# ---- riscv_demux5 ----
==> config.mk <==
export PLATFORM = sky130hd
export DESIGN_NAME = riscv_demux5
export DESIGN_NICKNAME = d
export VERILOG_FILES = /design/src/rtl/riscv_demux5.sv
export SDC_FILE = /design/constraint.sdc
export NUM_CORES = 1
export LEC_CHECK = 0
export CAP_MARGIN = 20
export CORE_AREA = 2 2 160 162
export DETAILED_ROUTE_END_ITERATION = 16
export DIE_AREA = 0 0 162 164
export PLACE_DENSITY = 0.69
export SYNTH_ARGS = -nofsm -noshare
export SYNTH_HDL_FRONTEND = slang
export SYNTH_SLANG_ARGS = --single-unit
==> constraint.sdc <==
create_clock -name i_riscv_demux5_clk -period 2.37 [get_ports i_riscv_demux5_clk]
set_input_delay 0.237 -clock i_riscv_demux5_clk [delete_from_list [all_inputs] [get_ports i_riscv_demux5_clk]]
set_output_delay 0.237 -clock i_riscv_demux5_clk [all_outputs]
set_load 0.03 [all_outputs]
==> src/rtl/riscv_demux5.sv <==
// Registered 1-to-5 result dispatcher with a single-entry output slot.
// Illegal selects are consumed, flagged and counted, never delivered.
module riscv_demux5 #(
    parameter int WIDTH = 64
) (
    input  logic             i_riscv_demux5_clk,
    input  logic             i_riscv_demux5_rst,
    input  logic             i_riscv_demux5_flush,
    input  logic             i_riscv_demux5_valid,
    input  logic [2:0]       i_riscv_demux5_sel,
    input  logic [WIDTH-1:0] i_riscv_demux5_in,
    output logic             o_riscv_demux5_ready,
    output logic [WIDTH-1:0] o_riscv_demux5_out0,
    output logic [WIDTH-1:0] o_riscv_demux5_out1,
    output logic [WIDTH-1:0] o_riscv_demux5_out2,
    output logic [WIDTH-1:0] o_riscv_demux5_out3,
    output logic [WIDTH-1:0] o_riscv_demux5_out4,
    output logic [4:0]       o_riscv_demux5_valid,
    input  logic [4:0]       i_riscv_demux5_ready,
    output logic             o_riscv_demux5_err,
    output logic [7:0]       o_riscv_demux5_drop_cnt
);

    localparam logic [0:0] S_EMPTY = 1'b0;
    localparam logic [0:0] S_FULL  = 1'b1;

    logic [0:0]       state_q, state_d;
    logic [WIDTH-1:0] data_q, data_d;
    logic [2:0]       sel_q, sel_d;
    logic             err_q, err_d;
    logic [7:0]       cnt_q, cnt_d;

    logic full;
    logic out_fire;
    logic in_fire;
    logic legal;

    assign full     = (state_q == S_FULL);
    assign out_fire = full && i_riscv_demux5_ready[sel_q];
    assign legal    = (i_riscv_demux5_sel <= 3'd4);

    // A full slot can take a new entry only while its own channel drains.
    assign o_riscv_demux5_ready = !i_riscv_demux5_flush
                                  && (!full || out_fire);
    assign in_fire = i_riscv_demux5_valid && o_riscv_demux5_ready;

    always_comb begin
        state_d = state_q;
        data_d  = data_q;
        sel_d   = sel_q;
        err_d   = 1'b0;
        cnt_d   = cnt_q;
        if (i_riscv_demux5_flush) begin
            state_d = S_EMPTY;
        end else begin
            if (in_fire && legal) begin
                state_d = S_FULL;
                data_d  = i_riscv_demux5_in;
                sel_d   = i_riscv_demux5_sel;
            end else if (out_fire) begin
                state_d = S_EMPTY;
            end
            if (in_fire && !legal) begin
                err_d = 1'b1;
                if (cnt_q != 8'hFF) begin
                    cnt_d = cnt_q + 8'd1;
                end
            end
        end
    end

    always_ff @(posedge i_riscv_demux5_clk or posedge i_riscv_demux5_rst) begin
        if (i_riscv_demux5_rst) begin
            state_q <= S_EMPTY;
            data_q  <= '0;
            sel_q   <= '0;
            err_q   <= 1'b0;
            cnt_q   <= '0;
        end else begin
            state_q <= state_d;
            data_q  <= data_d;
            sel_q   <= sel_d;
            err_q   <= err_d;
            cnt_q   <= cnt_d;
        end
    end

    always_comb begin
        o_riscv_demux5_valid = '0;
        for (int k = 0; k < 5; k++) begin
            o_riscv_demux5_valid[k] = full && (sel_q == 3'(k));
        end
    end

    assign o_riscv_demux5_out0 = o_riscv_demux5_valid[0] ? data_q : '0;
    assign o_riscv_demux5_out1 = o_riscv_demux5_valid[1] ? data_q : '0;
    assign o_riscv_demux5_out2 = o_riscv_demux5_valid[2] ? data_q : '0;
    assign o_riscv_demux5_out3 = o_riscv_demux5_valid[3] ? data_q : '0;
    assign o_riscv_demux5_out4 = o_riscv_demux5_valid[4] ? data_q : '0;

    assign o_riscv_demux5_err      = err_q;
    assign o_riscv_demux5_drop_cnt = cnt_q;

endmodule

# ---- servo_sequencer ----
## src/rtl/servo_seq_pkg.sv

```systemverilog
// Shared types and default timing constants for the servo motion sequencer.
package servo_seq_pkg;

  // Sequencer control states
  typedef enum logic [1:0] {
    S_IDLE  = 2'd0,
    S_RUN   = 2'd1,
    S_PAUSE = 2'd2,
    S_DONE  = 2'd3
  } seq_state_t;

  // Defaults for a 50 MHz system clock
  localparam int DEF_STEP_CYCLES = 1_000_000;  // 20 ms per program step
  localparam int DEF_RAMP_CYCLES = 50_000;     // 1 ms slew update period
  localparam int DEF_MAX_DELTA   = 4;          // position units per slew update

endpackage

```

## src/rtl/servo_slew.sv

```systemverilog
// Per-axis servo position register.
// With SERVO_SEQUENCER_SLEW_EN defined, the position walks toward the target
// by at most MAX_DELTA on each ramp tick; otherwise it is a plain one-cycle
// copy of the target.
module servo_slew #(
  parameter int DATA_W    = 8
`ifdef SERVO_SEQUENCER_SLEW_EN
  ,
  parameter int MAX_DELTA = 4
`endif
) (
  input  logic              clk,
  input  logic              rst,
`ifdef SERVO_SEQUENCER_SLEW_EN
  input  logic              tick,
`endif
  input  logic [DATA_W-1:0] target,
  output logic [DATA_W-1:0] pos
);

`ifdef SERVO_SEQUENCER_SLEW_EN
  // One bit wider than the data so a large MAX_DELTA is not truncated
  localparam logic [DATA_W:0] STEP = (DATA_W + 1)'(MAX_DELTA);

  logic              up;
  logic [DATA_W-1:0] diff;

  // Distance is always taken as larger minus smaller, so it never wraps
  assign up   = (target >= pos);
  assign diff = up ? (target - pos) : (pos - target);

  // Snap to target when close enough, otherwise move one bounded step toward it
  always_ff @(posedge clk or posedge rst) begin
    if (rst) begin
      pos <= '0;
    end else if (tick) begin
      if ({1'b0, diff} <= STEP) begin
        pos <= target;
      end else if (up) begin
        pos <= pos + STEP[DATA_W-1:0];
      end else begin
        pos <= pos - STEP[DATA_W-1:0];
      end
    end
  end
`else
  // Position follows target with one cycle of latency
  always_ff @(posedge clk or posedge rst) begin
    if (rst) begin
      pos <= '0;
    end else begin
      pos <= target;
    end
  end
`endif

endmodule

```

## src/rtl/servo_sequencer.sv

```systemverilog
// Motion-program sequencer for the three-servo arm: walks one address across
// the X/Y/Z position ROMs at a fixed step rate and latches each word into a
// per-axis position register.
// Optional build macro: SERVO_SEQUENCER_SLEW_EN (rate-limited position slewing).
module servo_sequencer
  import servo_seq_pkg::*;
#(
  parameter int ADDR_W      = 8,
  parameter int DATA_W      = 8,
  parameter int STEP_CYCLES = DEF_STEP_CYCLES,
  parameter int RAMP_CYCLES = DEF_RAMP_CYCLES,
  parameter int MAX_DELTA   = DEF_MAX_DELTA
) (
  input  logic              clk,
  input  logic              rst,
  input  logic              start,
  input  logic              stop,
  input  logic              pause,
  input  logic              loop_en,
  input  logic [ADDR_W-1:0] last_addr,
  output logic [ADDR_W-1:0] rom_address,
  input  logic [DATA_W-1:0] rom_data_x,
  input  logic [DATA_W-1:0] rom_data_y,
  input  logic [DATA_W-1:0] rom_data_z,
  output logic [DATA_W-1:0] pos_x,
  output logic [DATA_W-1:0] pos_y,
  output logic [DATA_W-1:0] pos_z,
  output logic              busy,
  output logic              done
);

  localparam int               CNT_W    = $clog2(STEP_CYCLES);
  localparam logic [CNT_W-1:0] CNT_LAST = CNT_W'(STEP_CYCLES - 1);

  // Reject parameter sets the step and slew logic cannot honour
  if (STEP_CYCLES < 2 || RAMP_CYCLES < 1 || MAX_DELTA < 1) begin : g_bad_params
    $error("servo_sequencer: STEP_CYCLES>=2, RAMP_CYCLES>=1, MAX_DELTA>=1 required");
  end

  seq_state_t        state;
  logic [CNT_W-1:0]  step_cnt;
  logic [ADDR_W-1:0] last_q;
  logic [DATA_W-1:0] target_x, target_y, target_z;
  logic              step_end;
  logic              finishing;

  assign step_end  = (step_cnt == CNT_LAST);
  // Last step expiring with looping off ends the program
  assign finishing = step_end && (rom_address == last_q) && !loop_en;

  // Control FSM: stop beats start, start beats pause; all outputs registered
  always_ff @(posedge clk or posedge rst) begin
    if (rst) begin
      state       <= S_IDLE;
      rom_address <= '0;
      step_cnt    <= '0;
      last_q      <= '0;
      target_x    <= '0;
      target_y    <= '0;
      target_z    <= '0;
      busy        <= 1'b0;
      done        <= 1'b0;
    end else begin
      // NOTE: non-blocking assignments let every register sample the pre-edge
      // values, so the default below and later overrides behave as intended.
      done <= 1'b0;
      if (stop) begin
        // Targets are left untouched so the servos hold their last position
        state       <= S_IDLE;
        rom_address <= '0;
        step_cnt    <= '0;
        busy        <= 1'b0;
      end else if (start && (state == S_IDLE || state == S_DONE)) begin
        state       <= S_RUN;
        rom_address <= '0;
        step_cnt    <= '0;
        last_q      <= last_addr;
        busy        <= 1'b1;
      end else begin
        case (state)
          S_RUN: begin
            target_x <= rom_data_x;
            target_y <= rom_data_y;
            target_z <= rom_data_z;
            if (step_end) begin
              step_cnt <= '0;
              // Wrap by explicit compare against the latched last step
              if (rom_address != last_q) begin
                rom_address <= rom_address + 1'b1;
              end else if (loop_en) begin
                rom_address <= '0;
              end
            end else begin
              step_cnt <= step_cnt + 1'b1;
            end
            if (finishing) begin
              state <= S_DONE;
              done  <= 1'b1;
              busy  <= 1'b0;
            end else if (pause) begin
              state <= S_PAUSE;
            end
          end
          S_PAUSE: begin
            if (!pause) state <= S_RUN;
          end
          default: begin
            // IDLE and DONE hold address and targets until start or stop
          end
        endcase
      end
    end
  end

`ifdef SERVO_SEQUENCER_SLEW_EN
  localparam int                RAMP_W    = $clog2(RAMP_CYCLES + 1);
  localparam logic [RAMP_W-1:0] RAMP_LAST = RAMP_W'(RAMP_CYCLES - 1);

  logic [RAMP_W-1:0] ramp_cnt;
  logic              ramp_tick;

  assign ramp_tick = (ramp_cnt == RAMP_LAST);

  // Free-running ramp timebase, independent of sequencer state
  always_ff @(posedge clk or posedge rst) begin
    if (rst) begin
      ramp_cnt <= '0;
    end else begin
      ramp_cnt <= ramp_tick ? '0 : ramp_cnt + 1'b1;
    end
  end
`endif

  servo_slew #(
    .DATA_W   (DATA_W)
`ifdef SERVO_SEQUENCER_SLEW_EN
    ,
    .MAX_DELTA(MAX_DELTA)
`endif
  ) u_slew_x (
    .clk   (clk),
    .rst   (rst),
`ifdef SERVO_SEQUENCER_SLEW_EN
    .tick  (ramp_tick),
`endif
    .target(target_x),
    .pos   (pos_x)
  );

  servo_slew #(
    .DATA_W   (DATA_W)
`ifdef SERVO_SEQUENCER_SLEW_EN
    ,
    .MAX_DELTA(MAX_DELTA)
`endif
  ) u_slew_y (
    .clk   (clk),
    .rst   (rst),
`ifdef SERVO_SEQUENCER_SLEW_EN
    .tick  (ramp_tick),
`endif
    .target(target_y),
    .pos   (pos_y)
  );

  servo_slew #(
    .DATA_W   (DATA_W)
`ifdef SERVO_SEQUENCER_SLEW_EN
    ,
    .MAX_DELTA(MAX_DELTA)
`endif
  ) u_slew_z (
    .clk   (clk),
    .rst   (rst),
`ifdef SERVO_SEQUENCER_SLEW_EN
    .tick  (ramp_tick),
`endif
    .target(target_z),
    .pos   (pos_z)
  );

endmodule

```

## config.mk

```make
export PLATFORM = sky130hd
export DESIGN_NAME = servo_sequencer
export DESIGN_NICKNAME = d
export VERILOG_FILES = /design/src/rtl/servo_seq_pkg.sv /design/src/rtl/servo_slew.sv /design/src/rtl/servo_sequencer.sv
export SDC_FILE = /design/constraint.sdc
export NUM_CORES = 1
export LEC_CHECK = 0
export CORE_MARGIN = 10
export CORE_UTILIZATION = 35
export CTS_CLUSTER_SIZE = 25
export DETAILED_ROUTE_END_ITERATION = 8
export GPL_TIMING_DRIVEN = 1
export HOLD_SLACK_MARGIN = 0.02
export MAX_ROUTING_LAYER = met4
export SYNTH_ARGS = -nofsm -noshare
export SYNTH_HDL_FRONTEND = slang
export SYNTH_SLANG_ARGS = --single-unit
```

## constraint.sdc

```tcl
create_clock -name clk -period 7.45 [get_ports clk]
set_clock_uncertainty 0.15 [all_clocks]
set_input_delay 1.49 -clock clk [delete_from_list [all_inputs] [get_ports clk]]
set_output_delay 1.49 -clock clk [all_outputs]
set_load 0.01 [all_outputs]
```

# ---- sync_fifo ----
==> src/rtl/sync_fifo_pkg.sv <==
// Shared helpers for the sync_fifo block: parameter legality checks used
// at elaboration time by the FIFO top.
package sync_fifo_pkg;

  // True when v is a power of two and at least 2 (legal FIFO depth).
  function automatic bit is_pow2(input int v);
    return (v >= 2) && ((v & (v - 1)) == 0);
  endfunction

  // True when lo <= v <= hi.
  function automatic bit in_range(input int v, input int lo, input int hi);
    return (v >= lo) && (v <= hi);
  endfunction

endpackage

==> src/rtl/sync_fifo_ram.sv <==
// Dual-port storage for sync_fifo: synchronous write port, asynchronous
// read port. Contents are intentionally not reset.
module sync_fifo_ram #(
  parameter int DW = 8,
  parameter int W  = 4
) (
  input  logic          clock,
  input  logic          we,
  input  logic [W-1:0]  waddr,
  input  logic [DW-1:0] wdata,
  input  logic [W-1:0]  raddr,
  output logic [DW-1:0] rdata
);

  logic [DW-1:0] mem_r [2**W];

  // Store the incoming word on an accepted write.
  always_ff @(posedge clock) begin
    if (we) begin
      mem_r[waddr] <= wdata;
    end
  end

  // Combinational read so the head word falls through without latency.
  always_comb begin
    rdata = mem_r[raddr];
  end

endmodule

==> src/rtl/sync_fifo.sv <==
// Single-clock first-word-fall-through FIFO with occupancy, threshold
// flags, synchronous flush and one-cycle overflow/underflow pulses.
module sync_fifo
  import sync_fifo_pkg::*;
#(
  parameter int WIDTH    = 8,
  parameter int DEPTH    = 16,
  parameter int AF_LEVEL = DEPTH - 2,
  parameter int AE_LEVEL = 2
) (
  input  logic                     clock,
  input  logic                     reset_L,
  input  logic                     clear,
  input  logic                     we,
  input  logic [WIDTH-1:0]         wdata,
  input  logic                     re,
  output logic [WIDTH-1:0]         rdata,
  output logic                     full,
  output logic                     empty,
  output logic                     almost_full,
  output logic                     almost_empty,
  output logic [$clog2(DEPTH):0]   count,
  output logic                     overflow,
  output logic                     underflow
);

  localparam int AW = $clog2(DEPTH);
  localparam logic [AW:0] AF_C  = AF_LEVEL[AW:0];
  localparam logic [AW:0] AE_C  = AE_LEVEL[AW:0];
  localparam logic [AW:0] ONE_C = {{AW{1'b0}}, 1'b1};

  // Reject illegal parameterisations while elaborating.
  if (!is_pow2(DEPTH)) begin : g_bad_depth
    $error("sync_fifo: DEPTH must be a power of two >= 2");
  end
  if (!in_range(AF_LEVEL, 1, DEPTH)) begin : g_bad_af
    $error("sync_fifo: AF_LEVEL must be within 1..DEPTH");
  end
  if (!in_range(AE_LEVEL, 0, DEPTH - 1)) begin : g_bad_ae
    $error("sync_fifo: AE_LEVEL must be within 0..DEPTH-1");
  end
  if (WIDTH < 1) begin : g_bad_width
    $error("sync_fifo: WIDTH must be >= 1");
  end

  // Pointers carry one extra MSB so equal low bits can mean full or empty.
  logic [AW:0]      wr_ptr_r;
  logic [AW:0]      rd_ptr_r;
  logic [AW:0]      count_r;
  logic             overflow_r;
  logic             underflow_r;

  logic             full_s;
  logic             empty_s;
  logic             wr_acc_s;
  logic             rd_acc_s;
  logic             ram_we_s;
  logic [AW:0]      count_nxt_s;
  logic [WIDTH-1:0] ram_rdata_s;

  // Status flags come only from registered state, never from we/re.
  always_comb begin
    empty_s  = (wr_ptr_r == rd_ptr_r);
    full_s   = (wr_ptr_r[AW] != rd_ptr_r[AW]) &&
               (wr_ptr_r[AW-1:0] == rd_ptr_r[AW-1:0]);
    wr_acc_s = we & ~full_s;
    rd_acc_s = re & ~empty_s;
    ram_we_s = wr_acc_s & ~clear;
  end

  // Occupancy update: +1 on accepted write, -1 on accepted read.
  always_comb begin
    count_nxt_s = count_r;
    case ({wr_acc_s, rd_acc_s})
      2'b10:   count_nxt_s = count_r + ONE_C;
      2'b01:   count_nxt_s = count_r - ONE_C;
      default: count_nxt_s = count_r;
    endcase
  end

  // Pointer, count and error-pulse registers; flush wins over traffic.
  always_ff @(posedge clock or negedge reset_L) begin
    if (!reset_L) begin
      wr_ptr_r    <= '0;
      rd_ptr_r    <= '0;
      count_r     <= '0;
      overflow_r  <= 1'b0;
      underflow_r <= 1'b0;
    end else if (clear) begin
      wr_ptr_r    <= '0;
      rd_ptr_r    <= '0;
      count_r     <= '0;
      overflow_r  <= 1'b0;
      underflow_r <= 1'b0;
    end else begin
      if (wr_acc_s) begin
        wr_ptr_r <= wr_ptr_r + ONE_C;
      end
      if (rd_acc_s) begin
        rd_ptr_r <= rd_ptr_r + ONE_C;
      end
      count_r     <= count_nxt_s;
      overflow_r  <= we & full_s;
      underflow_r <= re & empty_s;
    end
  end

  sync_fifo_ram #(
    .DW (WIDTH),
    .W  (AW)
  ) u_ram (
    .clock (clock),
    .we    (ram_we_s),
    .waddr (wr_ptr_r[AW-1:0]),
    .wdata (wdata),
    .raddr (rd_ptr_r[AW-1:0]),
    .rdata (ram_rdata_s)
  );

  // Drive outputs; the head word reads as zero while the FIFO is empty.
  always_comb begin
    if (empty_s) begin
      rdata = {WIDTH{1'b0}};
    end else begin
      rdata = ram_rdata_s;
    end
    full         = full_s;
    empty        = empty_s;
    almost_full  = (count_r >= AF_C);
    almost_empty = (count_r <= AE_C);
    count        = count_r;
    overflow     = overflow_r;
    underflow    = underflow_r;
  end

endmodule

==> config.mk <==
export PLATFORM = sky130hd
export DESIGN_NAME = sync_fifo
export DESIGN_NICKNAME = d
export VERILOG_FILES = /design/src/rtl/sync_fifo_pkg.sv /design/src/rtl/sync_fifo_ram.sv /design/src/rtl/sync_fifo.sv
export SDC_FILE = /design/constraint.sdc
export NUM_CORES = 1
export LEC_CHECK = 0
export ABC_AREA = 1
export CAP_MARGIN = 20
export CELL_PAD_IN_SITES_DETAIL_PLACEMENT = 1
export CELL_PAD_IN_SITES_GLOBAL_PLACEMENT = 1
export CORE_UTILIZATION = 35
export DETAILED_ROUTE_END_ITERATION = 10
export PLACE_DENSITY = 0.58
export SYNTH_ARGS = -nofsm -noshare
export SYNTH_HDL_FRONTEND = slang
export SYNTH_SLANG_ARGS = --single-unit
export TNS_END_PERCENT = 5
==> constraint.sdc <==
create_clock -name clock -period 3.1 [get_ports clock]
set_input_delay 0.62 -clock clock [delete_from_list [all_inputs] [get_ports clock]]
set_output_delay 0.62 -clock clock [all_outputs]
set_load 0.02 [all_outputs]
**riscv_demux5: ports around the boundary**

Pins as bars across the die edge, other pins in grey.
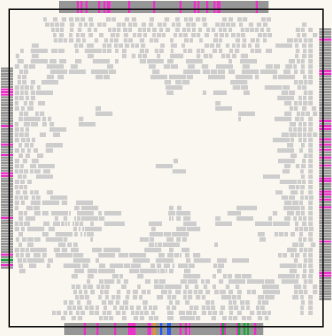
- magenta: o_riscv_demux5_out4 (pins 64; direction output; edge 20 east, 17 north, 16 south, 11 west)
- blue: i_riscv_demux5_sel (pins 3; direction input; edge south)
- green: o_riscv_demux5_valid (pins 5; direction output; edge 4 south, 1 west)
- orange: o_riscv_demux5_ready (pins 1; direction output; edge south)
Port Buffers: 410
die width: 162 um
Die Y: 164 um

==> out/metrics.cfg, riscv_demux5 <==
[status]
status=completed

[finish]
n_all_buffers=432
buf_share_pct=37.93
final_layout_size_suffix_gt1_share_pct=45.01
n_fill_cell=2543
num-nets-final=1034
flops=77
fin_area_sq_um=9444
sh_seq_area_pct=20.42

[floorplan]
core-area_sq_um=24820

[timing]
fin_crit_ps=2240
hold_viol_final=0
max_freq_mhz=446.4
slew_headroom_pct=71.75
holdWs_ps=309.7
finalSetupViolCount=0

[logic_synthesis]
synthAoiAreaFrac_pct=1.228
ys_area_sq_um=5300
yosys-top-cells-count=and2_1 (258), dfrtp_1 (77), and3_1 (67), mux2_2 (51), clkbuf_1 (43)
top_logic_kind=simple AND/OR/NAND/NOR gates
async_flop_share_pct=100.0
yosysWarnings=0
synth_area_per_cell_sq_um=9.381
fp_nets=642
synthFlopType=dfrtp_1
yosys.area_share.xor_xnor_pct=0.6610

[cts]
cts.sinks=77
clk_latency_ps=340
cts_tree=done

[worst_hold_path]
hold_path.class=input pin to async pin

[worst_setup_path]
path_class=flop to output pin
critPathCaptureType=output pin
worstPathCellList=buf_4 > nor4b_2 > buf_12 > and2_1 > buf_4

[route]
vias_per_cell=4.197
top_layer=met4
drt_iter0_markers=221

[grt]
grt_pass1_wl_um=30860
met2_usage_pct=26.79
met3_usage_pct=4.318
gr-max-usage-layer=met2

[power_and_ir_drop]
pwr-share-clk_pct=27.2
power_frac_seq_pct=38.6
pg_seq_mw=2.14

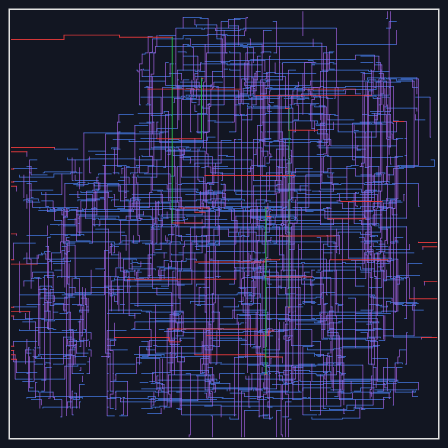
**Above:** sync_fifo (signal wires by layer).
- blue: metal 1 (wire length 7380 um)
- red: metal 3 (wire length 521 um)
- green: metal 4 (wire length 192 um)
- purple: metal 2 (wire length 7990 um)
gr usage total: 19.39%
drt wl/cell: 20.13 um
Via Count: 4133

==> out/metrics.cfg, sync_fifo <==
[status]
status=completed

[worst_setup_path]
r2r_start=wr_ptr_r[3]$_DFFE_PN0P_
cp-start-kind=flop
worstPathCellList=inv_2 > buf_12 > o21ai_0 > o221ai_1 > nand3_1 > a31oi_1 > dlygate4sd2_1
path_delay_family=buffers and inverters
crit_fanout=33
cp.depth=7

[grt]
grt_pass1_vias=4501
overflow=0
met2_usage_pct=32.30

[power_and_ir_drop]
top_power_group=sequential cells
intPower_mw=3.774
power_frac_seq_pct=42.8
leakagePower_nw=2.632
comb_power_mw=0.799

[logic_synthesis]
synth.distinct_cells=35
yosys.area.top_type_share_pct=62.34
synth_area_per_cell_sq_um=11.90

[placement]
io_buffers=31

[finish]
num-nets-final=581
sh_comb_area_pct=22.90
nClkBuffers=18
fin_cells=799

[route]
m1WireLength_um=7379

[floorplan]
die_h_um=134.7
initCoreUtil_pct=35.77

**servo_sequencer: gate-type map**

Scale bar: 20 um.
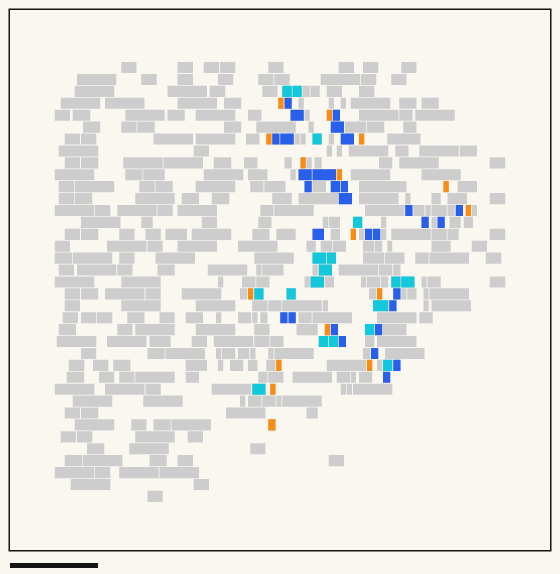
- orange: inverters (cells 16)
- blue: inverting AOI/OAI gates (cells 30)
- cyan: AND and OR gates (cells 18; where centre)
fraction of area in multi-input gates: 29.86%
final std cells w/o fill: 521
Top cell excl fill/tap: dfrtp_1

==> out/metrics.cfg, servo_sequencer <==
[status]
status=completed

[logic_synthesis]
synth_top_cell_by_count=dfrtp_1
yosys.area_share.xor_xnor_pct=4.925
numSynthFlops=88
top_area_cell=dfrtp_1
ys_sh_mux_pct=9.950
edf_count=0
synth_area_per_cell_sq_um=12.21
synth-simple-area-share_pct=14.64
syn_area_sq_um=3735
yosysCellCount=306

[route]
wl_met2_um=3487
vias_per_cell=4.850
drt_iter0_markers=95
wl_per_cell_um=15.26
post-route-drc-count=0

[timing]
rsz0062_at_grt=false
slew_headroom_pct=43.40
tightestPinTransition_ps=849.0
timing.final.ws_setup_ps=3942

[placement]
place_area_sq_um=4588
routabilityCongestion=0.7445
dp.cells=506
preCtsSetupSlack_ps=3578

[worst_setup_path]
critPathCaptureType=flop
worstSetupEndpoint=rom_address[2]$_DFFE_PP0P_
slowest_stage=a2111oi_2
critPathRequiredTime_ps=7590
cp-start-kind=input pin
worstPathCellList=clkdlybuf4s50_1 > a21o_1 > or2_1 > buf_4 > a2111oi_2 > a31oi_1 > o21ai_1
reg2reg_slack_ps=4760
cp.depth=7
crit_start=stop

[power_and_ir_drop]
comb_power_mw=0.450
peakVddDrop_mv=0.1722
power_frac_seq_pct=47.4
power_mw=1.496
p_comb_share_pct=30.1
p_sw_mw=0.4441
pwr-share-clk_pct=22.5
switching_share_pct=29.68
power_density_nw_per_um2=312.7

[floorplan]
core.rowCount=37
initCoreUtil_pct=36.02
io_pins=72
die_area_sq_um=15200

[cts]
cts_resized=0
clk_pin_slew_ps=90
cts.htree.levels=3
cts_buffers=9
hold_buffers=0

[finish]
num-nets-final=424
final_layout_size_suffix_gt1_share_pct=16.36
nMultiInputCombCells=193
n_all_buffers=73
clkCellAreaFrac_pct=4.106

[grt]
grtUsageMet1_pct=13.56
track_usage_pct=11.38
met2_usage_pct=16.15
grt_pass1_wl_um=13230

[job]
drv_cap=0


==> screenshots <==
Clock routing.
panel A
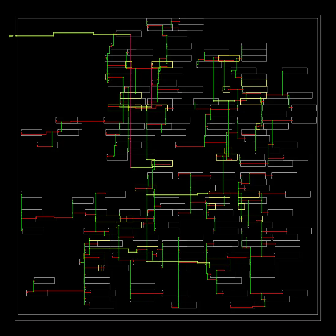
panel B
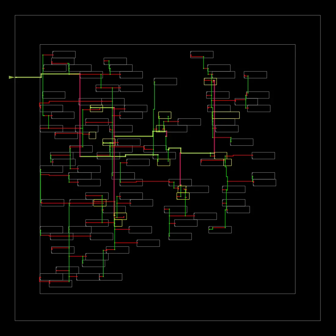
panel C
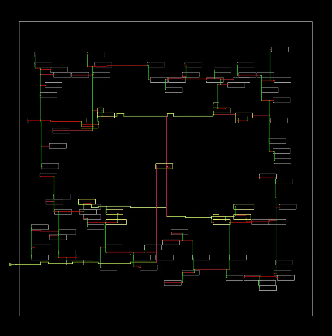
riscv_demux5 -> panel C
servo_sequencer -> panel B
sync_fifo -> panel A


# ---- pc_stack ----
**pc_stack: gate-type map**

Scale bar: 50 um.
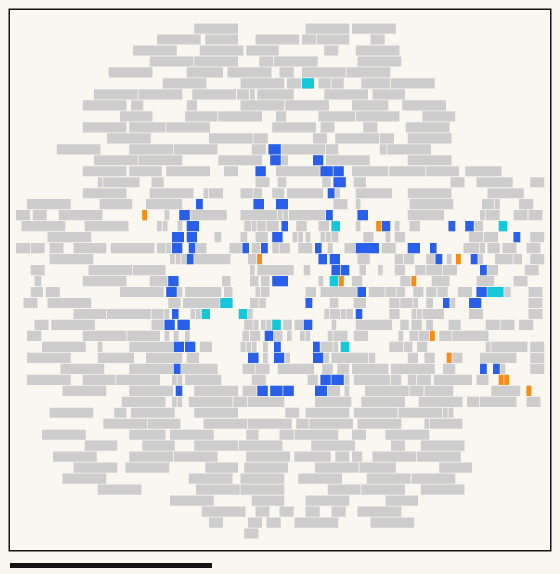

## config.mk

```make
export PLATFORM = sky130hd
export DESIGN_NAME = pc_stack
export DESIGN_NICKNAME = d
export VERILOG_FILES = /design/src/rtl/pc_stack.sv
export SDC_FILE = /design/constraint.sdc
export NUM_CORES = 1
export LEC_CHECK = 0
export ABC_CLOCK_PERIOD_IN_PS = 3200
export CAP_MARGIN = 20
export CORE_UTILIZATION = 40
export DETAILED_ROUTE_END_ITERATION = 12
export GPL_ROUTABILITY_DRIVEN = 0
export MAX_ROUTING_LAYER = met4
export PLACE_DENSITY = 0.6
export SLEW_MARGIN = 10
export SYNTH_ARGS = -nofsm -noshare
export SYNTH_HDL_FRONTEND = slang
export SYNTH_SLANG_ARGS = --single-unit
```

## constraint.sdc

```tcl
create_clock -name CLK -period 3.2 [get_ports CLK]
set_clock_uncertainty 0.05 [all_clocks]
set_input_delay 0.64 -clock CLK [delete_from_list [all_inputs] [get_ports CLK]]
set_output_delay 0.64 -clock CLK [all_outputs]
set_load 0.02 [all_outputs]
```

## src/rtl/pc_stack.sv

```systemverilog
// pc_stack: program counter with a circular return-address stack for call/return.
// Every operation takes effect on the next rising edge; no backpressure, EN=0 stalls all state.
module pc_stack #(
  parameter int unsigned      WIDTH        = 16,
  parameter int unsigned      DEPTH        = 8,
  parameter logic [WIDTH-1:0] RESET_VECTOR = '0,
  parameter int unsigned      STEP         = 1
) (
  input  logic                       CLK,
  input  logic                       RESET,
  input  logic                       EN,
  input  logic                       LOAD,
  input  logic                       INC,
  input  logic                       CALL,
  input  logic                       RET,
  input  logic                       CLR_ERR,
  input  logic [WIDTH-1:0]           IN,
  output logic [WIDTH-1:0]           OUT,
  output logic [$clog2(DEPTH+1)-1:0] COUNT,
  output logic                       FULL,
  output logic                       EMPTY,
  output logic                       OVERFLOW,
  output logic                       UNDERFLOW
);

  localparam int unsigned      PW      = $clog2(DEPTH);
  localparam int unsigned      CW      = $clog2(DEPTH+1);
  localparam logic [WIDTH-1:0] STEP_W  = WIDTH'(STEP);
  localparam logic [CW-1:0]    DEPTH_C = CW'(DEPTH);

  logic [WIDTH-1:0] pc_q, pc_d;
  logic [PW-1:0]    ptr_q, ptr_d;
  logic [CW-1:0]    cnt_q, cnt_d;
  logic             ovf_q, ovf_d;
  logic             unf_q, unf_d;
  logic             push;

  // ptr_q points at the next free slot; when full it also points at the oldest entry.
  logic [WIDTH-1:0] stack_q [DEPTH];
  logic [PW-1:0]    ptr_dec;
  logic [WIDTH-1:0] ret_addr;
  logic             full;

  assign ptr_dec  = ptr_q - PW'(1);
  assign ret_addr = pc_q + STEP_W;
  assign full     = (cnt_q == DEPTH_C);

  always_comb begin
    pc_d  = pc_q;
    ptr_d = ptr_q;
    cnt_d = cnt_q;
    ovf_d = ovf_q;
    unf_d = unf_q;
    push  = 1'b0;
    if (EN) begin
      if (CLR_ERR) begin
        ovf_d = 1'b0;
        unf_d = 1'b0;
      end
      if (CALL && RET) begin
        pc_d = IN;
      end else if (RET) begin
        if (cnt_q != '0) begin
          pc_d  = stack_q[ptr_dec];
          ptr_d = ptr_dec;
          cnt_d = cnt_q - CW'(1);
        end else begin
          unf_d = 1'b1;
        end
      end else if (CALL) begin
        push  = 1'b1;
        pc_d  = IN;
        ptr_d = ptr_q + PW'(1);
        if (full) ovf_d = 1'b1;
        else      cnt_d = cnt_q + CW'(1);
      end else if (LOAD) begin
        pc_d = IN;
      end else if (INC) begin
        pc_d = pc_q + STEP_W;
      end
    end
  end

  always_ff @(posedge CLK or posedge RESET) begin
    if (RESET) begin
      pc_q  <= RESET_VECTOR;
      ptr_q <= '0;
      cnt_q <= '0;
      ovf_q <= 1'b0;
      unf_q <= 1'b0;
    end else begin
      pc_q  <= pc_d;
      ptr_q <= ptr_d;
      cnt_q <= cnt_d;
      ovf_q <= ovf_d;
      unf_q <= unf_d;
    end
  end

  // Stack storage needs no reset: entries are only read below the valid count.
  always_ff @(posedge CLK) begin
    if (push) stack_q[ptr_q] <= ret_addr;
  end

  assign OUT       = pc_q;
  assign COUNT     = cnt_q;
  assign FULL      = full;
  assign EMPTY     = (cnt_q == '0);
  assign OVERFLOW  = ovf_q;
  assign UNDERFLOW = unf_q;

endmodule
```

# ---- snoop_responder ----
## config.mk

```make
export PLATFORM = sky130hd
export DESIGN_NAME = snoop_responder
export DESIGN_NICKNAME = d
export VERILOG_FILES = /design/src/rtl/cpu_types_pkg.sv /design/src/rtl/snoop_tag_match.sv /design/src/rtl/snoop_responder.sv
export SDC_FILE = /design/constraint.sdc
export NUM_CORES = 1
export LEC_CHECK = 0
export CELL_PAD_IN_SITES_DETAIL_PLACEMENT = 1
export CELL_PAD_IN_SITES_GLOBAL_PLACEMENT = 1
export CORE_UTILIZATION = 26
export CTS_CLUSTER_SIZE = 30
export DETAILED_ROUTE_END_ITERATION = 8
export HOLD_SLACK_MARGIN = 0.03
export PLACE_DENSITY_LB_ADDON = 0.1
export REMOVE_ABC_BUFFERS = 1
export SYNTH_ARGS = -nofsm -noshare
export SYNTH_HDL_FRONTEND = slang
export SYNTH_HIERARCHICAL = 1
export SYNTH_SLANG_ARGS = --single-unit
export TNS_END_PERCENT = 100
```

## constraint.sdc

```tcl
create_clock -name CLK -period 2 [get_ports CLK]
set_input_delay 0.3 -clock CLK [delete_from_list [all_inputs] [get_ports CLK]]
set_output_delay 0.3 -clock CLK [all_outputs]
set_load 0.005 [all_outputs]
```

## src/rtl/cpu_types_pkg.sv

```systemverilog
// Shared cache types: coherence states and the snoop address split.
package cpu_types_pkg;

    typedef enum logic [1:0] {
        I = 2'b00,
        S = 2'b01,
        M = 2'b10
    } cohstate_t;

    localparam int NWAYS      = 2;
    localparam int WORD_W     = 32;
    localparam int LINE_W     = 64;
    localparam int TAG_W      = 26;
    localparam int IDX_W      = 3;
    localparam int TAG_LSB    = 6;
    localparam int IDX_LSB    = 3;
    localparam int BLKOFF_BIT = 2;

endpackage

```

## src/rtl/snoop_tag_match.sv

```systemverilog
// 2-way tag compare for snoop lookups; way 0 wins if both ways match.
module snoop_tag_match
    import cpu_types_pkg::*;
(
    input  logic [TAG_W-1:0]             tag,
    input  logic [NWAYS-1:0][TAG_W-1:0]  way_tag,
    input  cohstate_t [NWAYS-1:0]        way_state,
    output logic                         hit,
    output logic                         way
);

    logic [NWAYS-1:0] match;

    for (genvar w = 0; w < NWAYS; w++) begin : g_way
        assign match[w] = (way_tag[w] == tag) && (way_state[w] != I);
    end

    assign hit = |match;
    assign way = ~match[0];

endmodule

```

## src/rtl/snoop_responder.sv

```systemverilog
// Snoop side of the dcache: looks up snooped lines, writes back dirty data
// and downgrades/invalidates the local copy.
module snoop_responder
    import cpu_types_pkg::*;
(
    input  logic                          CLK,
    input  logic                          nRST,
    input  logic                          ccwait,
    input  logic                          ccinv,
    input  logic [31:0]                   ccsnoopaddr,
    input  logic                          dwait,
    output logic                          cctrans,
    output logic                          ccwrite,
    output logic                          dWEN,
    output logic [31:0]                   daddr,
    output logic [WORD_W-1:0]             dstore,
    output logic [IDX_W-1:0]              snp_idx,
    input  logic [NWAYS-1:0][TAG_W-1:0]   snp_tag,
    input  cohstate_t [NWAYS-1:0]         snp_state,
    input  logic [NWAYS-1:0][LINE_W-1:0]  snp_data,
    output logic                          snp_wen,
    output logic                          snp_way,
    output cohstate_t                     snp_nstate,
    output logic                          snp_busy
);

    typedef enum logic [2:0] {
        IDLE, LOOKUP, FLUSH0, FLUSH1, INVAL, WAIT
    } snp_fsm_t;

    snp_fsm_t          state;
    logic [TAG_W-1:0]  tag_r;
    logic [IDX_W-1:0]  idx_r;
    logic              inv_r;
    logic              way_r;
    logic [LINE_W-1:0] line_r;
    logic              flushed_r;

    logic      hit, hit_way;
    cohstate_t hit_state;
    snp_fsm_t  done_state;
    logic      flushing;
    logic      unused_addr_bits;

    assign unused_addr_bits = ^ccsnoopaddr[BLKOFF_BIT:0];

    snoop_tag_match u_match (
        .tag       (tag_r),
        .way_tag   (snp_tag),
        .way_state (snp_state),
        .hit       (hit),
        .way       (hit_way)
    );

    assign hit_state = snp_state[hit_way];
    // Once the requester has released ccwait, skip WAIT and go straight home.
    assign done_state = ccwait ? WAIT : IDLE;

    always_ff @(posedge CLK or negedge nRST) begin
        if (!nRST) begin
            state     <= IDLE;
            tag_r     <= '0;
            idx_r     <= '0;
            inv_r     <= 1'b0;
            way_r     <= 1'b0;
            line_r    <= '0;
            flushed_r <= 1'b0;
        end else begin
            case (state)
                IDLE: if (ccwait) begin
                    tag_r     <= ccsnoopaddr[31:TAG_LSB];
                    idx_r     <= ccsnoopaddr[TAG_LSB-1:IDX_LSB];
                    inv_r     <= ccinv;
                    flushed_r <= 1'b0;
                    state     <= LOOKUP;
                end
                LOOKUP: begin
                    way_r  <= hit_way;
                    line_r <= snp_data[hit_way];
                    if (!hit)
                        state <= done_state;
                    else if (hit_state == M) begin
                        flushed_r <= 1'b1;
                        state     <= FLUSH0;
                    end else if (inv_r)
                        state <= INVAL;
                    else
                        state <= done_state;
                end
                FLUSH0: if (!dwait) state <= FLUSH1;
                FLUSH1: if (!dwait) state <= done_state;
                INVAL:  state <= done_state;
                WAIT:   if (!ccwait) state <= IDLE;
                default: state <= IDLE;
            endcase
        end
    end

    assign flushing = (state == FLUSH0) || (state == FLUSH1);

    assign dWEN    = flushing;
    assign cctrans = flushing;
    assign daddr   = flushing ? {tag_r, idx_r, (state == FLUSH1), 2'b00} : '0;
    assign dstore  = (state == FLUSH0) ? line_r[WORD_W-1:0] :
                     (state == FLUSH1) ? line_r[LINE_W-1:WORD_W] : '0;
    assign ccwrite = (state == WAIT) && !flushed_r;

    // State write lands on the same edge the second word is accepted.
    assign snp_wen    = ((state == FLUSH1) && !dwait) || (state == INVAL);
    assign snp_way    = way_r;
    assign snp_nstate = ((state == FLUSH1) && !inv_r) ? S : I;
    assign snp_idx    = idx_r;

    assign snp_busy = (state != IDLE) || (ccwait && nRST);

endmodule

```

# ---- stream_demultiplexor ----
## src/rtl/stream_demultiplexor.sv

```systemverilog
// stream_demultiplexor
// Routes one valid/ready input stream into two output lanes (A and B).
// Each lane has a one-entry output register. The select bit travels with
// the data and names the destination lane.
// Optional feature: define DEMUX_COUNT_EN to add the per-lane delivered-word
// counters and their ports a_count / b_count.
module stream_demultiplexor #(
    parameter int WIDTH = 64,
    parameter int CNT_W = 16
) (
    input  logic             clk,
    input  logic             rst,
    input  logic             in_valid,
    output logic             in_ready,
    input  logic [WIDTH-1:0] in_data,
    input  logic             select,
    output logic             a_valid,
    input  logic             a_ready,
    output logic [WIDTH-1:0] a_data,
    output logic             b_valid,
    input  logic             b_ready,
    output logic [WIDTH-1:0] b_data
`ifdef DEMUX_COUNT_EN
    ,
    output logic [CNT_W-1:0] a_count,
    output logic [CNT_W-1:0] b_count
`endif
);

    logic a_load;
    logic b_load;
    logic a_drain;
    logic b_drain;
    logic a_space;
    logic b_space;

    // A lane has room this cycle when it is empty or its word is leaving
    assign a_space  = ~a_valid | a_ready;
    assign b_space  = ~b_valid | b_ready;

    // Accept the input only if the lane it is addressed to has room
    assign in_ready = ~rst & (select ? b_space : a_space);

    assign a_load   = in_valid & in_ready & ~select;
    assign b_load   = in_valid & in_ready &  select;
    assign a_drain  = a_valid & a_ready;
    assign b_drain  = b_valid & b_ready;

    // Lane A register: a reload wins over a drain, so there is no bubble
    always_ff @(posedge clk) begin
        if (rst) begin
            a_valid <= 1'b0;
            a_data  <= '0;
        end else if (a_load) begin
            a_valid <= 1'b1;
            a_data  <= in_data;
        end else if (a_drain) begin
            a_valid <= 1'b0;
        end
    end

    // Lane B register: same behaviour as lane A
    always_ff @(posedge clk) begin
        if (rst) begin
            b_valid <= 1'b0;
            b_data  <= '0;
        end else if (b_load) begin
            b_valid <= 1'b1;
            b_data  <= in_data;
        end else if (b_drain) begin
            b_valid <= 1'b0;
        end
    end

`ifdef DEMUX_COUNT_EN
    // Delivered-word counters; they wrap freely and ignore drains under reset
    always_ff @(posedge clk) begin
        if (rst) begin
            a_count <= '0;
            b_count <= '0;
        end else begin
            if (a_drain) begin
                a_count <= a_count + CNT_W'(1);
            end
            if (b_drain) begin
                b_count <= b_count + CNT_W'(1);
            end
        end
    end
`endif

endmodule

```

## config.mk

```make
export PLATFORM = sky130hd
export DESIGN_NAME = stream_demultiplexor
export DESIGN_NICKNAME = d
export VERILOG_FILES = /design/src/rtl/stream_demultiplexor.sv
export SDC_FILE = /design/constraint.sdc
export NUM_CORES = 1
export LEC_CHECK = 0
export CAP_MARGIN = 20
export CORE_MARGIN = 5
export CORE_UTILIZATION = 44
export CTS_BUF_LIST = sky130_fd_sc_hd__clkbuf_4 sky130_fd_sc_hd__clkbuf_8 sky130_fd_sc_hd__clkbuf_16
export DETAILED_ROUTE_END_ITERATION = 10
export GPL_ROUTABILITY_DRIVEN = 1
export GPL_TIMING_DRIVEN = 1
export PLACE_DENSITY_LB_ADDON = 0.15
export SETUP_SLACK_MARGIN = 0.02
export SLEW_MARGIN = 20
export SYNTH_ARGS = -nofsm -noshare
export SYNTH_HDL_FRONTEND = slang
export SYNTH_SLANG_ARGS = --single-unit
```

## constraint.sdc

```tcl
create_clock -name clk -period 1.5 [get_ports clk]
set_input_delay 0.15 -clock clk [delete_from_list [all_inputs] [get_ports clk]]
set_output_delay 0.15 -clock clk [all_outputs]
set_load 0.01 [all_outputs]
```

# ---- idex_pipe_reg_flat ----
--- config.mk ---
export PLATFORM = sky130hd
export DESIGN_NAME = idex_pipe_reg_flat
export DESIGN_NICKNAME = d
export VERILOG_FILES = /design/src/rtl/idex_pipe_reg_if.sv /design/src/rtl/idex_pipe_reg.sv /design/src/flat_wrapper.sv
export SDC_FILE = /design/constraint.sdc
export NUM_CORES = 1
export LEC_CHECK = 0
export CAP_MARGIN = 0
export CORE_MARGIN = 8
export CORE_UTILIZATION = 49
export CTS_CLUSTER_SIZE = 28
export DETAILED_ROUTE_END_ITERATION = 6
export PLACE_DENSITY = 0.78
export REMOVE_ABC_BUFFERS = 1
export SYNTH_ARGS = -nofsm -noshare
export SYNTH_HDL_FRONTEND = slang
export SYNTH_SLANG_ARGS = --single-unit
--- constraint.sdc ---
create_clock -name clk -period 2 [get_ports clk]
set_input_delay 0.4 -clock clk [delete_from_list [all_inputs] [get_ports clk]]
set_output_delay 0.4 -clock clk [all_outputs]
set_load 0.005 [all_outputs]
--- src/rtl/idex_pipe_reg_if.sv ---
// rtl/idex_pipe_reg_if.sv - decode/execute handshake bundle for the ID/EX stage register
interface idex_pipe_reg_if #(
    parameter int PAYLOAD_W = 181
);
    logic                 in_valid;
    logic                 in_ready;
    logic [PAYLOAD_W-1:0] in_data;
    logic                 out_valid;
    logic                 out_ready;
    logic [PAYLOAD_W-1:0] out_data;

    // Environment side: drives decode beats and the execute-side ready
    modport master (
        output in_valid,
        output in_data,
        output out_ready,
        input  in_ready,
        input  out_valid,
        input  out_data
    );

    // Stage register side
    modport slave (
        input  in_valid,
        input  in_data,
        input  out_ready,
        output in_ready,
        output out_valid,
        output out_data
    );
endinterface

--- src/rtl/idex_pipe_reg.sv ---
// rtl/idex_pipe_reg.sv - parametrised ID/EX stage register with handshake, flush, skid entry and stall counter
module idex_pipe_reg #(
    parameter int PAYLOAD_W = 181,
    parameter int SKID      = 1,
    parameter int CNT_W     = 16
) (
    input  logic             clk,
    input  logic             rst,
    idex_pipe_reg_if.slave   bus,
    input  logic             flush,
    input  logic             stall_clr,
    output logic [CNT_W-1:0] stall_cnt
);

    typedef enum logic [1:0] {
        ST_EMPTY = 2'd0,
        ST_ONE   = 2'd1,
        ST_FULL  = 2'd2
    } state_t;

    state_t               r_state;
    logic                 r_out_valid;
    logic                 r_in_ready;
    logic [PAYLOAD_W-1:0] r_main_data;
    logic [PAYLOAD_W-1:0] r_skid_data;
    logic [CNT_W-1:0]     r_stall_cnt;

    logic w_in_ready;
    logic w_in_xfer;
    logic w_out_xfer;
    logic w_stalled;
    logic w_cnt_sat;

    // With a skid entry in_ready comes straight from a flop; without one it
    // must look at out_ready so a beat can be replaced while it drains.
    assign w_in_ready = (SKID != 0) ? r_in_ready : (~r_out_valid | bus.out_ready);

    // A beat offered during a flush is dropped even when in_ready is high.
    assign w_in_xfer  = bus.in_valid & w_in_ready & ~flush;
    assign w_out_xfer = r_out_valid & bus.out_ready;
    assign w_stalled  = r_out_valid & ~bus.out_ready;
    assign w_cnt_sat  = &r_stall_cnt;

    assign bus.in_ready  = w_in_ready;
    assign bus.out_valid = r_out_valid;
    assign bus.out_data  = r_main_data;
    assign stall_cnt     = r_stall_cnt;

    // Occupancy FSM: main register feeds execute, skid catches the beat that
    // arrives in the cycle in_ready was still high but execute stalled.
    always_ff @(posedge clk) begin
        if (rst) begin
            r_state     <= ST_EMPTY;
            r_out_valid <= 1'b0;
            r_in_ready  <= 1'b1;
            r_main_data <= '0;
            r_skid_data <= '0;
        end else if (flush) begin
            r_state     <= ST_EMPTY;
            r_out_valid <= 1'b0;
            r_in_ready  <= 1'b1;
        end else if (SKID == 0) begin
            if (w_in_xfer) begin
                r_main_data <= bus.in_data;
                r_out_valid <= 1'b1;
                r_state     <= ST_ONE;
            end else if (w_out_xfer) begin
                r_out_valid <= 1'b0;
                r_state     <= ST_EMPTY;
            end
        end else begin
            case (r_state)
                ST_EMPTY: begin
                    if (w_in_xfer) begin
                        r_main_data <= bus.in_data;
                        r_out_valid <= 1'b1;
                        r_state     <= ST_ONE;
                    end
                end
                ST_ONE: begin
                    if (w_in_xfer && w_out_xfer) begin
                        r_main_data <= bus.in_data;
                    end else if (w_in_xfer) begin
                        r_skid_data <= bus.in_data;
                        r_in_ready  <= 1'b0;
                        r_state     <= ST_FULL;
                    end else if (w_out_xfer) begin
                        r_out_valid <= 1'b0;
                        r_state     <= ST_EMPTY;
                    end
                end
                ST_FULL: begin
                    if (w_out_xfer) begin
                        r_main_data <= r_skid_data;
                        r_in_ready  <= 1'b1;
                        r_state     <= ST_ONE;
                    end
                end
                default: begin
                    r_state     <= ST_EMPTY;
                    r_out_valid <= 1'b0;
                    r_in_ready  <= 1'b1;
                end
            endcase
        end
    end

    // Saturating count of back-pressured cycles; clear wins over a stall.
    always_ff @(posedge clk) begin
        if (rst || stall_clr) begin
            r_stall_cnt <= '0;
        end else if (w_stalled && !w_cnt_sat) begin
            r_stall_cnt <= r_stall_cnt + CNT_W'(1);
        end
    end

endmodule

--- src/flat_wrapper.sv ---
// flat-port wrapper written by rule: the top's interface ports become plain ports
module idex_pipe_reg_flat 
#(
    parameter int PAYLOAD_W = 181,
    parameter int SKID      = 1,
    parameter int CNT_W     = 16
)
  (clk, rst, flush, stall_clr, stall_cnt, bus_in_valid, bus_in_data, bus_out_ready, bus_in_ready, bus_out_valid, bus_out_data);
  idex_pipe_reg_if #(.PAYLOAD_W(PAYLOAD_W)) bus_i ();
  input  logic clk;
  input  logic rst;
  input  logic flush;
  input  logic stall_clr;
  output logic [CNT_W-1:0] stall_cnt;
  input wire logic [$bits(bus_i.in_valid)-1:0] bus_in_valid;
  input wire logic [$bits(bus_i.in_data)-1:0] bus_in_data;
  input wire logic [$bits(bus_i.out_ready)-1:0] bus_out_ready;
  output wire logic [$bits(bus_i.in_ready)-1:0] bus_in_ready;
  output wire logic [$bits(bus_i.out_valid)-1:0] bus_out_valid;
  output wire logic [$bits(bus_i.out_data)-1:0] bus_out_data;
  assign bus_i.in_valid = bus_in_valid;
  assign bus_i.in_data = bus_in_data;
  assign bus_i.out_ready = bus_out_ready;
  assign bus_in_ready = bus_i.in_ready;
  assign bus_out_valid = bus_i.out_valid;
  assign bus_out_data = bus_i.out_data;
  idex_pipe_reg #(.PAYLOAD_W(PAYLOAD_W), .SKID(SKID), .CNT_W(CNT_W)) u_core (.clk(clk), .rst(rst), .bus(bus_i), .flush(flush), .stall_clr(stall_clr), .stall_cnt(stall_cnt));
endmodule
**stream_demultiplexor: ports around the boundary**

Pins as bars across the die edge, other pins in grey.
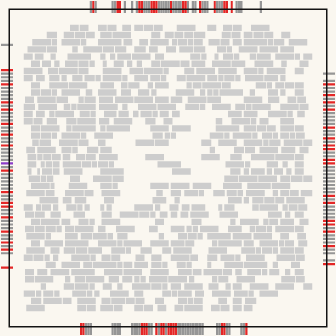
- purple: in_ready (pins 1; direction output; edge west)
- red: b_data (pins 64; direction output; edge 17 east, 16 north, 16 west, 15 south)
die width: 119.6 um
Die Y: 119.6 um
Port Buffers: 200

**stream_demultiplexor: gate-type map**

Scale bar: 20 um.
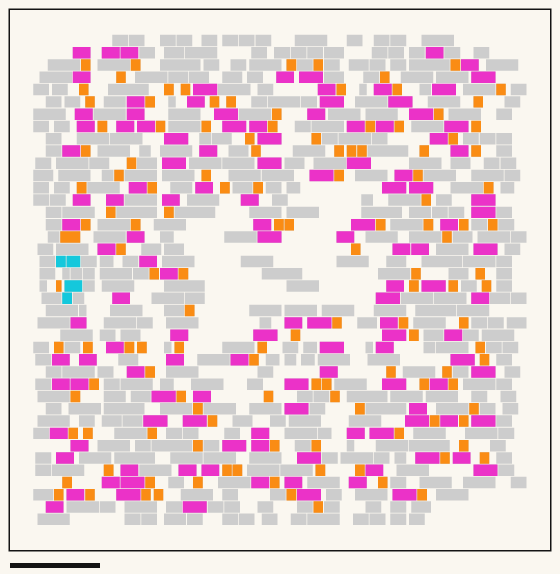
- orange: NOR gates (cells 130; where widely spread)
- magenta: multiplexers (cells 129; where widely spread)
- cyan: NAND gates (cells 4; where west)
final std cells w/o fill: 789
Top cell excl fill/tap: clkdlybuf4s50_1
fraction of area in multi-input gates: 30.77%

==> out/metrics.cfg, stream_demultiplexor <==
[route]
post-route-drc-count=0
wl_per_cell_um=16.44
drt_iter0_markers=186
dr.pass1.iters=4
drt-total-wl_um=12970
top_layer=met4

[timing]
period_used_pct=96.15
holdWs_ps=267.9
slew_headroom_pct=78.44
max_freq_mhz=693.3

[power_and_ir_drop]
power_density_nw_per_um2=1082
switching_share_pct=22.02
intPower_mw=6.842

[job]
warnings=26
drv_cap=0

[placement]
dp.cells=756
preCtsSetupSlack_ps=-191.4

[logic_synthesis]
postSynthCellCount=423
synth-simple-area-share_pct=15.92
top_logic_kind=multiplexers
top_area_cell=dfxtp_1

[worst_setup_path]
cp.depth=1
path_class=flop to output pin
reg2reg_slack_ps=120
path_delay_family=buffers and inverters
max_stage_delay_ps=550
critPathRequiredTime_ps=1350

[cts]
postCtsSetupBuffers=1
cts.htree.levels=4
cts_tree=done

[floorplan]
initCoreUtil_pct=44.40

[grt]
met3_usage_pct=8.011
grtUsageMet1_pct=21.74

[status]
status=completed

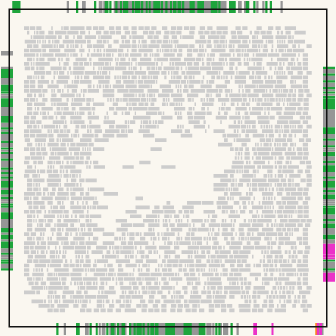
**Above:** idex_pipe_reg_flat (ports around the boundary).
Pins as bars across the die edge, other pins in grey.
- orange: bus_out_valid (pins 1; direction output; edge south)
- green: bus_in_data (pins 181; direction input; edge 55 north, 46 west, 40 east, 40 south)
- magenta: stall_cnt (pins 16; direction output; edge 11 east, 5 south)
Port Buffers: 385
Die Y: 191.9 um

==> out/metrics.cfg, idex_pipe_reg_flat <==
[power_and_ir_drop]
p_sw_mw=3.988
p_comb_share_pct=11.7
pwr-share-clk_pct=41.8
switching_share_pct=22.88
power_frac_seq_pct=46.5

[finish]
antennaDiodeCount=5
regArea_sq_um=7650
sh_comb_area_pct=32.41
n_fill_cell=2280
final_util_pct=69.19
lay_top_count=clkdlybuf4s50_1
sh_seq_area_pct=36.24
num-nets-final=2284
final_layout_size_suffix_gt1_share_pct=7.486
final_cell_mix=clkdlybuf4s50_1 (384), dfxtp_1 (380), nand2_1 (379)
flops=382
n_all_buffers=474
clkCellAreaFrac_pct=6.117
nMultiInputCombCells=1196

[placement]
place_area_sq_um=19800
dp.cells=2449

[worst_setup_path]
path_delay_family=buffers and inverters
worstSetupEndpoint=stall_cnt[3]
max_stage_delay_ps=560
cp.depth=1
reg2regPathDepth=6
worstPathCellList=clkdlybuf4s50_1
r2r_start=u_core.r_state[1]$_SDFFE_PP0P_

[logic_synthesis]
yosysCellCount=1727
async_flop_share_pct=0
postSynthCellCount=1727
synth_area_per_cell_sq_um=8.777
synth_top_cell_by_count=dfxtp_1
top_area_cell=dfxtp_1
ys_sh_mux_pct=12.41
yosys.area_share.xor_xnor_pct=0
ys_area_sq_um=15160
synthFlopType=dfxtp_1

[route]
drt_iter0_markers=840
m1WireLength_um=18260
vias=13660
top_layer=met4

[grt]
met2_usage_pct=38.54

[floorplan]
io_pins=386
core.rowCount=64
core-area_sq_um=30510

[timing]
timing.final.ws_setup_ps=55.55
drv_slew=0
holdWs_ps=269.0
setup_tns_ps=0
slew_headroom_pct=67.75
hold_viol_final=0
tightestPinTransition_ps=483.7
fin_crit_ps=1944

[worst_hold_path]
worstHoldEndpoint=u_core.r_skid_data[113]$_SDFFE_PP0P_
hold_start=rst
hold_depth=2

[cts]
postCtsSetupBuffers=0
hold_buffers=0

[status]
status=completed

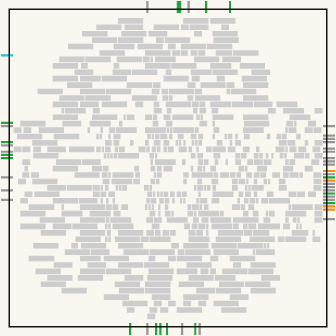
**Above:** pc_stack (ports around the boundary).
Pins as bars across the die edge, other pins in grey.
- cyan: CLK (pins 1; direction input; edge west)
- green: OUT (pins 16; direction output; edge 5 south, 4 west, 4 north, 3 east)
- orange: COUNT (pins 4; direction output; edge east)
Port Buffers: 47
Die Y: 133.8 um

Notes on 'gate-type map' of pc_stack above:
- orange: inverters (cells 11)
- blue: inverting AOI/OAI gates (cells 70)
- cyan: AND and OR gates (cells 10)
Top cell excl fill/tap: edfxtp_1
final std cells w/o fill: 786
fraction of area in multi-input gates: 27.49%

==> out/metrics.cfg, pc_stack <==
[power_and_ir_drop]
p_comb_share_pct=37.7
power_mw=7.742
top_power_group=combinational cells
comb_power_mw=2.92

[worst_setup_path]
critPathRequiredTime_ps=2510
worstPathCellList=or4_4 > inv_1 > clkdlybuf4s50_1
worst_ep_arrival_time_ps=2280
crit_fanout=7
slowest_stage=or4_4
max_stage_delay_ps=640

[timing]
finalSetupViolCount=0
slew_headroom_pct=50.82
tightestPinTransition_ps=732.4

[route]
drt-total-wl_um=17100
vias=4550
wl_per_cell_um=21.75

[logic_synthesis]
syn_area_sq_um=6948
numSynthFlops=153
synth-simple-area-share_pct=9.058
fp_nets=518
yosys-top-cells-count=edfxtp_1 (128), nand2_1 (42), nor2_1 (37), dfrtp_1 (25), mux4_2 (24)
synth_area_per_cell_sq_um=14.24

[grt]
antenna_found_initial=0
met2_usage_pct=32.76
gr-max-usage-layer=met2
grtUsageMet1_pct=28.54
met3_usage_pct=3.477

[finish]
area_delta_synth_final_pct=21.02
clkCellAreaFrac_pct=6.920
final_layout_size_suffix_gt1_share_pct=18.37
buf_share_pct=8.661
largest-register=stack_q
num-nets-final=583
n_fill_cell=1447
n_all_buffers=78
comb_area_sq_um=2311
final_cell_mix=edfxtp_1 (128), clkdlybuf4s50_1 (47), nand2_1 (42)

[cts]
clockBufferDepth=2
cts_tree=done
cts_resized=0
clk_pin_slew_ps=60

[status]
status=completed

**snoop_responder: signal wires by layer**

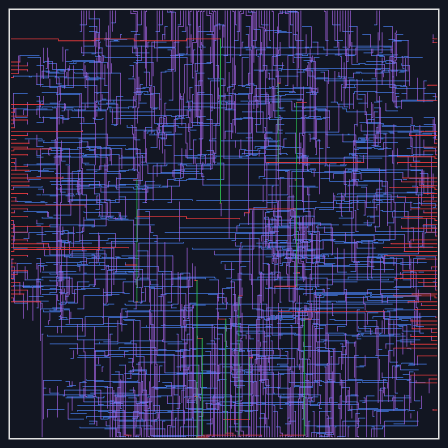
- blue: metal 1 (wire length 9050 um)
- red: metal 3 (wire length 1130 um)
- purple: metal 2 (wire length 11100 um)
- green: metal 4 (wire length 434 um)
drt wl/cell: 18.35 um
gr usage total: 18.39%
final WL: 21710 um
Via Count: 5376

**snoop_responder: clock routing**

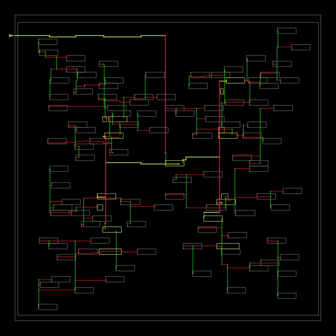
Insertion Delay late pin: 350 ps
Inserted Clock Buffers: 9

==> out/metrics.cfg, snoop_responder <==
[placement]
dp.cells=1133
dp_hpwl_um=15560

[worst_setup_path]
reg2regPathDepth=9
crit_start=tag_r[3]$_DFFE_PN0P_

[floorplan]
core.rowCount=53

[finish]
final_layout_size_suffix_gt1_share_pct=19.51
sh_seq_area_pct=24.62

[grt]
met2_usage_pct=32.83
grt_pass1_wl_um=31390
met3_usage_pct=3.333

[status]
violations=negative setup slack
status=finished, violations left

[logic_synthesis]
synth_top_cell_by_count=nor2_1
synthAdderAreaFrac_pct=0

[worst_hold_path]
hold_path.class=input pin to async pin

[timing]
timing.final.ws_setup_ps=-200.7
finalSetupViolCount=69

[power_and_ir_drop]
top_power_group=combinational cells
power_mw=10.48
comb_power_mw=4.83


==> notes/layouts.md <==
Pictures saved along the way, in no particular order.

Sequential cells coloured by netlist name.
Other sequential cells in the stronger grey, the rest of the logic in the fainter grey.
shot_01.png
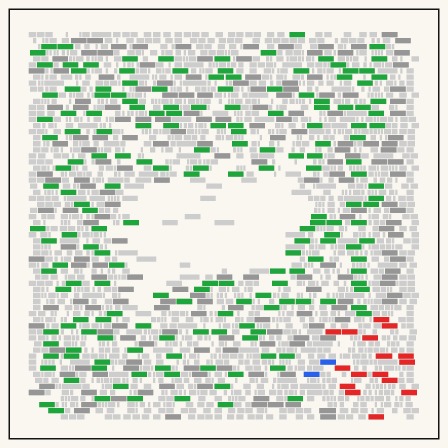
shot_02.png
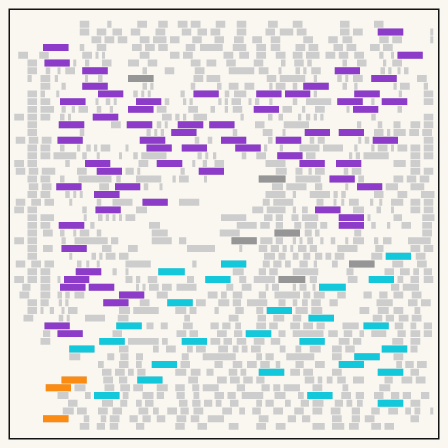
shot_03.png
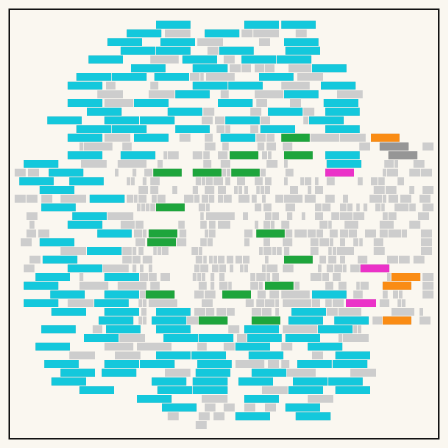
shot_01.png -> idex_pipe_reg_flat
shot_02.png -> snoop_responder
shot_03.png -> pc_stack

Key to shot_02.png:
- orange: snp_idx (sequential cells 3)
- purple: line_r (sequential cells 64)
- cyan: tag_r (sequential cells 26)


# ---- edge_stream_filter ----
**edge_stream_filter: ports around the boundary**

Pins as bars across the die edge, other pins in grey.
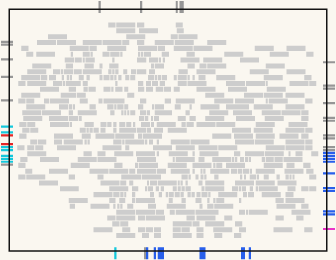

## config.mk

```make
export PLATFORM = sky130hd
export DESIGN_NAME = edge_stream_filter
export DESIGN_NICKNAME = d
export VERILOG_FILES = /design/src/rtl/edge_pkg.sv /design/src/rtl/pixel_delay_line.sv /design/src/rtl/edge_stream_filter.sv
export SDC_FILE = /design/constraint.sdc
export NUM_CORES = 1
export LEC_CHECK = 0
export CAP_MARGIN = 20
export CORE_ASPECT_RATIO = 0.75
export CORE_MARGIN = 3
export CORE_UTILIZATION = 41
export DETAILED_ROUTE_END_ITERATION = 8
export PLACE_DENSITY = 0.64
export SLEW_MARGIN = 25
export SYNTH_ARGS = -nofsm -noshare
export SYNTH_HDL_FRONTEND = slang
export SYNTH_SLANG_ARGS = --single-unit
```

## constraint.sdc

```tcl
create_clock -name Clk -period 7.9 [get_ports Clk]
set_clock_uncertainty 0.15 [all_clocks]
set_input_delay 0.79 -clock Clk [delete_from_list [all_inputs] [get_ports Clk]]
set_output_delay 0.79 -clock Clk [all_outputs]
set_load 0.03 [all_outputs]
```

## src/rtl/edge_pkg.sv

```systemverilog
// Shared types and mode encodings for the edge stream filter.
package edge_pkg;

  typedef logic [1:0] mode_t;

  localparam mode_t MODE_PASS = 2'd0;
  localparam mode_t MODE_HALF = 2'd1;
  localparam mode_t MODE_GRAD = 2'd2;
  localparam mode_t MODE_BIN  = 2'd3;

endpackage

```

## src/rtl/pixel_delay_line.sv

```systemverilog
// Fixed-depth shift register with async active-low reset. The penultimate
// stage is tapped so consumers can register a result aligned with data_o.
module pixel_delay_line #(
  parameter int WIDTH = 8,
  parameter int DEPTH = 5
) (
  input  logic             clk_i,
  input  logic             rst_ni,
  input  logic [WIDTH-1:0] data_i,
  output logic [WIDTH-1:0] data_o,
  output logic [WIDTH-1:0] tap_o
);

  logic [WIDTH-1:0] sr_q [DEPTH];

  always_ff @(posedge clk_i or negedge rst_ni) begin
    if (!rst_ni) begin
      for (int i = 0; i < DEPTH; i++) sr_q[i] <= '0;
    end else begin
      sr_q[0] <= data_i;
      for (int i = 1; i < DEPTH; i++) sr_q[i] <= sr_q[i-1];
    end
  end

  assign data_o = sr_q[DEPTH-1];

  // With a single stage the "one before the output" value is the input itself.
  generate
    if (DEPTH > 1) begin : g_tap
      assign tap_o = sr_q[DEPTH-2];
    end else begin : g_tap_in
      assign tap_o = data_i;
    end
  endgenerate

endmodule

```

## src/rtl/edge_stream_filter.sv

```systemverilog
// One-pixel-per-clock filter stage: pass / halve / horizontal gradient /
// binary edge, plus a per-frame edge-pixel counter. Free-running stream, no backpressure.
module edge_stream_filter
  import edge_pkg::*;
#(
  parameter int WIDTH   = 8,
  parameter int LATENCY = 8,
  parameter int CNT_W   = 20
) (
  input  logic             Clk,
  input  logic             nReset,
  input  logic [WIDTH-1:0] PixelIn,
  input  logic             FrameIn,
  input  logic             LineIn,
  input  logic [1:0]       Mode,
  input  logic [WIDTH-1:0] Threshold,
  output logic [WIDTH-1:0] PixelOut,
  output logic             FrameOut,
  output logic             LineOut,
  output logic [CNT_W-1:0] EdgeCount,
  output logic             CountValid
);

  localparam int DEPTH = LATENCY - 3;
  localparam int DW    = WIDTH + 3;

  mode_t            mode_q, eff_mode;
  logic [WIDTH-1:0] thr_q, eff_thr;

  // a1 holds the right neighbour, a2 the centre, a3 the left neighbour.
  logic [WIDTH-1:0] a1_px_q, a2_px_q, a3_px_q;
  logic             a1_frame_q, a2_frame_q, a1_line_q, a2_line_q;
  mode_t            a1_mode_q, a2_mode_q;
  logic [WIDTH-1:0] a1_thr_q, a2_thr_q;

  logic [WIDTH-1:0] left, right, grad;
  logic [WIDTH-1:0] s3_px_d, s3_px_q;
  logic             s3_edge_d, s3_edge_q, s3_frame_q, s3_line_q;

  logic [DW-1:0]    tail, tap;
  logic             tap_frame, tap_edge;

  logic [CNT_W-1:0] acc_d, acc_q, ec_d, ec_q;
  logic             cv_d, cv_q, first_d, first_q;
  logic             unused_bits;

  // A pixel carrying FrameIn uses the Mode/Threshold of its own cycle.
  assign eff_mode = FrameIn ? Mode : mode_q;
  assign eff_thr  = FrameIn ? Threshold : thr_q;

  always_ff @(posedge Clk or negedge nReset) begin
    if (!nReset) begin
      mode_q     <= MODE_PASS;
      thr_q      <= '0;
      a1_px_q    <= '0;
      a2_px_q    <= '0;
      a3_px_q    <= '0;
      a1_frame_q <= 1'b0;
      a2_frame_q <= 1'b0;
      a1_line_q  <= 1'b0;
      a2_line_q  <= 1'b0;
      a1_mode_q  <= MODE_PASS;
      a2_mode_q  <= MODE_PASS;
      a1_thr_q   <= '0;
      a2_thr_q   <= '0;
      s3_px_q    <= '0;
      s3_edge_q  <= 1'b0;
      s3_frame_q <= 1'b0;
      s3_line_q  <= 1'b0;
    end else begin
      mode_q     <= eff_mode;
      thr_q      <= eff_thr;
      a1_px_q    <= PixelIn;
      a1_frame_q <= FrameIn;
      a1_line_q  <= LineIn;
      a1_mode_q  <= eff_mode;
      a1_thr_q   <= eff_thr;
      a2_px_q    <= a1_px_q;
      a2_frame_q <= a1_frame_q;
      a2_line_q  <= a1_line_q;
      a2_mode_q  <= a1_mode_q;
      a2_thr_q   <= a1_thr_q;
      a3_px_q    <= a2_px_q;
      s3_px_q    <= s3_px_d;
      s3_edge_q  <= s3_edge_d;
      s3_frame_q <= a2_frame_q;
      s3_line_q  <= a2_line_q;
    end
  end

  // Line boundaries replicate the centre pixel into the missing neighbour.
  always_comb begin
    left      = a2_line_q ? a2_px_q : a3_px_q;
    right     = a1_line_q ? a2_px_q : a1_px_q;
    grad      = (right >= left) ? (right - left) : (left - right);
    s3_edge_d = (grad >= a2_thr_q);
    s3_px_d   = a2_px_q;
    case (a2_mode_q)
      MODE_PASS: s3_px_d = a2_px_q;
      MODE_HALF: s3_px_d = a2_px_q >> 1;
      MODE_GRAD: s3_px_d = grad;
      MODE_BIN:  s3_px_d = s3_edge_d ? '1 : '0;
      default:   s3_px_d = a2_px_q;
    endcase
  end

  pixel_delay_line #(
    .WIDTH (DW),
    .DEPTH (DEPTH)
  ) u_tail (
    .clk_i  (Clk),
    .rst_ni (nReset),
    .data_i ({s3_px_q, s3_frame_q, s3_line_q, s3_edge_q}),
    .data_o (tail),
    .tap_o  (tap)
  );

  assign PixelOut  = tail[DW-1:3];
  assign FrameOut  = tail[2];
  assign LineOut   = tail[1];
  assign tap_frame = tap[2];
  assign tap_edge  = tap[0];
  assign unused_bits = ^{tail[0], tap[DW-1:3], tap[1]};

  // Counter runs one stage ahead so its registers update with FrameOut.
  always_comb begin
    acc_d   = acc_q;
    ec_d    = ec_q;
    cv_d    = 1'b0;
    first_d = first_q;
    if (tap_frame) begin
      acc_d   = CNT_W'(tap_edge);
      first_d = 1'b0;
      if (!first_q) begin
        ec_d = acc_q;
        cv_d = 1'b1;
      end
    end else if (tap_edge && (acc_q != '1)) begin
      acc_d = acc_q + CNT_W'(1);
    end
  end

  always_ff @(posedge Clk or negedge nReset) begin
    if (!nReset) begin
      acc_q   <= '0;
      ec_q    <= '0;
      cv_q    <= 1'b0;
      first_q <= 1'b1;
    end else begin
      acc_q   <= acc_d;
      ec_q    <= ec_d;
      cv_q    <= cv_d;
      first_q <= first_d;
    end
  end

  assign EdgeCount  = ec_q;
  assign CountValid = cv_q;

endmodule

```

# ---- pheap_level_stage ----
--- src/rtl/pheap_level_stage.sv ---
// pheap_level_stage: one level of a pipelined P-heap.
// Holds the entry registers of its level and serves INSERT/REMOVE tokens from
// the level above. It reads the two child entries through the lower level's
// pair-read port, rewrites its own entry and passes a token further down.
// Optional build macro: PHEAP_MIN_ORDER_EN selects min-heap ordering
// (smaller value wins); without it the stage orders as a max-heap.
module pheap_level_stage #(
  parameter int W     = 32,
  parameter int LEVEL = 1,
  parameter int DEPTH = 4,
  localparam int PW   = (LEVEL > 0) ? LEVEL : 1,
  localparam int CW   = DEPTH - LEVEL
) (
  input  logic              clk,
  input  logic              rst,
  input  logic              in_valid,
  output logic              in_ready,
  input  logic              in_op,
  input  logic [PW-1:0]     in_pos,
  input  logic [W-1:0]      in_value,
  output logic              out_valid,
  input  logic              out_ready,
  output logic              out_op,
  output logic [PW:0]       out_pos,
  output logic [W-1:0]      out_value,
  output logic              busy,
  input  logic              child_busy,
  output logic [PW-1:0]     c_pair,
  input  logic [W+CW-1:0]   c_left,
  input  logic [W+CW-1:0]   c_right,
  input  logic [PW-1:0]     p_pair,
  output logic [W+CW:0]     p_left,
  output logic [W+CW:0]     p_right
  ,
  output logic              rm_valid,
  output logic [W-1:0]      rm_value,
  output logic              err
);

  // The storage array always spans the full pos range. At the root only slot 0
  // is ever written; slot 1 stays at its reset value and exists so the pair
  // read port can return an empty right neighbour without special casing.
  localparam int NS = 2 ** PW;
  localparam bit LEAF = (LEVEL == DEPTH - 1);
  localparam logic [CW-1:0] CAPFULL = '1;
  localparam logic OP_INSERT = 1'b0;

  typedef enum logic [1:0] {IDLE, RD, UPD, FWD} state_t;

  state_t         state_q;
  logic           op_q;
  logic [PW-1:0]  pos_q;
  logic [W-1:0]   val_q;

  logic           entAct_q [NS];
  logic [CW-1:0]  entCap_q [NS];
  logic [W-1:0]   entVal_q [NS];

  logic           curAct_q;
  logic [CW-1:0]  curCap_q;
  logic [W-1:0]   curVal_q;
  logic           cLAct_q, cRAct_q, cLCapNz_q;
  logic [W-1:0]   cLVal_q, cRVal_q;

  logic           outOp_q;
  logic [PW:0]    outPos_q;
  logic [W-1:0]   outValue_q;
  logic           rmValid_q;
  logic [W-1:0]   rmValue_q;
  logic           err_q;

  logic           cLAct, cRAct, cLCapNz, childStall;
  logic [W-1:0]   cLVal, cRVal;
  logic [PW-1:0]  slot, pairL, pairR;

  logic           wrAct_d;
  logic [CW-1:0]  wrCap_d, capDec, capInc;
  logic [W-1:0]   wrVal_d, fwdVal_d;
  logic           fwd_d, fwdSel_d, rm_d, illegal_d;

  // True when value a displaces value b under the configured ordering.
  function automatic logic beats(input logic [W-1:0] a, input logic [W-1:0] b);
`ifdef PHEAP_MIN_ORDER_EN
    return a < b;
`else
    return a > b;
`endif
  endfunction

  // A leaf has no level below: its children look empty and full, and the
  // child busy handshake never stalls it.
  if (LEAF) begin : g_leaf
    logic unusedLeafInputs;
    assign unusedLeafInputs = ^{c_left, c_right, child_busy};
    assign cLAct      = 1'b0;
    assign cRAct      = 1'b0;
    assign cLCapNz    = 1'b0;
    assign cLVal      = '0;
    assign cRVal      = '0;
    assign childStall = 1'b0;
  end else begin : g_inner
    assign cLAct      = c_left[W+CW-1];
    assign cRAct      = c_right[W+CW-1];
    assign cLCapNz    = |c_left[W+CW-2:W];
    assign cLVal      = c_left[W-1:0];
    assign cRVal      = c_right[W-1:0];
    assign childStall = child_busy;
  end

  assign slot  = (LEVEL == 0) ? '0 : pos_q;
  assign pairL = (LEVEL == 0) ? '0 : PW'({p_pair, 1'b0});
  assign pairR = pairL | PW'(1);

  assign p_left    = {entAct_q[pairL], entCap_q[pairL], entVal_q[pairL]};
  assign p_right   = {entAct_q[pairR], entCap_q[pairR], entVal_q[pairR]};
  assign c_pair    = pos_q;
  assign in_ready  = (state_q == IDLE);
  assign busy      = (state_q != IDLE);
  assign out_valid = (state_q == FWD);
  assign out_op    = outOp_q;
  assign out_pos   = outPos_q;
  assign out_value = outValue_q;
  assign rm_valid  = rmValid_q;
  assign rm_value  = rmValue_q;
  assign err       = err_q;

  // Decide the entry rewrite and the downstream token from the snapshot taken in RD.
  always_comb begin
    wrAct_d   = curAct_q;
    wrCap_d   = curCap_q;
    wrVal_d   = curVal_q;
    fwd_d     = 1'b0;
    fwdSel_d  = 1'b0;
    fwdVal_d  = '0;
    rm_d      = 1'b0;
    illegal_d = 1'b0;
    capDec    = (curCap_q != '0) ? curCap_q - CW'(1) : curCap_q;
    capInc    = (curCap_q != CAPFULL) ? curCap_q + CW'(1) : curCap_q;
    if (op_q == OP_INSERT) begin
      if (!curAct_q) begin
        wrAct_d = 1'b1;
        wrCap_d = capDec;
        wrVal_d = val_q;
      end else if (curCap_q == '0 || LEAF) begin
        illegal_d = 1'b1;
      end else begin
        wrCap_d  = capDec;
        fwd_d    = 1'b1;
        fwdSel_d = cLCapNz_q ? 1'b0 : 1'b1;
        if (beats(val_q, curVal_q)) begin
          wrVal_d  = val_q;
          fwdVal_d = curVal_q;
        end else begin
          fwdVal_d = val_q;
        end
      end
    end else begin
      if (!curAct_q) begin
        illegal_d = 1'b1;
      end else begin
        rm_d    = 1'b1;
        wrCap_d = capInc;
        if (!cLAct_q && !cRAct_q) begin
          wrAct_d = 1'b0;
        end else begin
          fwd_d = 1'b1;
          if (cLAct_q && cRAct_q) begin
            fwdSel_d = beats(cRVal_q, cLVal_q);
          end else begin
            fwdSel_d = cRAct_q;
          end
          wrVal_d = fwdSel_d ? cRVal_q : cLVal_q;
        end
      end
    end
  end

  // Token FSM, entry storage and all registered outputs.
  always_ff @(posedge clk) begin
    if (rst) begin
      state_q    <= IDLE;
      op_q       <= 1'b0;
      pos_q      <= '0;
      val_q      <= '0;
      curAct_q   <= 1'b0;
      curCap_q   <= '0;
      curVal_q   <= '0;
      cLAct_q    <= 1'b0;
      cRAct_q    <= 1'b0;
      cLCapNz_q  <= 1'b0;
      cLVal_q    <= '0;
      cRVal_q    <= '0;
      outOp_q    <= 1'b0;
      outPos_q   <= '0;
      outValue_q <= '0;
      rmValid_q  <= 1'b0;
      rmValue_q  <= '0;
      err_q      <= 1'b0;
      for (int i = 0; i < NS; i++) begin
        entAct_q[i] <= 1'b0;
        entCap_q[i] <= CAPFULL;
        entVal_q[i] <= '0;
      end
    end else begin
      rmValid_q <= 1'b0;
      case (state_q)
        IDLE: begin
          if (in_valid) begin
            op_q    <= in_op;
            pos_q   <= in_pos;
            val_q   <= in_value;
            state_q <= RD;
          end
        end
        RD: begin
          if (!childStall) begin
            curAct_q  <= entAct_q[slot];
            curCap_q  <= entCap_q[slot];
            curVal_q  <= entVal_q[slot];
            cLAct_q   <= cLAct;
            cRAct_q   <= cRAct;
            cLCapNz_q <= cLCapNz;
            cLVal_q   <= cLVal;
            cRVal_q   <= cRVal;
            state_q   <= UPD;
          end
        end
        UPD: begin
          entAct_q[slot] <= wrAct_d;
          entCap_q[slot] <= wrCap_d;
          entVal_q[slot] <= wrVal_d;
          if (rm_d) begin
            rmValid_q <= 1'b1;
            rmValue_q <= curVal_q;
          end
          if (illegal_d) begin
            err_q <= 1'b1;
          end
          if (fwd_d) begin
            outOp_q    <= op_q;
            outPos_q   <= {pos_q, fwdSel_d};
            outValue_q <= fwdVal_d;
            state_q    <= FWD;
          end else begin
            state_q <= IDLE;
          end
        end
        FWD: begin
          if (out_ready) begin
            state_q <= IDLE;
          end
        end
        default: state_q <= IDLE;
      endcase
    end
  end

endmodule
--- config.mk ---
export PLATFORM = sky130hd
export DESIGN_NAME = pheap_level_stage
export DESIGN_NICKNAME = d
export VERILOG_FILES = /design/src/rtl/pheap_level_stage.sv
export SDC_FILE = /design/constraint.sdc
export NUM_CORES = 1
export LEC_CHECK = 0
export CORE_MARGIN = 8
export CORE_UTILIZATION = 40
export CTS_BUF_LIST = sky130_fd_sc_hd__clkbuf_8
export DETAILED_ROUTE_END_ITERATION = 16
export PLACE_DENSITY = 0.72
export REMOVE_ABC_BUFFERS = 1
export SYNTH_ARGS = -nofsm -noshare
export SYNTH_HDL_FRONTEND = slang
export SYNTH_SLANG_ARGS = --single-unit
--- constraint.sdc ---
create_clock -name clk -period 2.7 [get_ports clk]
set_input_delay 0.81 -clock clk [delete_from_list [all_inputs] [get_ports clk]]
set_output_delay 0.81 -clock clk [all_outputs]
set_load 0.01 [all_outputs]
**edge_stream_filter: clock routing**

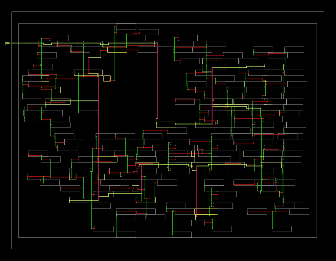
Insertion Delay late pin: 430 ps
# clk buffers: 20

About 'ports around the boundary' of edge_stream_filter:
- blue: EdgeCount (pins 20; direction output; edge 11 south, 9 east)
- magenta: nReset (pins 1; direction input; edge east)
- cyan: Threshold (pins 8; direction input; edge 7 west, 1 south)
- red: Mode (pins 2; direction input; edge west)
- all pins by edge: 20 east, 15 west, 13 south, 5 north
die width: 146.9 um
Port Buffers: 52
Die Y: 111.7 um

==> out/metrics.cfg, edge_stream_filter <==
[status]
status=completed

[placement]
place_area_sq_um=6744

[job]
warnings=33

[logic_synthesis]
yosysCellCount=454
synth-simple-area-share_pct=7.481
yosysWarnings=0
top_area_cell=dfrtp_1
synth_area_per_cell_sq_um=13.45
synthTopCellsByArea=dfrtp_1 (63%), mux2_2 (5.7%), ha_1 (4.9%)
ys_sh_mux_pct=10.06

[floorplan]
io_pins=53
initCoreUtil_pct=43.23
core-area_sq_um=14120
core.rowCount=37
tapCellCount=195

[finish]
flops=155
area_delta_synth_final_pct=19.96
regArea_sq_um=3880
n_all_inverters=28
lay_top_count=dfrtp_1
n_all_buffers=53
fin_area_sq_um=7323
clkCellAreaFrac_pct=7.876
buf_share_pct=7.227

[worst_setup_path]
worstPathCellList=mux2i_1 > inv_1 > fa_1 > nand3_2 > nand3_2 > a41oi_4 > mux2i_1 > xor2_1 > ha_1 > a21oi_1 > nor2_1 > a211oi_1 > o21ai_0 > mux4_2
cp_num_buf_inv=1
r2r_end=s3_px_q[1]$_DFF_PN0_

[timing]
timing.final.ws_setup_ps=3238
max_freq_mhz=214.5
rsz0062_at_grt=false
setup_tns_ps=0
fin_crit_ps=4662
hold_viol_final=0
finalSetupViolCount=0

[power_and_ir_drop]
peakVddDrop_mv=0.1677
switching_share_pct=26.59

[cts]
cts_buffers=17
cts_tree=done
cts.htree.levels=4
postCtsSetupBuffers=0

[grt]
overflow=0
gr-max-usage-layer=met1
grt_pass1_vias=3417

[route]
wl_met2_um=4417

[worst_hold_path]
hold_path.class=flop to flop
hold_depth=0

**pheap_level_stage: signal wires by layer**

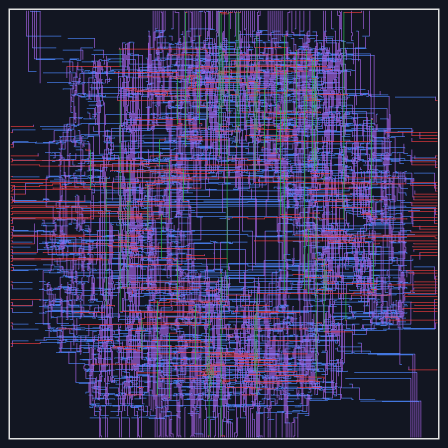
- red: metal 3 (wire length 5050 um)
- purple: metal 2 (wire length 24.1 mm)
- blue: metal 1 (wire length 20.2 mm)
- green: metal 4 (wire length 2210 um)
gr usage total: 24.08%
drt wl/cell: 21.33 um
final WL: 51530 um
Via Count: 13230

==> out/metrics.cfg, pheap_level_stage <==
[logic_synthesis]
synth_top_cell_by_count=nand2_1
synthAdderAreaFrac_pct=6.282
synth.distinct_cells=48
synthFlopType=dfxtp_1
synth-simple-area-share_pct=16.23
yosys.area_share.xor_xnor_pct=0.06563
numSynthFlops=280
top_area_cell=dfxtp_1
ys_area_sq_um=13350
edf_count=72
syn_area_sq_um=13350
postSynthCellCount=1507
ys_sh_mux_pct=7.575
ys_seq_share_pct=47.40

[timing]
holdWs_ps=453.7
clock_skew_ps=31.66
hold_viol_final=0
finalSetupViolCount=97
timing.final.ws_setup_ps=-317.6
fin_crit_ps=3018

[status]
violations=negative setup slack
status=finished, violations left

[placement]
dp_hpwl_um=33320
preCtsSetupSlack_ps=-312.2

[finish]
fin_cells=2416
sh_comb_area_pct=35.50
largest-register=entVal_q
flops=280
n_all_buffers=473
n_fill_cell=2744
lay_top_count=nand2_1
n_all_inverters=104

[job]
warnings=34

[grt]
met2_usage_pct=40.46
antenna_found_initial=0
gr-max-usage-layer=met2
met3_usage_pct=6.141

[cts]
postCtsSetupBuffers=11
clk_pin_slew_ps=60
root_buffer=clkbuf_8
hold_buffers=0
cts.htree.levels=2

[worst_setup_path]
worstSetupEndpoint=entVal_q[1][9]$_SDFFCE_PN0P_
worst_ep_arrival_time_ps=3330
r2r_start=curVal_q[22]$_SDFFE_PP0P_
r2r_end=entVal_q[1][9]$_SDFFCE_PN0P_
reg2reg_slack_ps=-320

[power_and_ir_drop]
p_comb_share_pct=27.4
power_density_nw_per_um2=587.4
leakagePower_nw=7.405
comb_power_mw=3.27
pwr-share-clk_pct=33.4
top_power_group=sequential cells
power_mw=11.91

[floorplan]
die_w_um=198.7
die_area_sq_um=39460
die_h_um=198.7

[worst_hold_path]
hold_depth=2

[route]
antenna_left=0
m1WireLength_um=20180


# ---- uart_ram_scheduler ----
**uart_ram_scheduler: ports around the boundary**

Pins as bars across the die edge, other pins in grey.
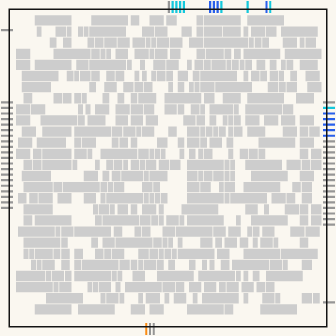

File: src/rtl/uart_buf_pkg.sv
// Shared types and defaults for the UART byte-buffer scheduler.
package uart_buf_pkg;

  localparam int DATA_W          = 8;
  localparam int ADDR_W_DEF      = 8;
  localparam int DEPTH_DEF       = 256;
  localparam int TIMEOUT_CYC_DEF = 50000000;
  localparam int TMO_W_DEF       = 26;

  typedef enum logic [2:0] {
    ST_IDLE    = 3'd0,
    ST_RX_REQ  = 3'd1,
    ST_RX_CAP  = 3'd2,
    ST_TX_ADDR = 3'd3,
    ST_TX_DATA = 3'd4
  } state_e;

endpackage

File: src/rtl/uart_idle_timer.sv
// Idle timer: counts while enabled, clears otherwise or on clr,
// and flags the terminal count (TIMEOUT_CYC-1).
module uart_idle_timer #(
  parameter int TIMEOUT_CYC = 50000000,
  parameter int TMO_W       = 26
) (
  input  logic clk,
  input  logic rst_n,
  input  logic clr,
  input  logic en,
  output logic tc
);

  logic [TMO_W-1:0] cnt_q, cnt_d;

  // Next count: clear has priority, otherwise count only while enabled.
  always_comb begin
    cnt_d = '0;
    if (clr) begin
      cnt_d = '0;
    end else if (en) begin
      cnt_d = cnt_q + TMO_W'(1);
    end else begin
      cnt_d = '0;
    end
  end

  // Counter register.
  always_ff @(posedge clk or negedge rst_n) begin
    if (!rst_n) begin
      cnt_q <= '0;
    end else begin
      cnt_q <= cnt_d;
    end
  end

  assign tc = (cnt_q == TMO_W'(TIMEOUT_CYC - 1));

endmodule

File: src/rtl/uart_ram_scheduler.sv
// Moves bytes RX FIFO -> RAM (drain) and RAM -> TX FIFO (replay),
// owning the single RAM port and both FIFO handshakes.
module uart_ram_scheduler
  import uart_buf_pkg::*;
#(
  parameter int ADDR_W      = ADDR_W_DEF,
  parameter int DEPTH       = DEPTH_DEF,
  parameter int TIMEOUT_CYC = TIMEOUT_CYC_DEF,
  parameter int TMO_W       = TMO_W_DEF
) (
  input  logic              clk,
  input  logic              rst_n,
  input  logic              rx_rdempty,
  input  logic              rx_rdfull,
  output logic              rx_rdreq,
  input  logic [DATA_W-1:0] rx_q,
  input  logic              tx_wrfull,
  output logic              tx_wrreq,
  output logic [DATA_W-1:0] tx_data,
  output logic [ADDR_W-1:0] ram_addr,
  output logic              ram_wren,
  output logic [DATA_W-1:0] ram_wdata,
  input  logic [DATA_W-1:0] ram_q,
  input  logic              play_start,
  output logic              busy,
  output logic [ADDR_W:0]   byte_count,
  output logic              overflow
);

  localparam logic [ADDR_W:0] DEPTH_C = (ADDR_W+1)'(DEPTH);

  state_e            state_q, state_d;
  logic [ADDR_W-1:0] wr_ptr_q, wr_ptr_d;
  logic [ADDR_W-1:0] rd_ptr_q, rd_ptr_d;
  logic [ADDR_W:0]   cnt_q, cnt_d;
  logic              play_pend_q, play_pend_d;
  logic              ovf_q, ovf_d;

  logic tmr_en, tmr_clr, tmr_tc;
  logic drain_trig, ram_full, last_byte;

  // Drain when full, or when bytes have waited a full timeout period.
  assign drain_trig = rx_rdfull || (tmr_tc && !rx_rdempty);
  assign tmr_en     = (state_q == ST_IDLE) && !rx_rdempty && !rx_rdfull;
  assign tmr_clr    = (state_q == ST_IDLE) && drain_trig;
  assign ram_full   = (cnt_q >= DEPTH_C);
  assign last_byte  = (({1'b0, rd_ptr_q} + (ADDR_W+1)'(1)) == cnt_q);

  uart_idle_timer #(
    .TIMEOUT_CYC (TIMEOUT_CYC),
    .TMO_W       (TMO_W)
  ) u_idle_timer (
    .clk   (clk),
    .rst_n (rst_n),
    .clr   (tmr_clr),
    .en    (tmr_en),
    .tc    (tmr_tc)
  );

  // State and datapath registers.
  always_ff @(posedge clk or negedge rst_n) begin
    if (!rst_n) begin
      state_q     <= ST_IDLE;
      wr_ptr_q    <= '0;
      rd_ptr_q    <= '0;
      cnt_q       <= '0;
      play_pend_q <= 1'b0;
      ovf_q       <= 1'b0;
    end else begin
      state_q     <= state_d;
      wr_ptr_q    <= wr_ptr_d;
      rd_ptr_q    <= rd_ptr_d;
      cnt_q       <= cnt_d;
      play_pend_q <= play_pend_d;
      ovf_q       <= ovf_d;
    end
  end

  // Next state: drain beats replay in IDLE; replay runs to completion.
  always_comb begin
    state_d = state_q;
    case (state_q)
      ST_IDLE: begin
        if (drain_trig) begin
          state_d = ST_RX_REQ;
        end else if ((play_pend_q || play_start) && (cnt_q != '0)) begin
          state_d = ST_TX_ADDR;
        end else begin
          state_d = ST_IDLE;
        end
      end
      ST_RX_REQ:  state_d = ST_RX_CAP;
      ST_RX_CAP:  state_d = rx_rdempty ? ST_IDLE : ST_RX_REQ;
      ST_TX_ADDR: state_d = ST_TX_DATA;
      ST_TX_DATA: begin
        if (tx_wrfull) begin
          state_d = ST_TX_DATA;
        end else if (last_byte) begin
          state_d = ST_IDLE;
        end else begin
          state_d = ST_TX_ADDR;
        end
      end
      default:    state_d = ST_IDLE;
    endcase
  end

  // Pointer, count, pending-replay and overflow updates.
  always_comb begin
    wr_ptr_d    = wr_ptr_q;
    rd_ptr_d    = rd_ptr_q;
    cnt_d       = cnt_q;
    play_pend_d = play_pend_q;
    ovf_d       = ovf_q;
    case (state_q)
      ST_IDLE: begin
        // A request arriving as a drain starts must survive the drain.
        if (drain_trig && play_start) begin
          play_pend_d = 1'b1;
        end else begin
          play_pend_d = play_pend_q;
        end
      end
      ST_RX_REQ: begin
        if (play_start) begin
          play_pend_d = 1'b1;
        end else begin
          play_pend_d = play_pend_q;
        end
      end
      ST_RX_CAP: begin
        if (play_start) begin
          play_pend_d = 1'b1;
        end else begin
          play_pend_d = play_pend_q;
        end
        if (!ram_full) begin
          wr_ptr_d = wr_ptr_q + ADDR_W'(1);
          cnt_d    = cnt_q + (ADDR_W+1)'(1);
        end else begin
          ovf_d = 1'b1;
        end
      end
      ST_TX_DATA: begin
        if (tx_wrfull) begin
          rd_ptr_d = rd_ptr_q;
        end else if (last_byte) begin
          rd_ptr_d    = '0;
          wr_ptr_d    = '0;
          cnt_d       = '0;
          play_pend_d = 1'b0;
        end else begin
          rd_ptr_d = rd_ptr_q + ADDR_W'(1);
        end
      end
      default: begin
        play_pend_d = play_pend_q;
      end
    endcase
  end

  // Handshake and RAM port outputs decoded from the current state.
  always_comb begin
    rx_rdreq  = 1'b0;
    tx_wrreq  = 1'b0;
    tx_data   = '0;
    ram_addr  = '0;
    ram_wren  = 1'b0;
    ram_wdata = '0;
    case (state_q)
      ST_RX_REQ: rx_rdreq = 1'b1;
      ST_RX_CAP: begin
        if (!ram_full) begin
          ram_wren  = 1'b1;
          ram_addr  = wr_ptr_q;
          ram_wdata = rx_q;
        end else begin
          ram_wren  = 1'b0;
        end
      end
      ST_TX_ADDR: ram_addr = rd_ptr_q;
      ST_TX_DATA: begin
        // Address held while stalled so ram_q stays valid for the retry.
        ram_addr = rd_ptr_q;
        if (!tx_wrfull) begin
          tx_wrreq = 1'b1;
          tx_data  = ram_q;
        end else begin
          tx_wrreq = 1'b0;
        end
      end
      default: begin
        rx_rdreq = 1'b0;
      end
    endcase
  end

  assign busy       = (state_q != ST_IDLE);
  assign byte_count = cnt_q;
  assign overflow   = ovf_q;

endmodule

File: config.mk
export PLATFORM = sky130hd
export DESIGN_NAME = uart_ram_scheduler
export DESIGN_NICKNAME = d
export VERILOG_FILES = /design/src/rtl/uart_buf_pkg.sv /design/src/rtl/uart_idle_timer.sv /design/src/rtl/uart_ram_scheduler.sv
export SDC_FILE = /design/constraint.sdc
export NUM_CORES = 1
export LEC_CHECK = 0
export CORE_MARGIN = 1
export CORE_UTILIZATION = 59
export CTS_BUF_LIST = sky130_fd_sc_hd__clkbuf_4
export CTS_CLUSTER_SIZE = 12
export DETAILED_ROUTE_END_ITERATION = 8
export PLACE_DENSITY_LB_ADDON = 0.2
export REMOVE_ABC_BUFFERS = 1
export SLEW_MARGIN = 15
export SYNTH_ARGS = -nofsm -noshare
export SYNTH_HDL_FRONTEND = slang
export SYNTH_SLANG_ARGS = --single-unit
File: constraint.sdc
create_clock -name clk -period 3.39 [get_ports clk]
set_input_delay 0.678 -clock clk [delete_from_list [all_inputs] [get_ports clk]]
set_output_delay 0.678 -clock clk [all_outputs]
set_load 0.05 [all_outputs]
# ---- wb_trace_monitor ----
`config.mk`:
```
export PLATFORM = sky130hd
export DESIGN_NAME = wb_trace_monitor
export DESIGN_NICKNAME = d
export VERILOG_FILES = /design/src/rtl/wb_trace_monitor.sv
export SDC_FILE = /design/constraint.sdc
export NUM_CORES = 1
export LEC_CHECK = 0
export ABC_CLOCK_PERIOD_IN_PS = 5000
export CAP_MARGIN = 15
export CORE_AREA = 2 2 199 347
export CTS_CLUSTER_DIAMETER = 60
export DETAILED_ROUTE_END_ITERATION = 12
export DIE_AREA = 0 0 201 349
export PLACE_DENSITY = 0.76
export SLEW_MARGIN = 20
export SYNTH_ARGS = -nofsm -noshare
export SYNTH_HDL_FRONTEND = slang
export SYNTH_SLANG_ARGS = --single-unit
```
`constraint.sdc`:
```
create_clock -name clk -period 5 [get_ports clk]
set_input_delay 1.5 -clock clk [delete_from_list [all_inputs] [get_ports clk]]
set_output_delay 1.5 -clock clk [all_outputs]
set_load 0.02 [all_outputs]
```
`src/rtl/wb_trace_monitor.sv`:
```
// Write-back trace monitor: timestamps register write-backs into a circular
// first-word-fall-through FIFO, counts RUN cycles, and ends a run on a
// branch-to-self halt or when the cycle budget runs out.
module wb_trace_monitor #(
  parameter int unsigned DATA_W      = 32,
  parameter int unsigned PC_W        = 32,
  parameter int unsigned REG_W       = 4,
  parameter int unsigned DEPTH       = 16,
  parameter int unsigned CNT_W       = 16,
  parameter int unsigned TIMEOUT     = 100,
  parameter int unsigned HALT_CYCLES = 4
) (
  input  logic                     clk,
  input  logic                     reset,
  input  logic                     start,
  input  logic                     clr,
  input  logic [PC_W-1:0]          pc,
  input  logic                     wb_en,
  input  logic [REG_W-1:0]         wb_rd,
  input  logic [DATA_W-1:0]        wb_data,
  input  logic                     trace_pop,
  output logic                     trace_valid,
  output logic [CNT_W-1:0]         trace_cycle,
  output logic [REG_W-1:0]         trace_rd,
  output logic [DATA_W-1:0]        trace_data,
  output logic [$clog2(DEPTH):0]   trace_count,
  output logic                     overflow,
  output logic [CNT_W-1:0]         drop_cnt,
  output logic [CNT_W-1:0]         cycle_cnt,
  output logic [1:0]               state,
  output logic                     done
);

  localparam int unsigned AW = $clog2(DEPTH);
  localparam int unsigned CW = AW + 1;
  // Wide enough to hold HALT_CYCLES itself, so HALT_CYCLES=1 still works.
  localparam int unsigned SW = $clog2(HALT_CYCLES + 1);
  localparam int unsigned EW = CNT_W + REG_W + DATA_W;

  typedef enum logic [1:0] {
    StIdle    = 2'd0,
    StRun     = 2'd1,
    StHalted  = 2'd2,
    StTimeout = 2'd3
  } state_e;

  state_e              r_state;
  logic                r_done;
  logic [PC_W-1:0]     r_pc;
  logic [SW-1:0]       r_stable;
  logic [CNT_W-1:0]    r_cycle;
  logic [CNT_W-1:0]    r_drop;
  logic                r_overflow;
  logic [AW-1:0]       r_wptr;
  logic [AW-1:0]       r_rptr;
  logic [CW-1:0]       r_count;
  logic [EW-1:0]       r_mem [DEPTH];

  logic w_run;
  logic w_pc_same;
  logic w_halt_hit;
  logic w_timeout_hit;
  logic w_push;
  logic w_full;
  logic w_empty;
  logic w_pop;
  logic w_write;
  logic w_drop;
  logic [EW-1:0] w_head;

  assign w_run         = (r_state == StRun);
  assign w_pc_same     = (pc == r_pc);
  assign w_halt_hit    = w_run && w_pc_same && (r_stable == SW'(HALT_CYCLES - 1));
  assign w_timeout_hit = w_run && (r_cycle == CNT_W'(TIMEOUT - 1));
  assign w_push        = w_run && wb_en && !clr;
  assign w_full        = (r_count == CW'(DEPTH));
  assign w_empty       = (r_count == '0);
  assign w_pop         = trace_pop && !w_empty && !clr;
  // A pop on a full FIFO frees the slot the push lands in on the same edge.
  assign w_write       = w_push && (!w_full || w_pop);
  assign w_drop        = w_push && w_full && !w_pop;

  // Run-control FSM: cycle counting, halt detection and terminal states.
  always_ff @(posedge clk or posedge reset) begin
    if (reset) begin
      r_state  <= StIdle;
      r_done   <= 1'b0;
      r_pc     <= '0;
      r_stable <= '0;
      r_cycle  <= '0;
    end else if (clr) begin
      r_state  <= StIdle;
      r_done   <= 1'b0;
      r_pc     <= pc;
      r_stable <= '0;
      r_cycle  <= '0;
    end else begin
      r_pc <= pc;
      case (r_state)
        StIdle: begin
          r_stable <= '0;
          if (start) begin
            r_state <= StRun;
          end
        end
        StRun: begin
          r_cycle  <= r_cycle + 1'b1;
          r_stable <= w_pc_same ? r_stable + 1'b1 : '0;
          // Halt takes precedence over timeout on the same edge.
          if (w_halt_hit) begin
            r_state <= StHalted;
            r_done  <= 1'b1;
          end else if (w_timeout_hit) begin
            r_state <= StTimeout;
            r_done  <= 1'b1;
          end
        end
        StHalted: ;
        StTimeout: ;
        default: r_state <= StIdle;
      endcase
    end
  end

  // FIFO pointers, occupancy and drop accounting.
  always_ff @(posedge clk or posedge reset) begin
    if (reset) begin
      r_wptr     <= '0;
      r_rptr     <= '0;
      r_count    <= '0;
      r_overflow <= 1'b0;
      r_drop     <= '0;
    end else if (clr) begin
      r_wptr     <= '0;
      r_rptr     <= '0;
      r_count    <= '0;
      r_overflow <= 1'b0;
      r_drop     <= '0;
    end else begin
      if (w_write) begin
        r_wptr <= r_wptr + 1'b1;
      end
      if (w_pop) begin
        r_rptr <= r_rptr + 1'b1;
      end
      case ({w_write, w_pop})
        2'b10:   r_count <= r_count + 1'b1;
        2'b01:   r_count <= r_count - 1'b1;
        default: ;
      endcase
      if (w_drop) begin
        r_overflow <= 1'b1;
        if (r_drop != {CNT_W{1'b1}}) begin
          r_drop <= r_drop + 1'b1;
        end
      end
    end
  end

  // Trace storage; contents are meaningless while the FIFO is empty.
  always_ff @(posedge clk) begin
    if (w_write) begin
      r_mem[r_wptr] <= {r_cycle, wb_rd, wb_data};
    end
  end

  assign w_head      = r_mem[r_rptr];
  assign trace_valid = !w_empty;
  assign trace_cycle = w_head[EW-1 -: CNT_W];
  assign trace_rd    = w_head[DATA_W +: REG_W];
  assign trace_data  = w_head[DATA_W-1:0];
  assign trace_count = r_count;
  assign overflow    = r_overflow;
  assign drop_cnt    = r_drop;
  assign cycle_cnt   = r_cycle;
  assign state       = r_state;
  assign done        = r_done;

endmodule

```

## Gallery

Signal wires by layer.
picture 1
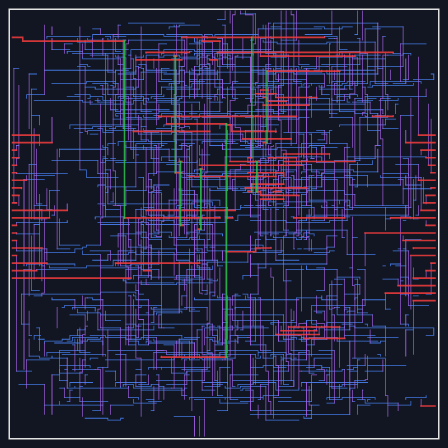
picture 2
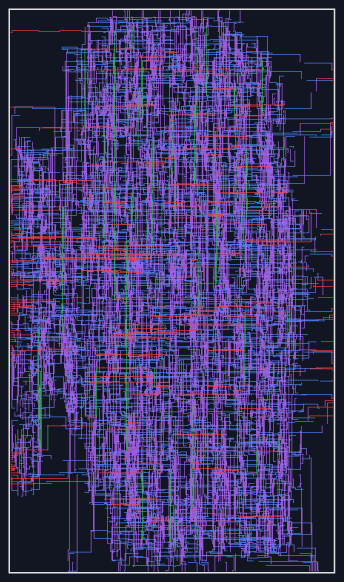
wb_trace_monitor -> picture 2
uart_ram_scheduler -> picture 1

Key to picture 1:
- red: metal 3 (wire length 612 um)
- green: metal 4 (wire length 159 um)
- blue: metal 1 (wire length 3500 um)
- purple: metal 2 (wire length 3660 um)

**uart_ram_scheduler: sequential cells coloured by netlist name**

Other sequential cells in the stronger grey, the rest of the logic in the fainter grey.
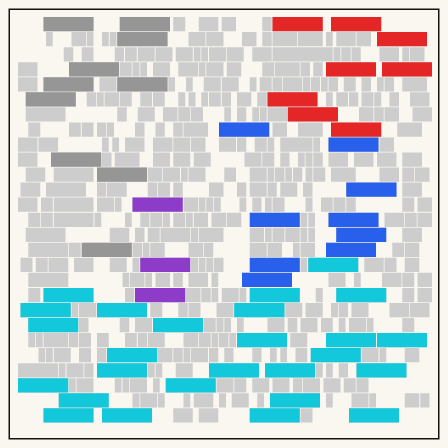
- purple: state_q (sequential cells 3)
- blue: byte_count (sequential cells 9; where east)
- cyan: u_idle_timer.cnt_q (sequential cells 26)
- red: wr_ptr_q (sequential cells 8; where north-east)
sequential portion of the cell area: 34.05%
Seq group: 0.788 mW
final core area utilization: 74.73%
register area: 1401 sq um

About 'ports around the boundary' of uart_ram_scheduler:
- cyan: ram_addr (pins 8; direction output; edge 7 north, 1 east)
- blue: byte_count (pins 9; direction output; edge 5 east, 4 north)
- orange: rx_rdfull (pins 1; direction input; edge south)
Port Buffers: 59
die width: 77.36 um
Die Y: 77.36 um

==> out/metrics.cfg, uart_ram_scheduler <==
[status]
status=completed

[logic_synthesis]
synthAoiAreaFrac_pct=13.93
ys_seq_share_pct=41.82
synthTopCellsByArea=dfrtp_1 (42%), xor2_1 (5.0%), nand2_1 (4.8%)
yosys.area.top_type_share_pct=41.82
top_area_cell=dfrtp_1

[worst_setup_path]
worstPathCellList=nor3b_2 > nand2b_1 > clkinvlp_4 > a22o_1 > buf_4
crit_start=state_q[1]$_DFF_PN0_

[power_and_ir_drop]
p_clk_mw=0.382
intPower_mw=1.227

[placement]
place_area_sq_um=4020

[route]
top_layer=met4
vias=3055

[floorplan]
core.rowCount=27
tapCellCount=72

[timing]
max_freq_mhz=309.1

[finish]
largest-register=u_idle_timer.cnt_q
area_delta_synth_final_pct=22.82
n_all_inverters=17

[grt]
track_usage_pct=28.01

**wb_trace_monitor: ports around the boundary**

Pins as bars across the die edge, other pins in grey.
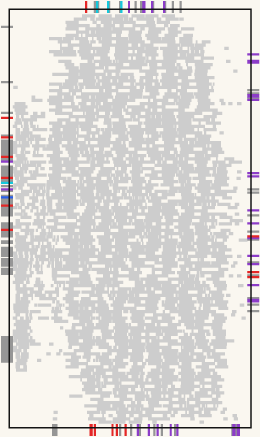
- cyan: trace_rd (pins 4; direction output; edge 3 north, 1 west)
- purple: trace_data (pins 32; direction output; edge 16 east, 9 south, 5 north, 2 west)
- blue: trace_pop (pins 1; direction input; edge west)
- red: trace_cycle (pins 16; direction output; edge 6 west, 6 south, 3 east, 1 north)
- all pins by edge: 89 west, 32 east, 27 south, 20 north
Port Buffers: 167
die width: 201 um
Die Y: 349 um

==> out/metrics.cfg, wb_trace_monitor <==
[status]
status=completed

[finish]
final_layout_size_suffix_gt1_share_pct=16.83
comb_area_sq_um=8499
buf_share_pct=5.891
largest-register=r_mem
lay_top_count=edfxtp_1
num-nets-final=2257
n_fill_cell=4645
largest_reg_flops=832
area_delta_synth_final_pct=16.52
largestClassByArea=sequential cells
flops=916
final_util_pct=62.22

[floorplan]
die_area_sq_um=70150
core-area_sq_um=67320
io_pins=168

[power_and_ir_drop]
switching_share_pct=24.99
peakVddDrop_mv=0.4552
p_comb_share_pct=19.1
power_density_nw_per_um2=433.4
p_sw_mw=4.536
power_frac_seq_pct=46.7
top_power_group=sequential cells
power_mw=18.15

[worst_hold_path]
hold_path.class=flop to flop
hold_start=overflow$_DFFE_PP0P_

[cts]
cts_resized=1
clockBufferDepth=3
hold_buffers=0
cts.htree.levels=3
cts_tree=done
cts.sinks=916

[timing]
fin_crit_ps=4889
timing.final.ws_setup_ps=110.8
setup_tns_ps=0
clock_skew_ps=19.41
holdWs_ps=495.2
rsz0062_at_grt=false
finalSetupViolCount=0

[placement]
place_area_sq_um=39240
dp.cells=2984

[grt]
grt_pass1_wl_um=124000
met2_usage_pct=43.61
met3_usage_pct=3.683
track_usage_pct=23.62
antenna_found_initial=1

[worst_setup_path]
crit_fanout=27
r2r_start=trace_count[1]$_DFFE_PP0P_
cp_num_buf_inv=2
critPathRequiredTime_ps=3500
reg2regPathDepth=9
reg2reg_slack_ps=1900
worst_ep_arrival_time_ps=3390
path_delay_family=buffers and inverters
worstPathCellList=and2_4 > buf_4 > a221oi_1 > a22oi_1 > nand2_1 > clkdlybuf4s50_1
max_stage_delay_ps=740

[logic_synthesis]
yosysWarnings=0
synth.distinct_cells=62
synth_area_per_cell_sq_um=18.41
yosys.area.top_type_share_pct=69.50
synth-simple-area-share_pct=3.115
synthAoiAreaFrac_pct=5.580
syn_area_sq_um=35950
ys_seq_share_pct=75.35

[route]
post-route-drc-count=0
dr.pass1.iters=5
route.met3.wl_um=4598

[job]
drv_cap=0


# ---- mem_port_arbiter_flat ----
**mem_port_arbiter_flat: signal wires by layer**

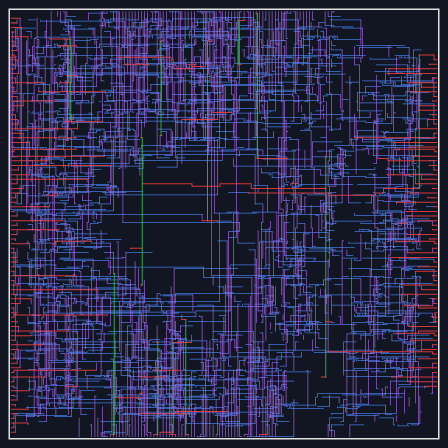
**mem_port_arbiter_flat: gate-type map**

Scale bar: 50 um.
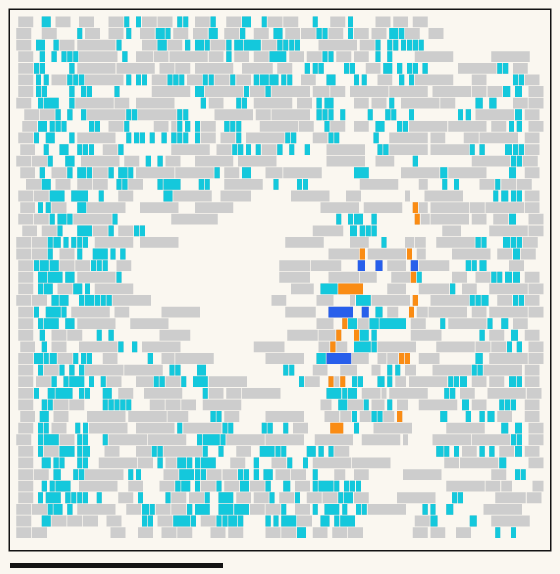
## config.mk

```make
export PLATFORM = sky130hd
export DESIGN_NAME = mem_port_arbiter_flat
export DESIGN_NICKNAME = d
export VERILOG_FILES = /design/src/rtl/mem_port_arbiter_pkg.sv /design/src/rtl/mem_port_arbiter_if.sv /design/src/rtl/mem_port_arbiter_pick.sv /design/src/rtl/mem_port_arbiter.sv /design/src/flat_wrapper.sv
export SDC_FILE = /design/constraint.sdc
export NUM_CORES = 1
export LEC_CHECK = 0
export ABC_AREA = 1
export CAP_MARGIN = 20
export CORE_UTILIZATION = 35
export DETAILED_ROUTE_END_ITERATION = 6
export PLACE_DENSITY_LB_ADDON = 0.3
export SKIP_CTS_REPAIR_TIMING = 1
export SLEW_MARGIN = 10
export SYNTH_ARGS = -nofsm -noshare
export SYNTH_HDL_FRONTEND = slang
export SYNTH_HIERARCHICAL = 1
export SYNTH_SLANG_ARGS = --single-unit
```

## constraint.sdc

```tcl
create_clock -name clk -period 1.7 [get_ports clk]
set_input_delay 0.34 -clock clk [delete_from_list [all_inputs] [get_ports clk]]
set_output_delay 0.34 -clock clk [all_outputs]
set_load 0.01 [all_outputs]
```

## src/rtl/mem_port_arbiter_pkg.sv

```systemverilog
// Shared types for the SPU data-memory port arbiter: requester ids, FSM states,
// the default DMA starvation limit and the saturating counter helper.
package spu_mem_pkg;

    typedef enum logic [1:0] {
        REQ_NONE = 2'd0,
        REQ_DM   = 2'd1,
        REQ_IF   = 2'd2,
        REQ_DMA  = 2'd3
    } req_id_e;

    typedef enum logic [1:0] {
        ST_IDLE  = 2'd0,
        ST_ISSUE = 2'd1,
        ST_WAIT  = 2'd2,
        ST_RESP  = 2'd3
    } arb_state_e;

    localparam int STARVE_MAX_DEF = 8;

    function automatic logic [3:0] sat_inc4(input logic [3:0] val, input logic [3:0] lim);
        if (val >= lim) begin
            return lim;
        end else begin
            return val + 4'd1;
        end
    endfunction

endpackage

```

## src/rtl/mem_port_arbiter_if.sv

```systemverilog
// Requester and memory-side signals of the data-memory port arbiter.
// The arbiter uses the slave view; requesters and memory model use the master view.
interface mem_port_arbiter_if #(
    parameter int AW = 32,
    parameter int DW = 32
);
    logic          dm_req;
    logic          dm_we;
    logic [AW-1:0] dm_addr;
    logic [DW-1:0] dm_wdata;
    logic          if_req;
    logic [AW-1:0] if_addr;
    logic          dma_req;
    logic          dma_we;
    logic [AW-1:0] dma_addr;
    logic [DW-1:0] dma_wdata;
    logic          dm_done;
    logic          if_done;
    logic          dma_done;
    logic [DW-1:0] rsp_rdata;
    logic          mem_en;
    logic          mem_we;
    logic [AW-1:0] mem_addr;
    logic [DW-1:0] mem_wdata;
    logic [DW-1:0] mem_rdata;
    logic          mem_done;
    logic          busy;
    logic [1:0]    gnt_id;

    modport slave (
        input  dm_req, dm_we, dm_addr, dm_wdata, if_req, if_addr,
               dma_req, dma_we, dma_addr, dma_wdata, mem_rdata, mem_done,
        output dm_done, if_done, dma_done, rsp_rdata,
               mem_en, mem_we, mem_addr, mem_wdata, busy, gnt_id
    );

    modport master (
        output dm_req, dm_we, dm_addr, dm_wdata, if_req, if_addr,
               dma_req, dma_we, dma_addr, dma_wdata, mem_rdata, mem_done,
        input  dm_done, if_done, dma_done, rsp_rdata,
               mem_en, mem_we, mem_addr, mem_wdata, busy, gnt_id
    );

endinterface

```

## src/rtl/mem_port_arbiter_pick.sv

```systemverilog
// Winner selection for the memory port: DM > IF > DMA, with DMA promoted to
// the top when it has been starved.
module mem_arb_pick
    import spu_mem_pkg::*;
(
    input  logic    dm_req,
    input  logic    if_req,
    input  logic    dma_req,
    input  logic    force_dma,
    output req_id_e win_id
);

    // Priority decode of the pending requests
    always_comb begin
        win_id = REQ_NONE;
        if (force_dma && dma_req) begin
            win_id = REQ_DMA;
        end else if (dm_req) begin
            win_id = REQ_DM;
        end else if (if_req) begin
            win_id = REQ_IF;
        end else if (dma_req) begin
            win_id = REQ_DMA;
        end else begin
            win_id = REQ_NONE;
        end
    end

endmodule

```

## src/rtl/mem_port_arbiter.sv

```systemverilog
// Shares one data-memory port among CPU data, CPU fetch and SPU DMA.
// One transaction in flight at a time; every output comes straight from a register.
module mem_port_arbiter
    import spu_mem_pkg::*;
#(
    parameter int AW         = 32,
    parameter int DW         = 32,
    parameter int STARVE_MAX = STARVE_MAX_DEF
) (
    input  logic              clk,
    input  logic              rst,
    input  logic              srst,
    mem_port_arbiter_if.slave bus
);

    localparam logic [3:0] STARVE_LIM = 4'(STARVE_MAX);

    arb_state_e    state_r;
    req_id_e       gnt_id_r;
    req_id_e       win_id_s;
    logic [3:0]    starve_cnt_r;
    logic          mem_en_r;
    logic          mem_we_r;
    logic [AW-1:0] mem_addr_r;
    logic [DW-1:0] mem_wdata_r;
    logic [DW-1:0] rsp_rdata_r;
    logic          busy_r;
    logic          dm_done_r;
    logic          if_done_r;
    logic          dma_done_r;
    logic          force_dma_s;
    logic          sel_we_s;
    logic [AW-1:0] sel_addr_s;
    logic [DW-1:0] sel_wdata_s;

    assign force_dma_s = bus.dma_req && (starve_cnt_r == STARVE_LIM);

    mem_arb_pick u_pick (
        .dm_req    (bus.dm_req),
        .if_req    (bus.if_req),
        .dma_req   (bus.dma_req),
        .force_dma (force_dma_s),
        .win_id    (win_id_s)
    );

    // Transaction fields of the current winner; fetches are always reads
    always_comb begin
        sel_we_s    = 1'b0;
        sel_addr_s  = '0;
        sel_wdata_s = '0;
        case (win_id_s)
            REQ_DM: begin
                sel_we_s    = bus.dm_we;
                sel_addr_s  = bus.dm_addr;
                sel_wdata_s = bus.dm_wdata;
            end
            REQ_IF: begin
                sel_addr_s  = bus.if_addr;
            end
            REQ_DMA: begin
                sel_we_s    = bus.dma_we;
                sel_addr_s  = bus.dma_addr;
                sel_wdata_s = bus.dma_wdata;
            end
            default: begin
                sel_we_s    = 1'b0;
            end
        endcase
    end

    // Arbiter FSM, starvation counter and all registered outputs
    always_ff @(posedge clk or negedge rst) begin
        if (!rst) begin
            state_r      <= ST_IDLE;
            gnt_id_r     <= REQ_NONE;
            starve_cnt_r <= 4'd0;
            mem_en_r     <= 1'b0;
            mem_we_r     <= 1'b0;
            mem_addr_r   <= '0;
            mem_wdata_r  <= '0;
            rsp_rdata_r  <= '0;
            busy_r       <= 1'b0;
            dm_done_r    <= 1'b0;
            if_done_r    <= 1'b0;
            dma_done_r   <= 1'b0;
        end else if (srst) begin
            state_r      <= ST_IDLE;
            gnt_id_r     <= REQ_NONE;
            starve_cnt_r <= 4'd0;
            mem_en_r     <= 1'b0;
            mem_we_r     <= 1'b0;
            mem_addr_r   <= '0;
            mem_wdata_r  <= '0;
            rsp_rdata_r  <= '0;
            busy_r       <= 1'b0;
            dm_done_r    <= 1'b0;
            if_done_r    <= 1'b0;
            dma_done_r   <= 1'b0;
        end else begin
            mem_en_r   <= 1'b0;
            dm_done_r  <= 1'b0;
            if_done_r  <= 1'b0;
            dma_done_r <= 1'b0;
            case (state_r)
                ST_IDLE: begin
                    if (win_id_s != REQ_NONE) begin
                        state_r     <= ST_ISSUE;
                        busy_r      <= 1'b1;
                        gnt_id_r    <= win_id_s;
                        mem_en_r    <= 1'b1;
                        mem_we_r    <= sel_we_s;
                        mem_addr_r  <= sel_addr_s;
                        mem_wdata_r <= sel_wdata_s;
                        if ((win_id_s == REQ_DMA) || !bus.dma_req) begin
                            starve_cnt_r <= 4'd0;
                        end else begin
                            starve_cnt_r <= sat_inc4(starve_cnt_r, STARVE_LIM);
                        end
                    end else begin
                        starve_cnt_r <= 4'd0;
                    end
                end
                ST_ISSUE: begin
                    state_r <= ST_WAIT;
                end
                ST_WAIT: begin
                    if (bus.mem_done) begin
                        state_r <= ST_RESP;
                        if (!mem_we_r) begin
                            rsp_rdata_r <= bus.mem_rdata;
                        end else begin
                            rsp_rdata_r <= rsp_rdata_r;
                        end
                        case (gnt_id_r)
                            REQ_DM:  dm_done_r  <= 1'b1;
                            REQ_IF:  if_done_r  <= 1'b1;
                            REQ_DMA: dma_done_r <= 1'b1;
                            default: dm_done_r  <= 1'b0;
                        endcase
                    end else begin
                        state_r <= ST_WAIT;
                    end
                end
                ST_RESP: begin
                    state_r  <= ST_IDLE;
                    busy_r   <= 1'b0;
                    gnt_id_r <= REQ_NONE;
                end
                default: begin
                    state_r  <= ST_IDLE;
                    busy_r   <= 1'b0;
                    gnt_id_r <= REQ_NONE;
                end
            endcase
        end
    end

    assign bus.mem_en    = mem_en_r;
    assign bus.mem_we    = mem_we_r;
    assign bus.mem_addr  = mem_addr_r;
    assign bus.mem_wdata = mem_wdata_r;
    assign bus.rsp_rdata = rsp_rdata_r;
    assign bus.busy      = busy_r;
    assign bus.gnt_id    = gnt_id_r;
    assign bus.dm_done   = dm_done_r;
    assign bus.if_done   = if_done_r;
    assign bus.dma_done  = dma_done_r;

endmodule

```

## src/flat_wrapper.sv

```systemverilog
// flat-port wrapper written by rule: the top's interface ports become plain ports
module mem_port_arbiter_flat import spu_mem_pkg::*;
#(
    parameter int AW         = 32,
    parameter int DW         = 32,
    parameter int STARVE_MAX = STARVE_MAX_DEF
)
  (clk, rst, srst, bus_dm_req, bus_dm_we, bus_dm_addr, bus_dm_wdata, bus_if_req, bus_if_addr, bus_dma_req, bus_dma_we, bus_dma_addr, bus_dma_wdata, bus_mem_rdata, bus_mem_done, bus_dm_done, bus_if_done, bus_dma_done, bus_rsp_rdata, bus_mem_en, bus_mem_we, bus_mem_addr, bus_mem_wdata, bus_busy, bus_gnt_id);
  mem_port_arbiter_if #(.AW(AW), .DW(DW)) bus_i ();
  input  logic clk;
  input  logic rst;
  input  logic srst;
  input wire logic [$bits(bus_i.dm_req)-1:0] bus_dm_req;
  input wire logic [$bits(bus_i.dm_we)-1:0] bus_dm_we;
  input wire logic [$bits(bus_i.dm_addr)-1:0] bus_dm_addr;
  input wire logic [$bits(bus_i.dm_wdata)-1:0] bus_dm_wdata;
  input wire logic [$bits(bus_i.if_req)-1:0] bus_if_req;
  input wire logic [$bits(bus_i.if_addr)-1:0] bus_if_addr;
  input wire logic [$bits(bus_i.dma_req)-1:0] bus_dma_req;
  input wire logic [$bits(bus_i.dma_we)-1:0] bus_dma_we;
  input wire logic [$bits(bus_i.dma_addr)-1:0] bus_dma_addr;
  input wire logic [$bits(bus_i.dma_wdata)-1:0] bus_dma_wdata;
  input wire logic [$bits(bus_i.mem_rdata)-1:0] bus_mem_rdata;
  input wire logic [$bits(bus_i.mem_done)-1:0] bus_mem_done;
  output wire logic [$bits(bus_i.dm_done)-1:0] bus_dm_done;
  output wire logic [$bits(bus_i.if_done)-1:0] bus_if_done;
  output wire logic [$bits(bus_i.dma_done)-1:0] bus_dma_done;
  output wire logic [$bits(bus_i.rsp_rdata)-1:0] bus_rsp_rdata;
  output wire logic [$bits(bus_i.mem_en)-1:0] bus_mem_en;
  output wire logic [$bits(bus_i.mem_we)-1:0] bus_mem_we;
  output wire logic [$bits(bus_i.mem_addr)-1:0] bus_mem_addr;
  output wire logic [$bits(bus_i.mem_wdata)-1:0] bus_mem_wdata;
  output wire logic [$bits(bus_i.busy)-1:0] bus_busy;
  output wire logic [$bits(bus_i.gnt_id)-1:0] bus_gnt_id;
  assign bus_i.dm_req = bus_dm_req;
  assign bus_i.dm_we = bus_dm_we;
  assign bus_i.dm_addr = bus_dm_addr;
  assign bus_i.dm_wdata = bus_dm_wdata;
  assign bus_i.if_req = bus_if_req;
  assign bus_i.if_addr = bus_if_addr;
  assign bus_i.dma_req = bus_dma_req;
  assign bus_i.dma_we = bus_dma_we;
  assign bus_i.dma_addr = bus_dma_addr;
  assign bus_i.dma_wdata = bus_dma_wdata;
  assign bus_i.mem_rdata = bus_mem_rdata;
  assign bus_i.mem_done = bus_mem_done;
  assign bus_dm_done = bus_i.dm_done;
  assign bus_if_done = bus_i.if_done;
  assign bus_dma_done = bus_i.dma_done;
  assign bus_rsp_rdata = bus_i.rsp_rdata;
  assign bus_mem_en = bus_i.mem_en;
  assign bus_mem_we = bus_i.mem_we;
  assign bus_mem_addr = bus_i.mem_addr;
  assign bus_mem_wdata = bus_i.mem_wdata;
  assign bus_busy = bus_i.busy;
  assign bus_gnt_id = bus_i.gnt_id;
  mem_port_arbiter #(.AW(AW), .DW(DW), .STARVE_MAX(STARVE_MAX)) u_core (.clk(clk), .rst(rst), .srst(srst), .bus(bus_i));
endmodule
```

==> out/metrics.cfg <==
[job]
warnings=32

[worst_setup_path]
critPathRequiredTime_ps=1930
r2r_start=u_core/starve_cnt_r[0]$_DFFE_PN0N_
slowest_stage=dfrtp_1
worst_ep_arrival_time_ps=2160
reg2reg_slack_ps=-230

[finish]
fin_area_sq_um=10030
comb_area_sq_um=2789
n_all_inverters=18

[route]
post-route-drc-count=0
top_layer=met4

[timing]
finalSetupViolCount=72
hold_viol_final=1
holdWs_ps=-4.619
setup_tns_ps=-13620
timing.final.ws_setup_ps=-230.5
rsz0062_at_grt=true

[logic_synthesis]
yosys.area_share.xor_xnor_pct=0.1613
top_logic_kind=simple AND/OR/NAND/NOR gates
ys_area_sq_um=5429

[grt]
gr-max-usage-layer=met2
grtUsageMet1_pct=24.93

[power_and_ir_drop]
peakVddDrop_mv=0.5240
intPower_mw=6.260
pwr-share-clk_pct=23.4
p_comb_share_pct=40.2

[placement]
preCtsSetupSlack_ps=-491.1

[floorplan]
die_w_um=126.5

[cts]
cts.htree.levels=3

[status]
violations=negative hold slack, negative setup slack
status=finished, violations left

Notes on 'signal wires by layer' of mem_port_arbiter_flat above:
- blue: metal 1 (wire length 7930 um)
- red: metal 3 (wire length 1280 um)
- purple: metal 2 (wire length 9540 um)
- green: metal 4 (wire length 472 um)
gr usage total: 21.00%
drt wl/cell: 15.12 um
final WL: 19220 um
Via Count: 5992

Notes on 'gate-type map' of mem_port_arbiter_flat above:
- cyan: NAND gates (cells 556; where widely spread)
- blue: inverting AOI/OAI gates (cells 6)
- orange: inverters (cells 18)
Top cell excl fill/tap: nand2_1
fraction of area in multi-input gates: 27.81%
final std cells w/o fill: 1271



==> notes/layouts.md <==
Pictures saved along the way, in no particular order.

Ports around the boundary.
Pins as bars across the die edge, other pins in grey.
image #1
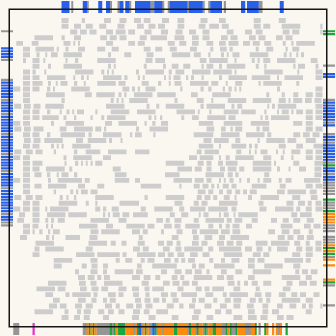
image #2
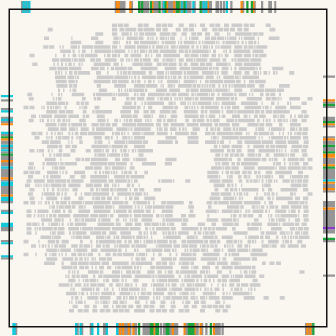
image #3
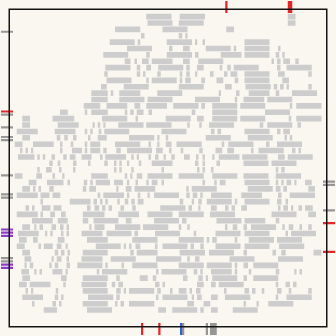
image #4
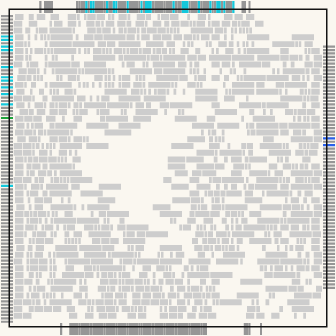
image #5
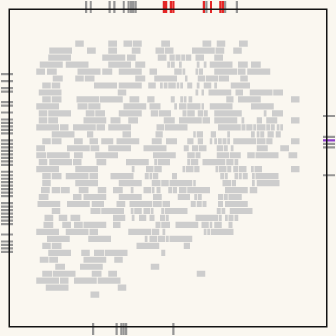
- fewest pins: image #3
snoop_responder is image #1.
sync_fifo is image #3.
pheap_level_stage is image #2.
servo_sequencer is image #5.
mem_port_arbiter_flat is image #4.

Key to image #4:
- blue: bus_gnt_id (pins 2; direction output; edge east)
- green: bus_dm_we (pins 1; direction input; edge west)
- cyan: bus_dm_wdata (pins 32; direction input; edge 21 north, 11 west)


==> gallery <==
Gate-type map.
Scale bar: 50 um.
(a)
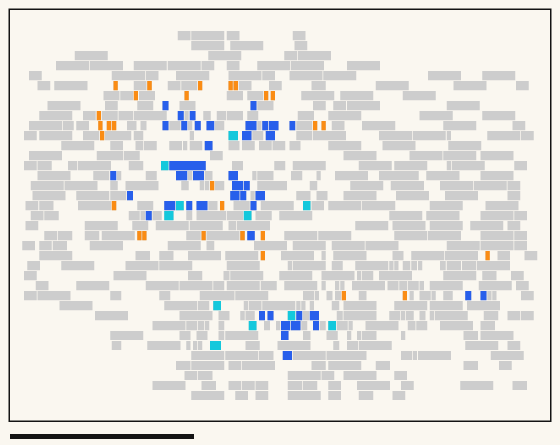
(b)
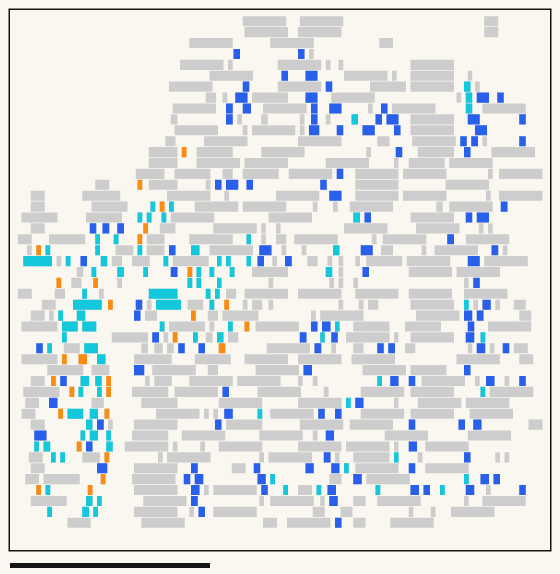
(c)
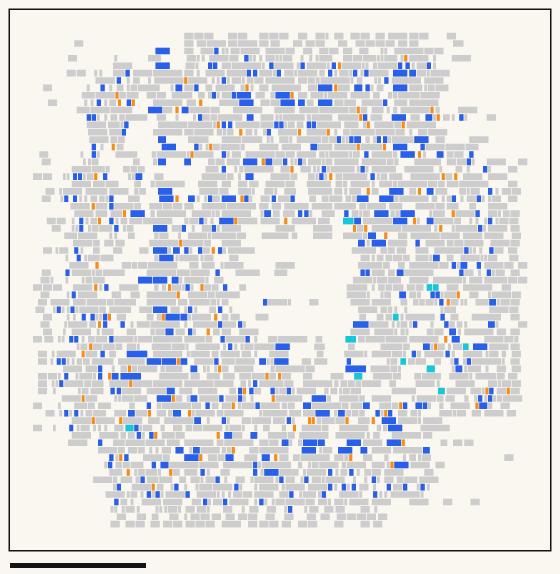
(d)
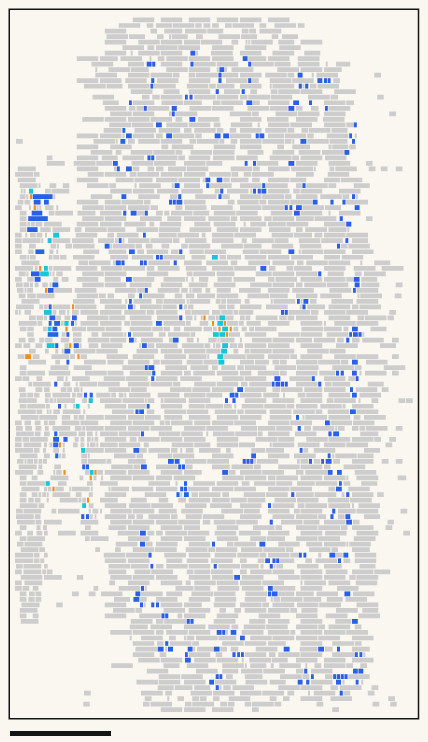
(e)
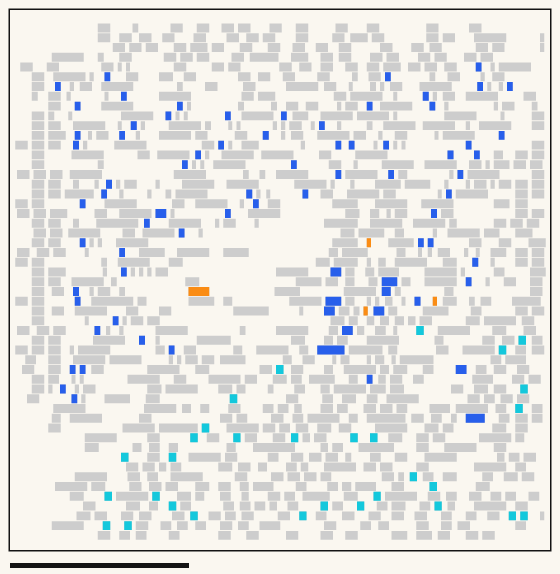
(f)
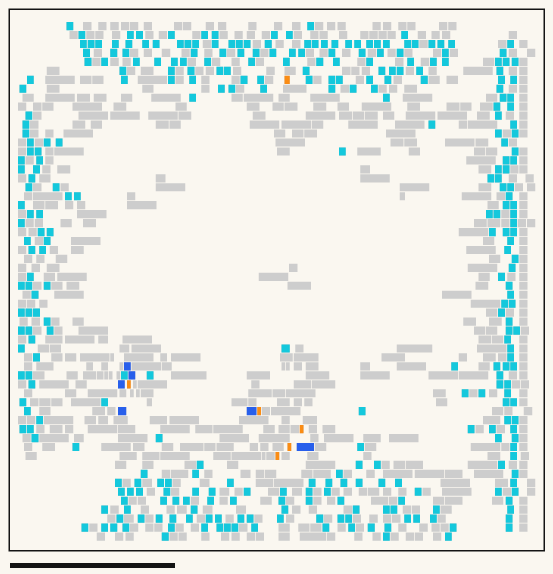
Of these, most cells: (d)
Of these, largest die: (d)
(b): sync_fifo
(d): wb_trace_monitor
(c): pheap_level_stage
(e): snoop_responder
(a): edge_stream_filter
(f): riscv_demux5

No activity file was given, so power comes from the tool's default toggle rates.
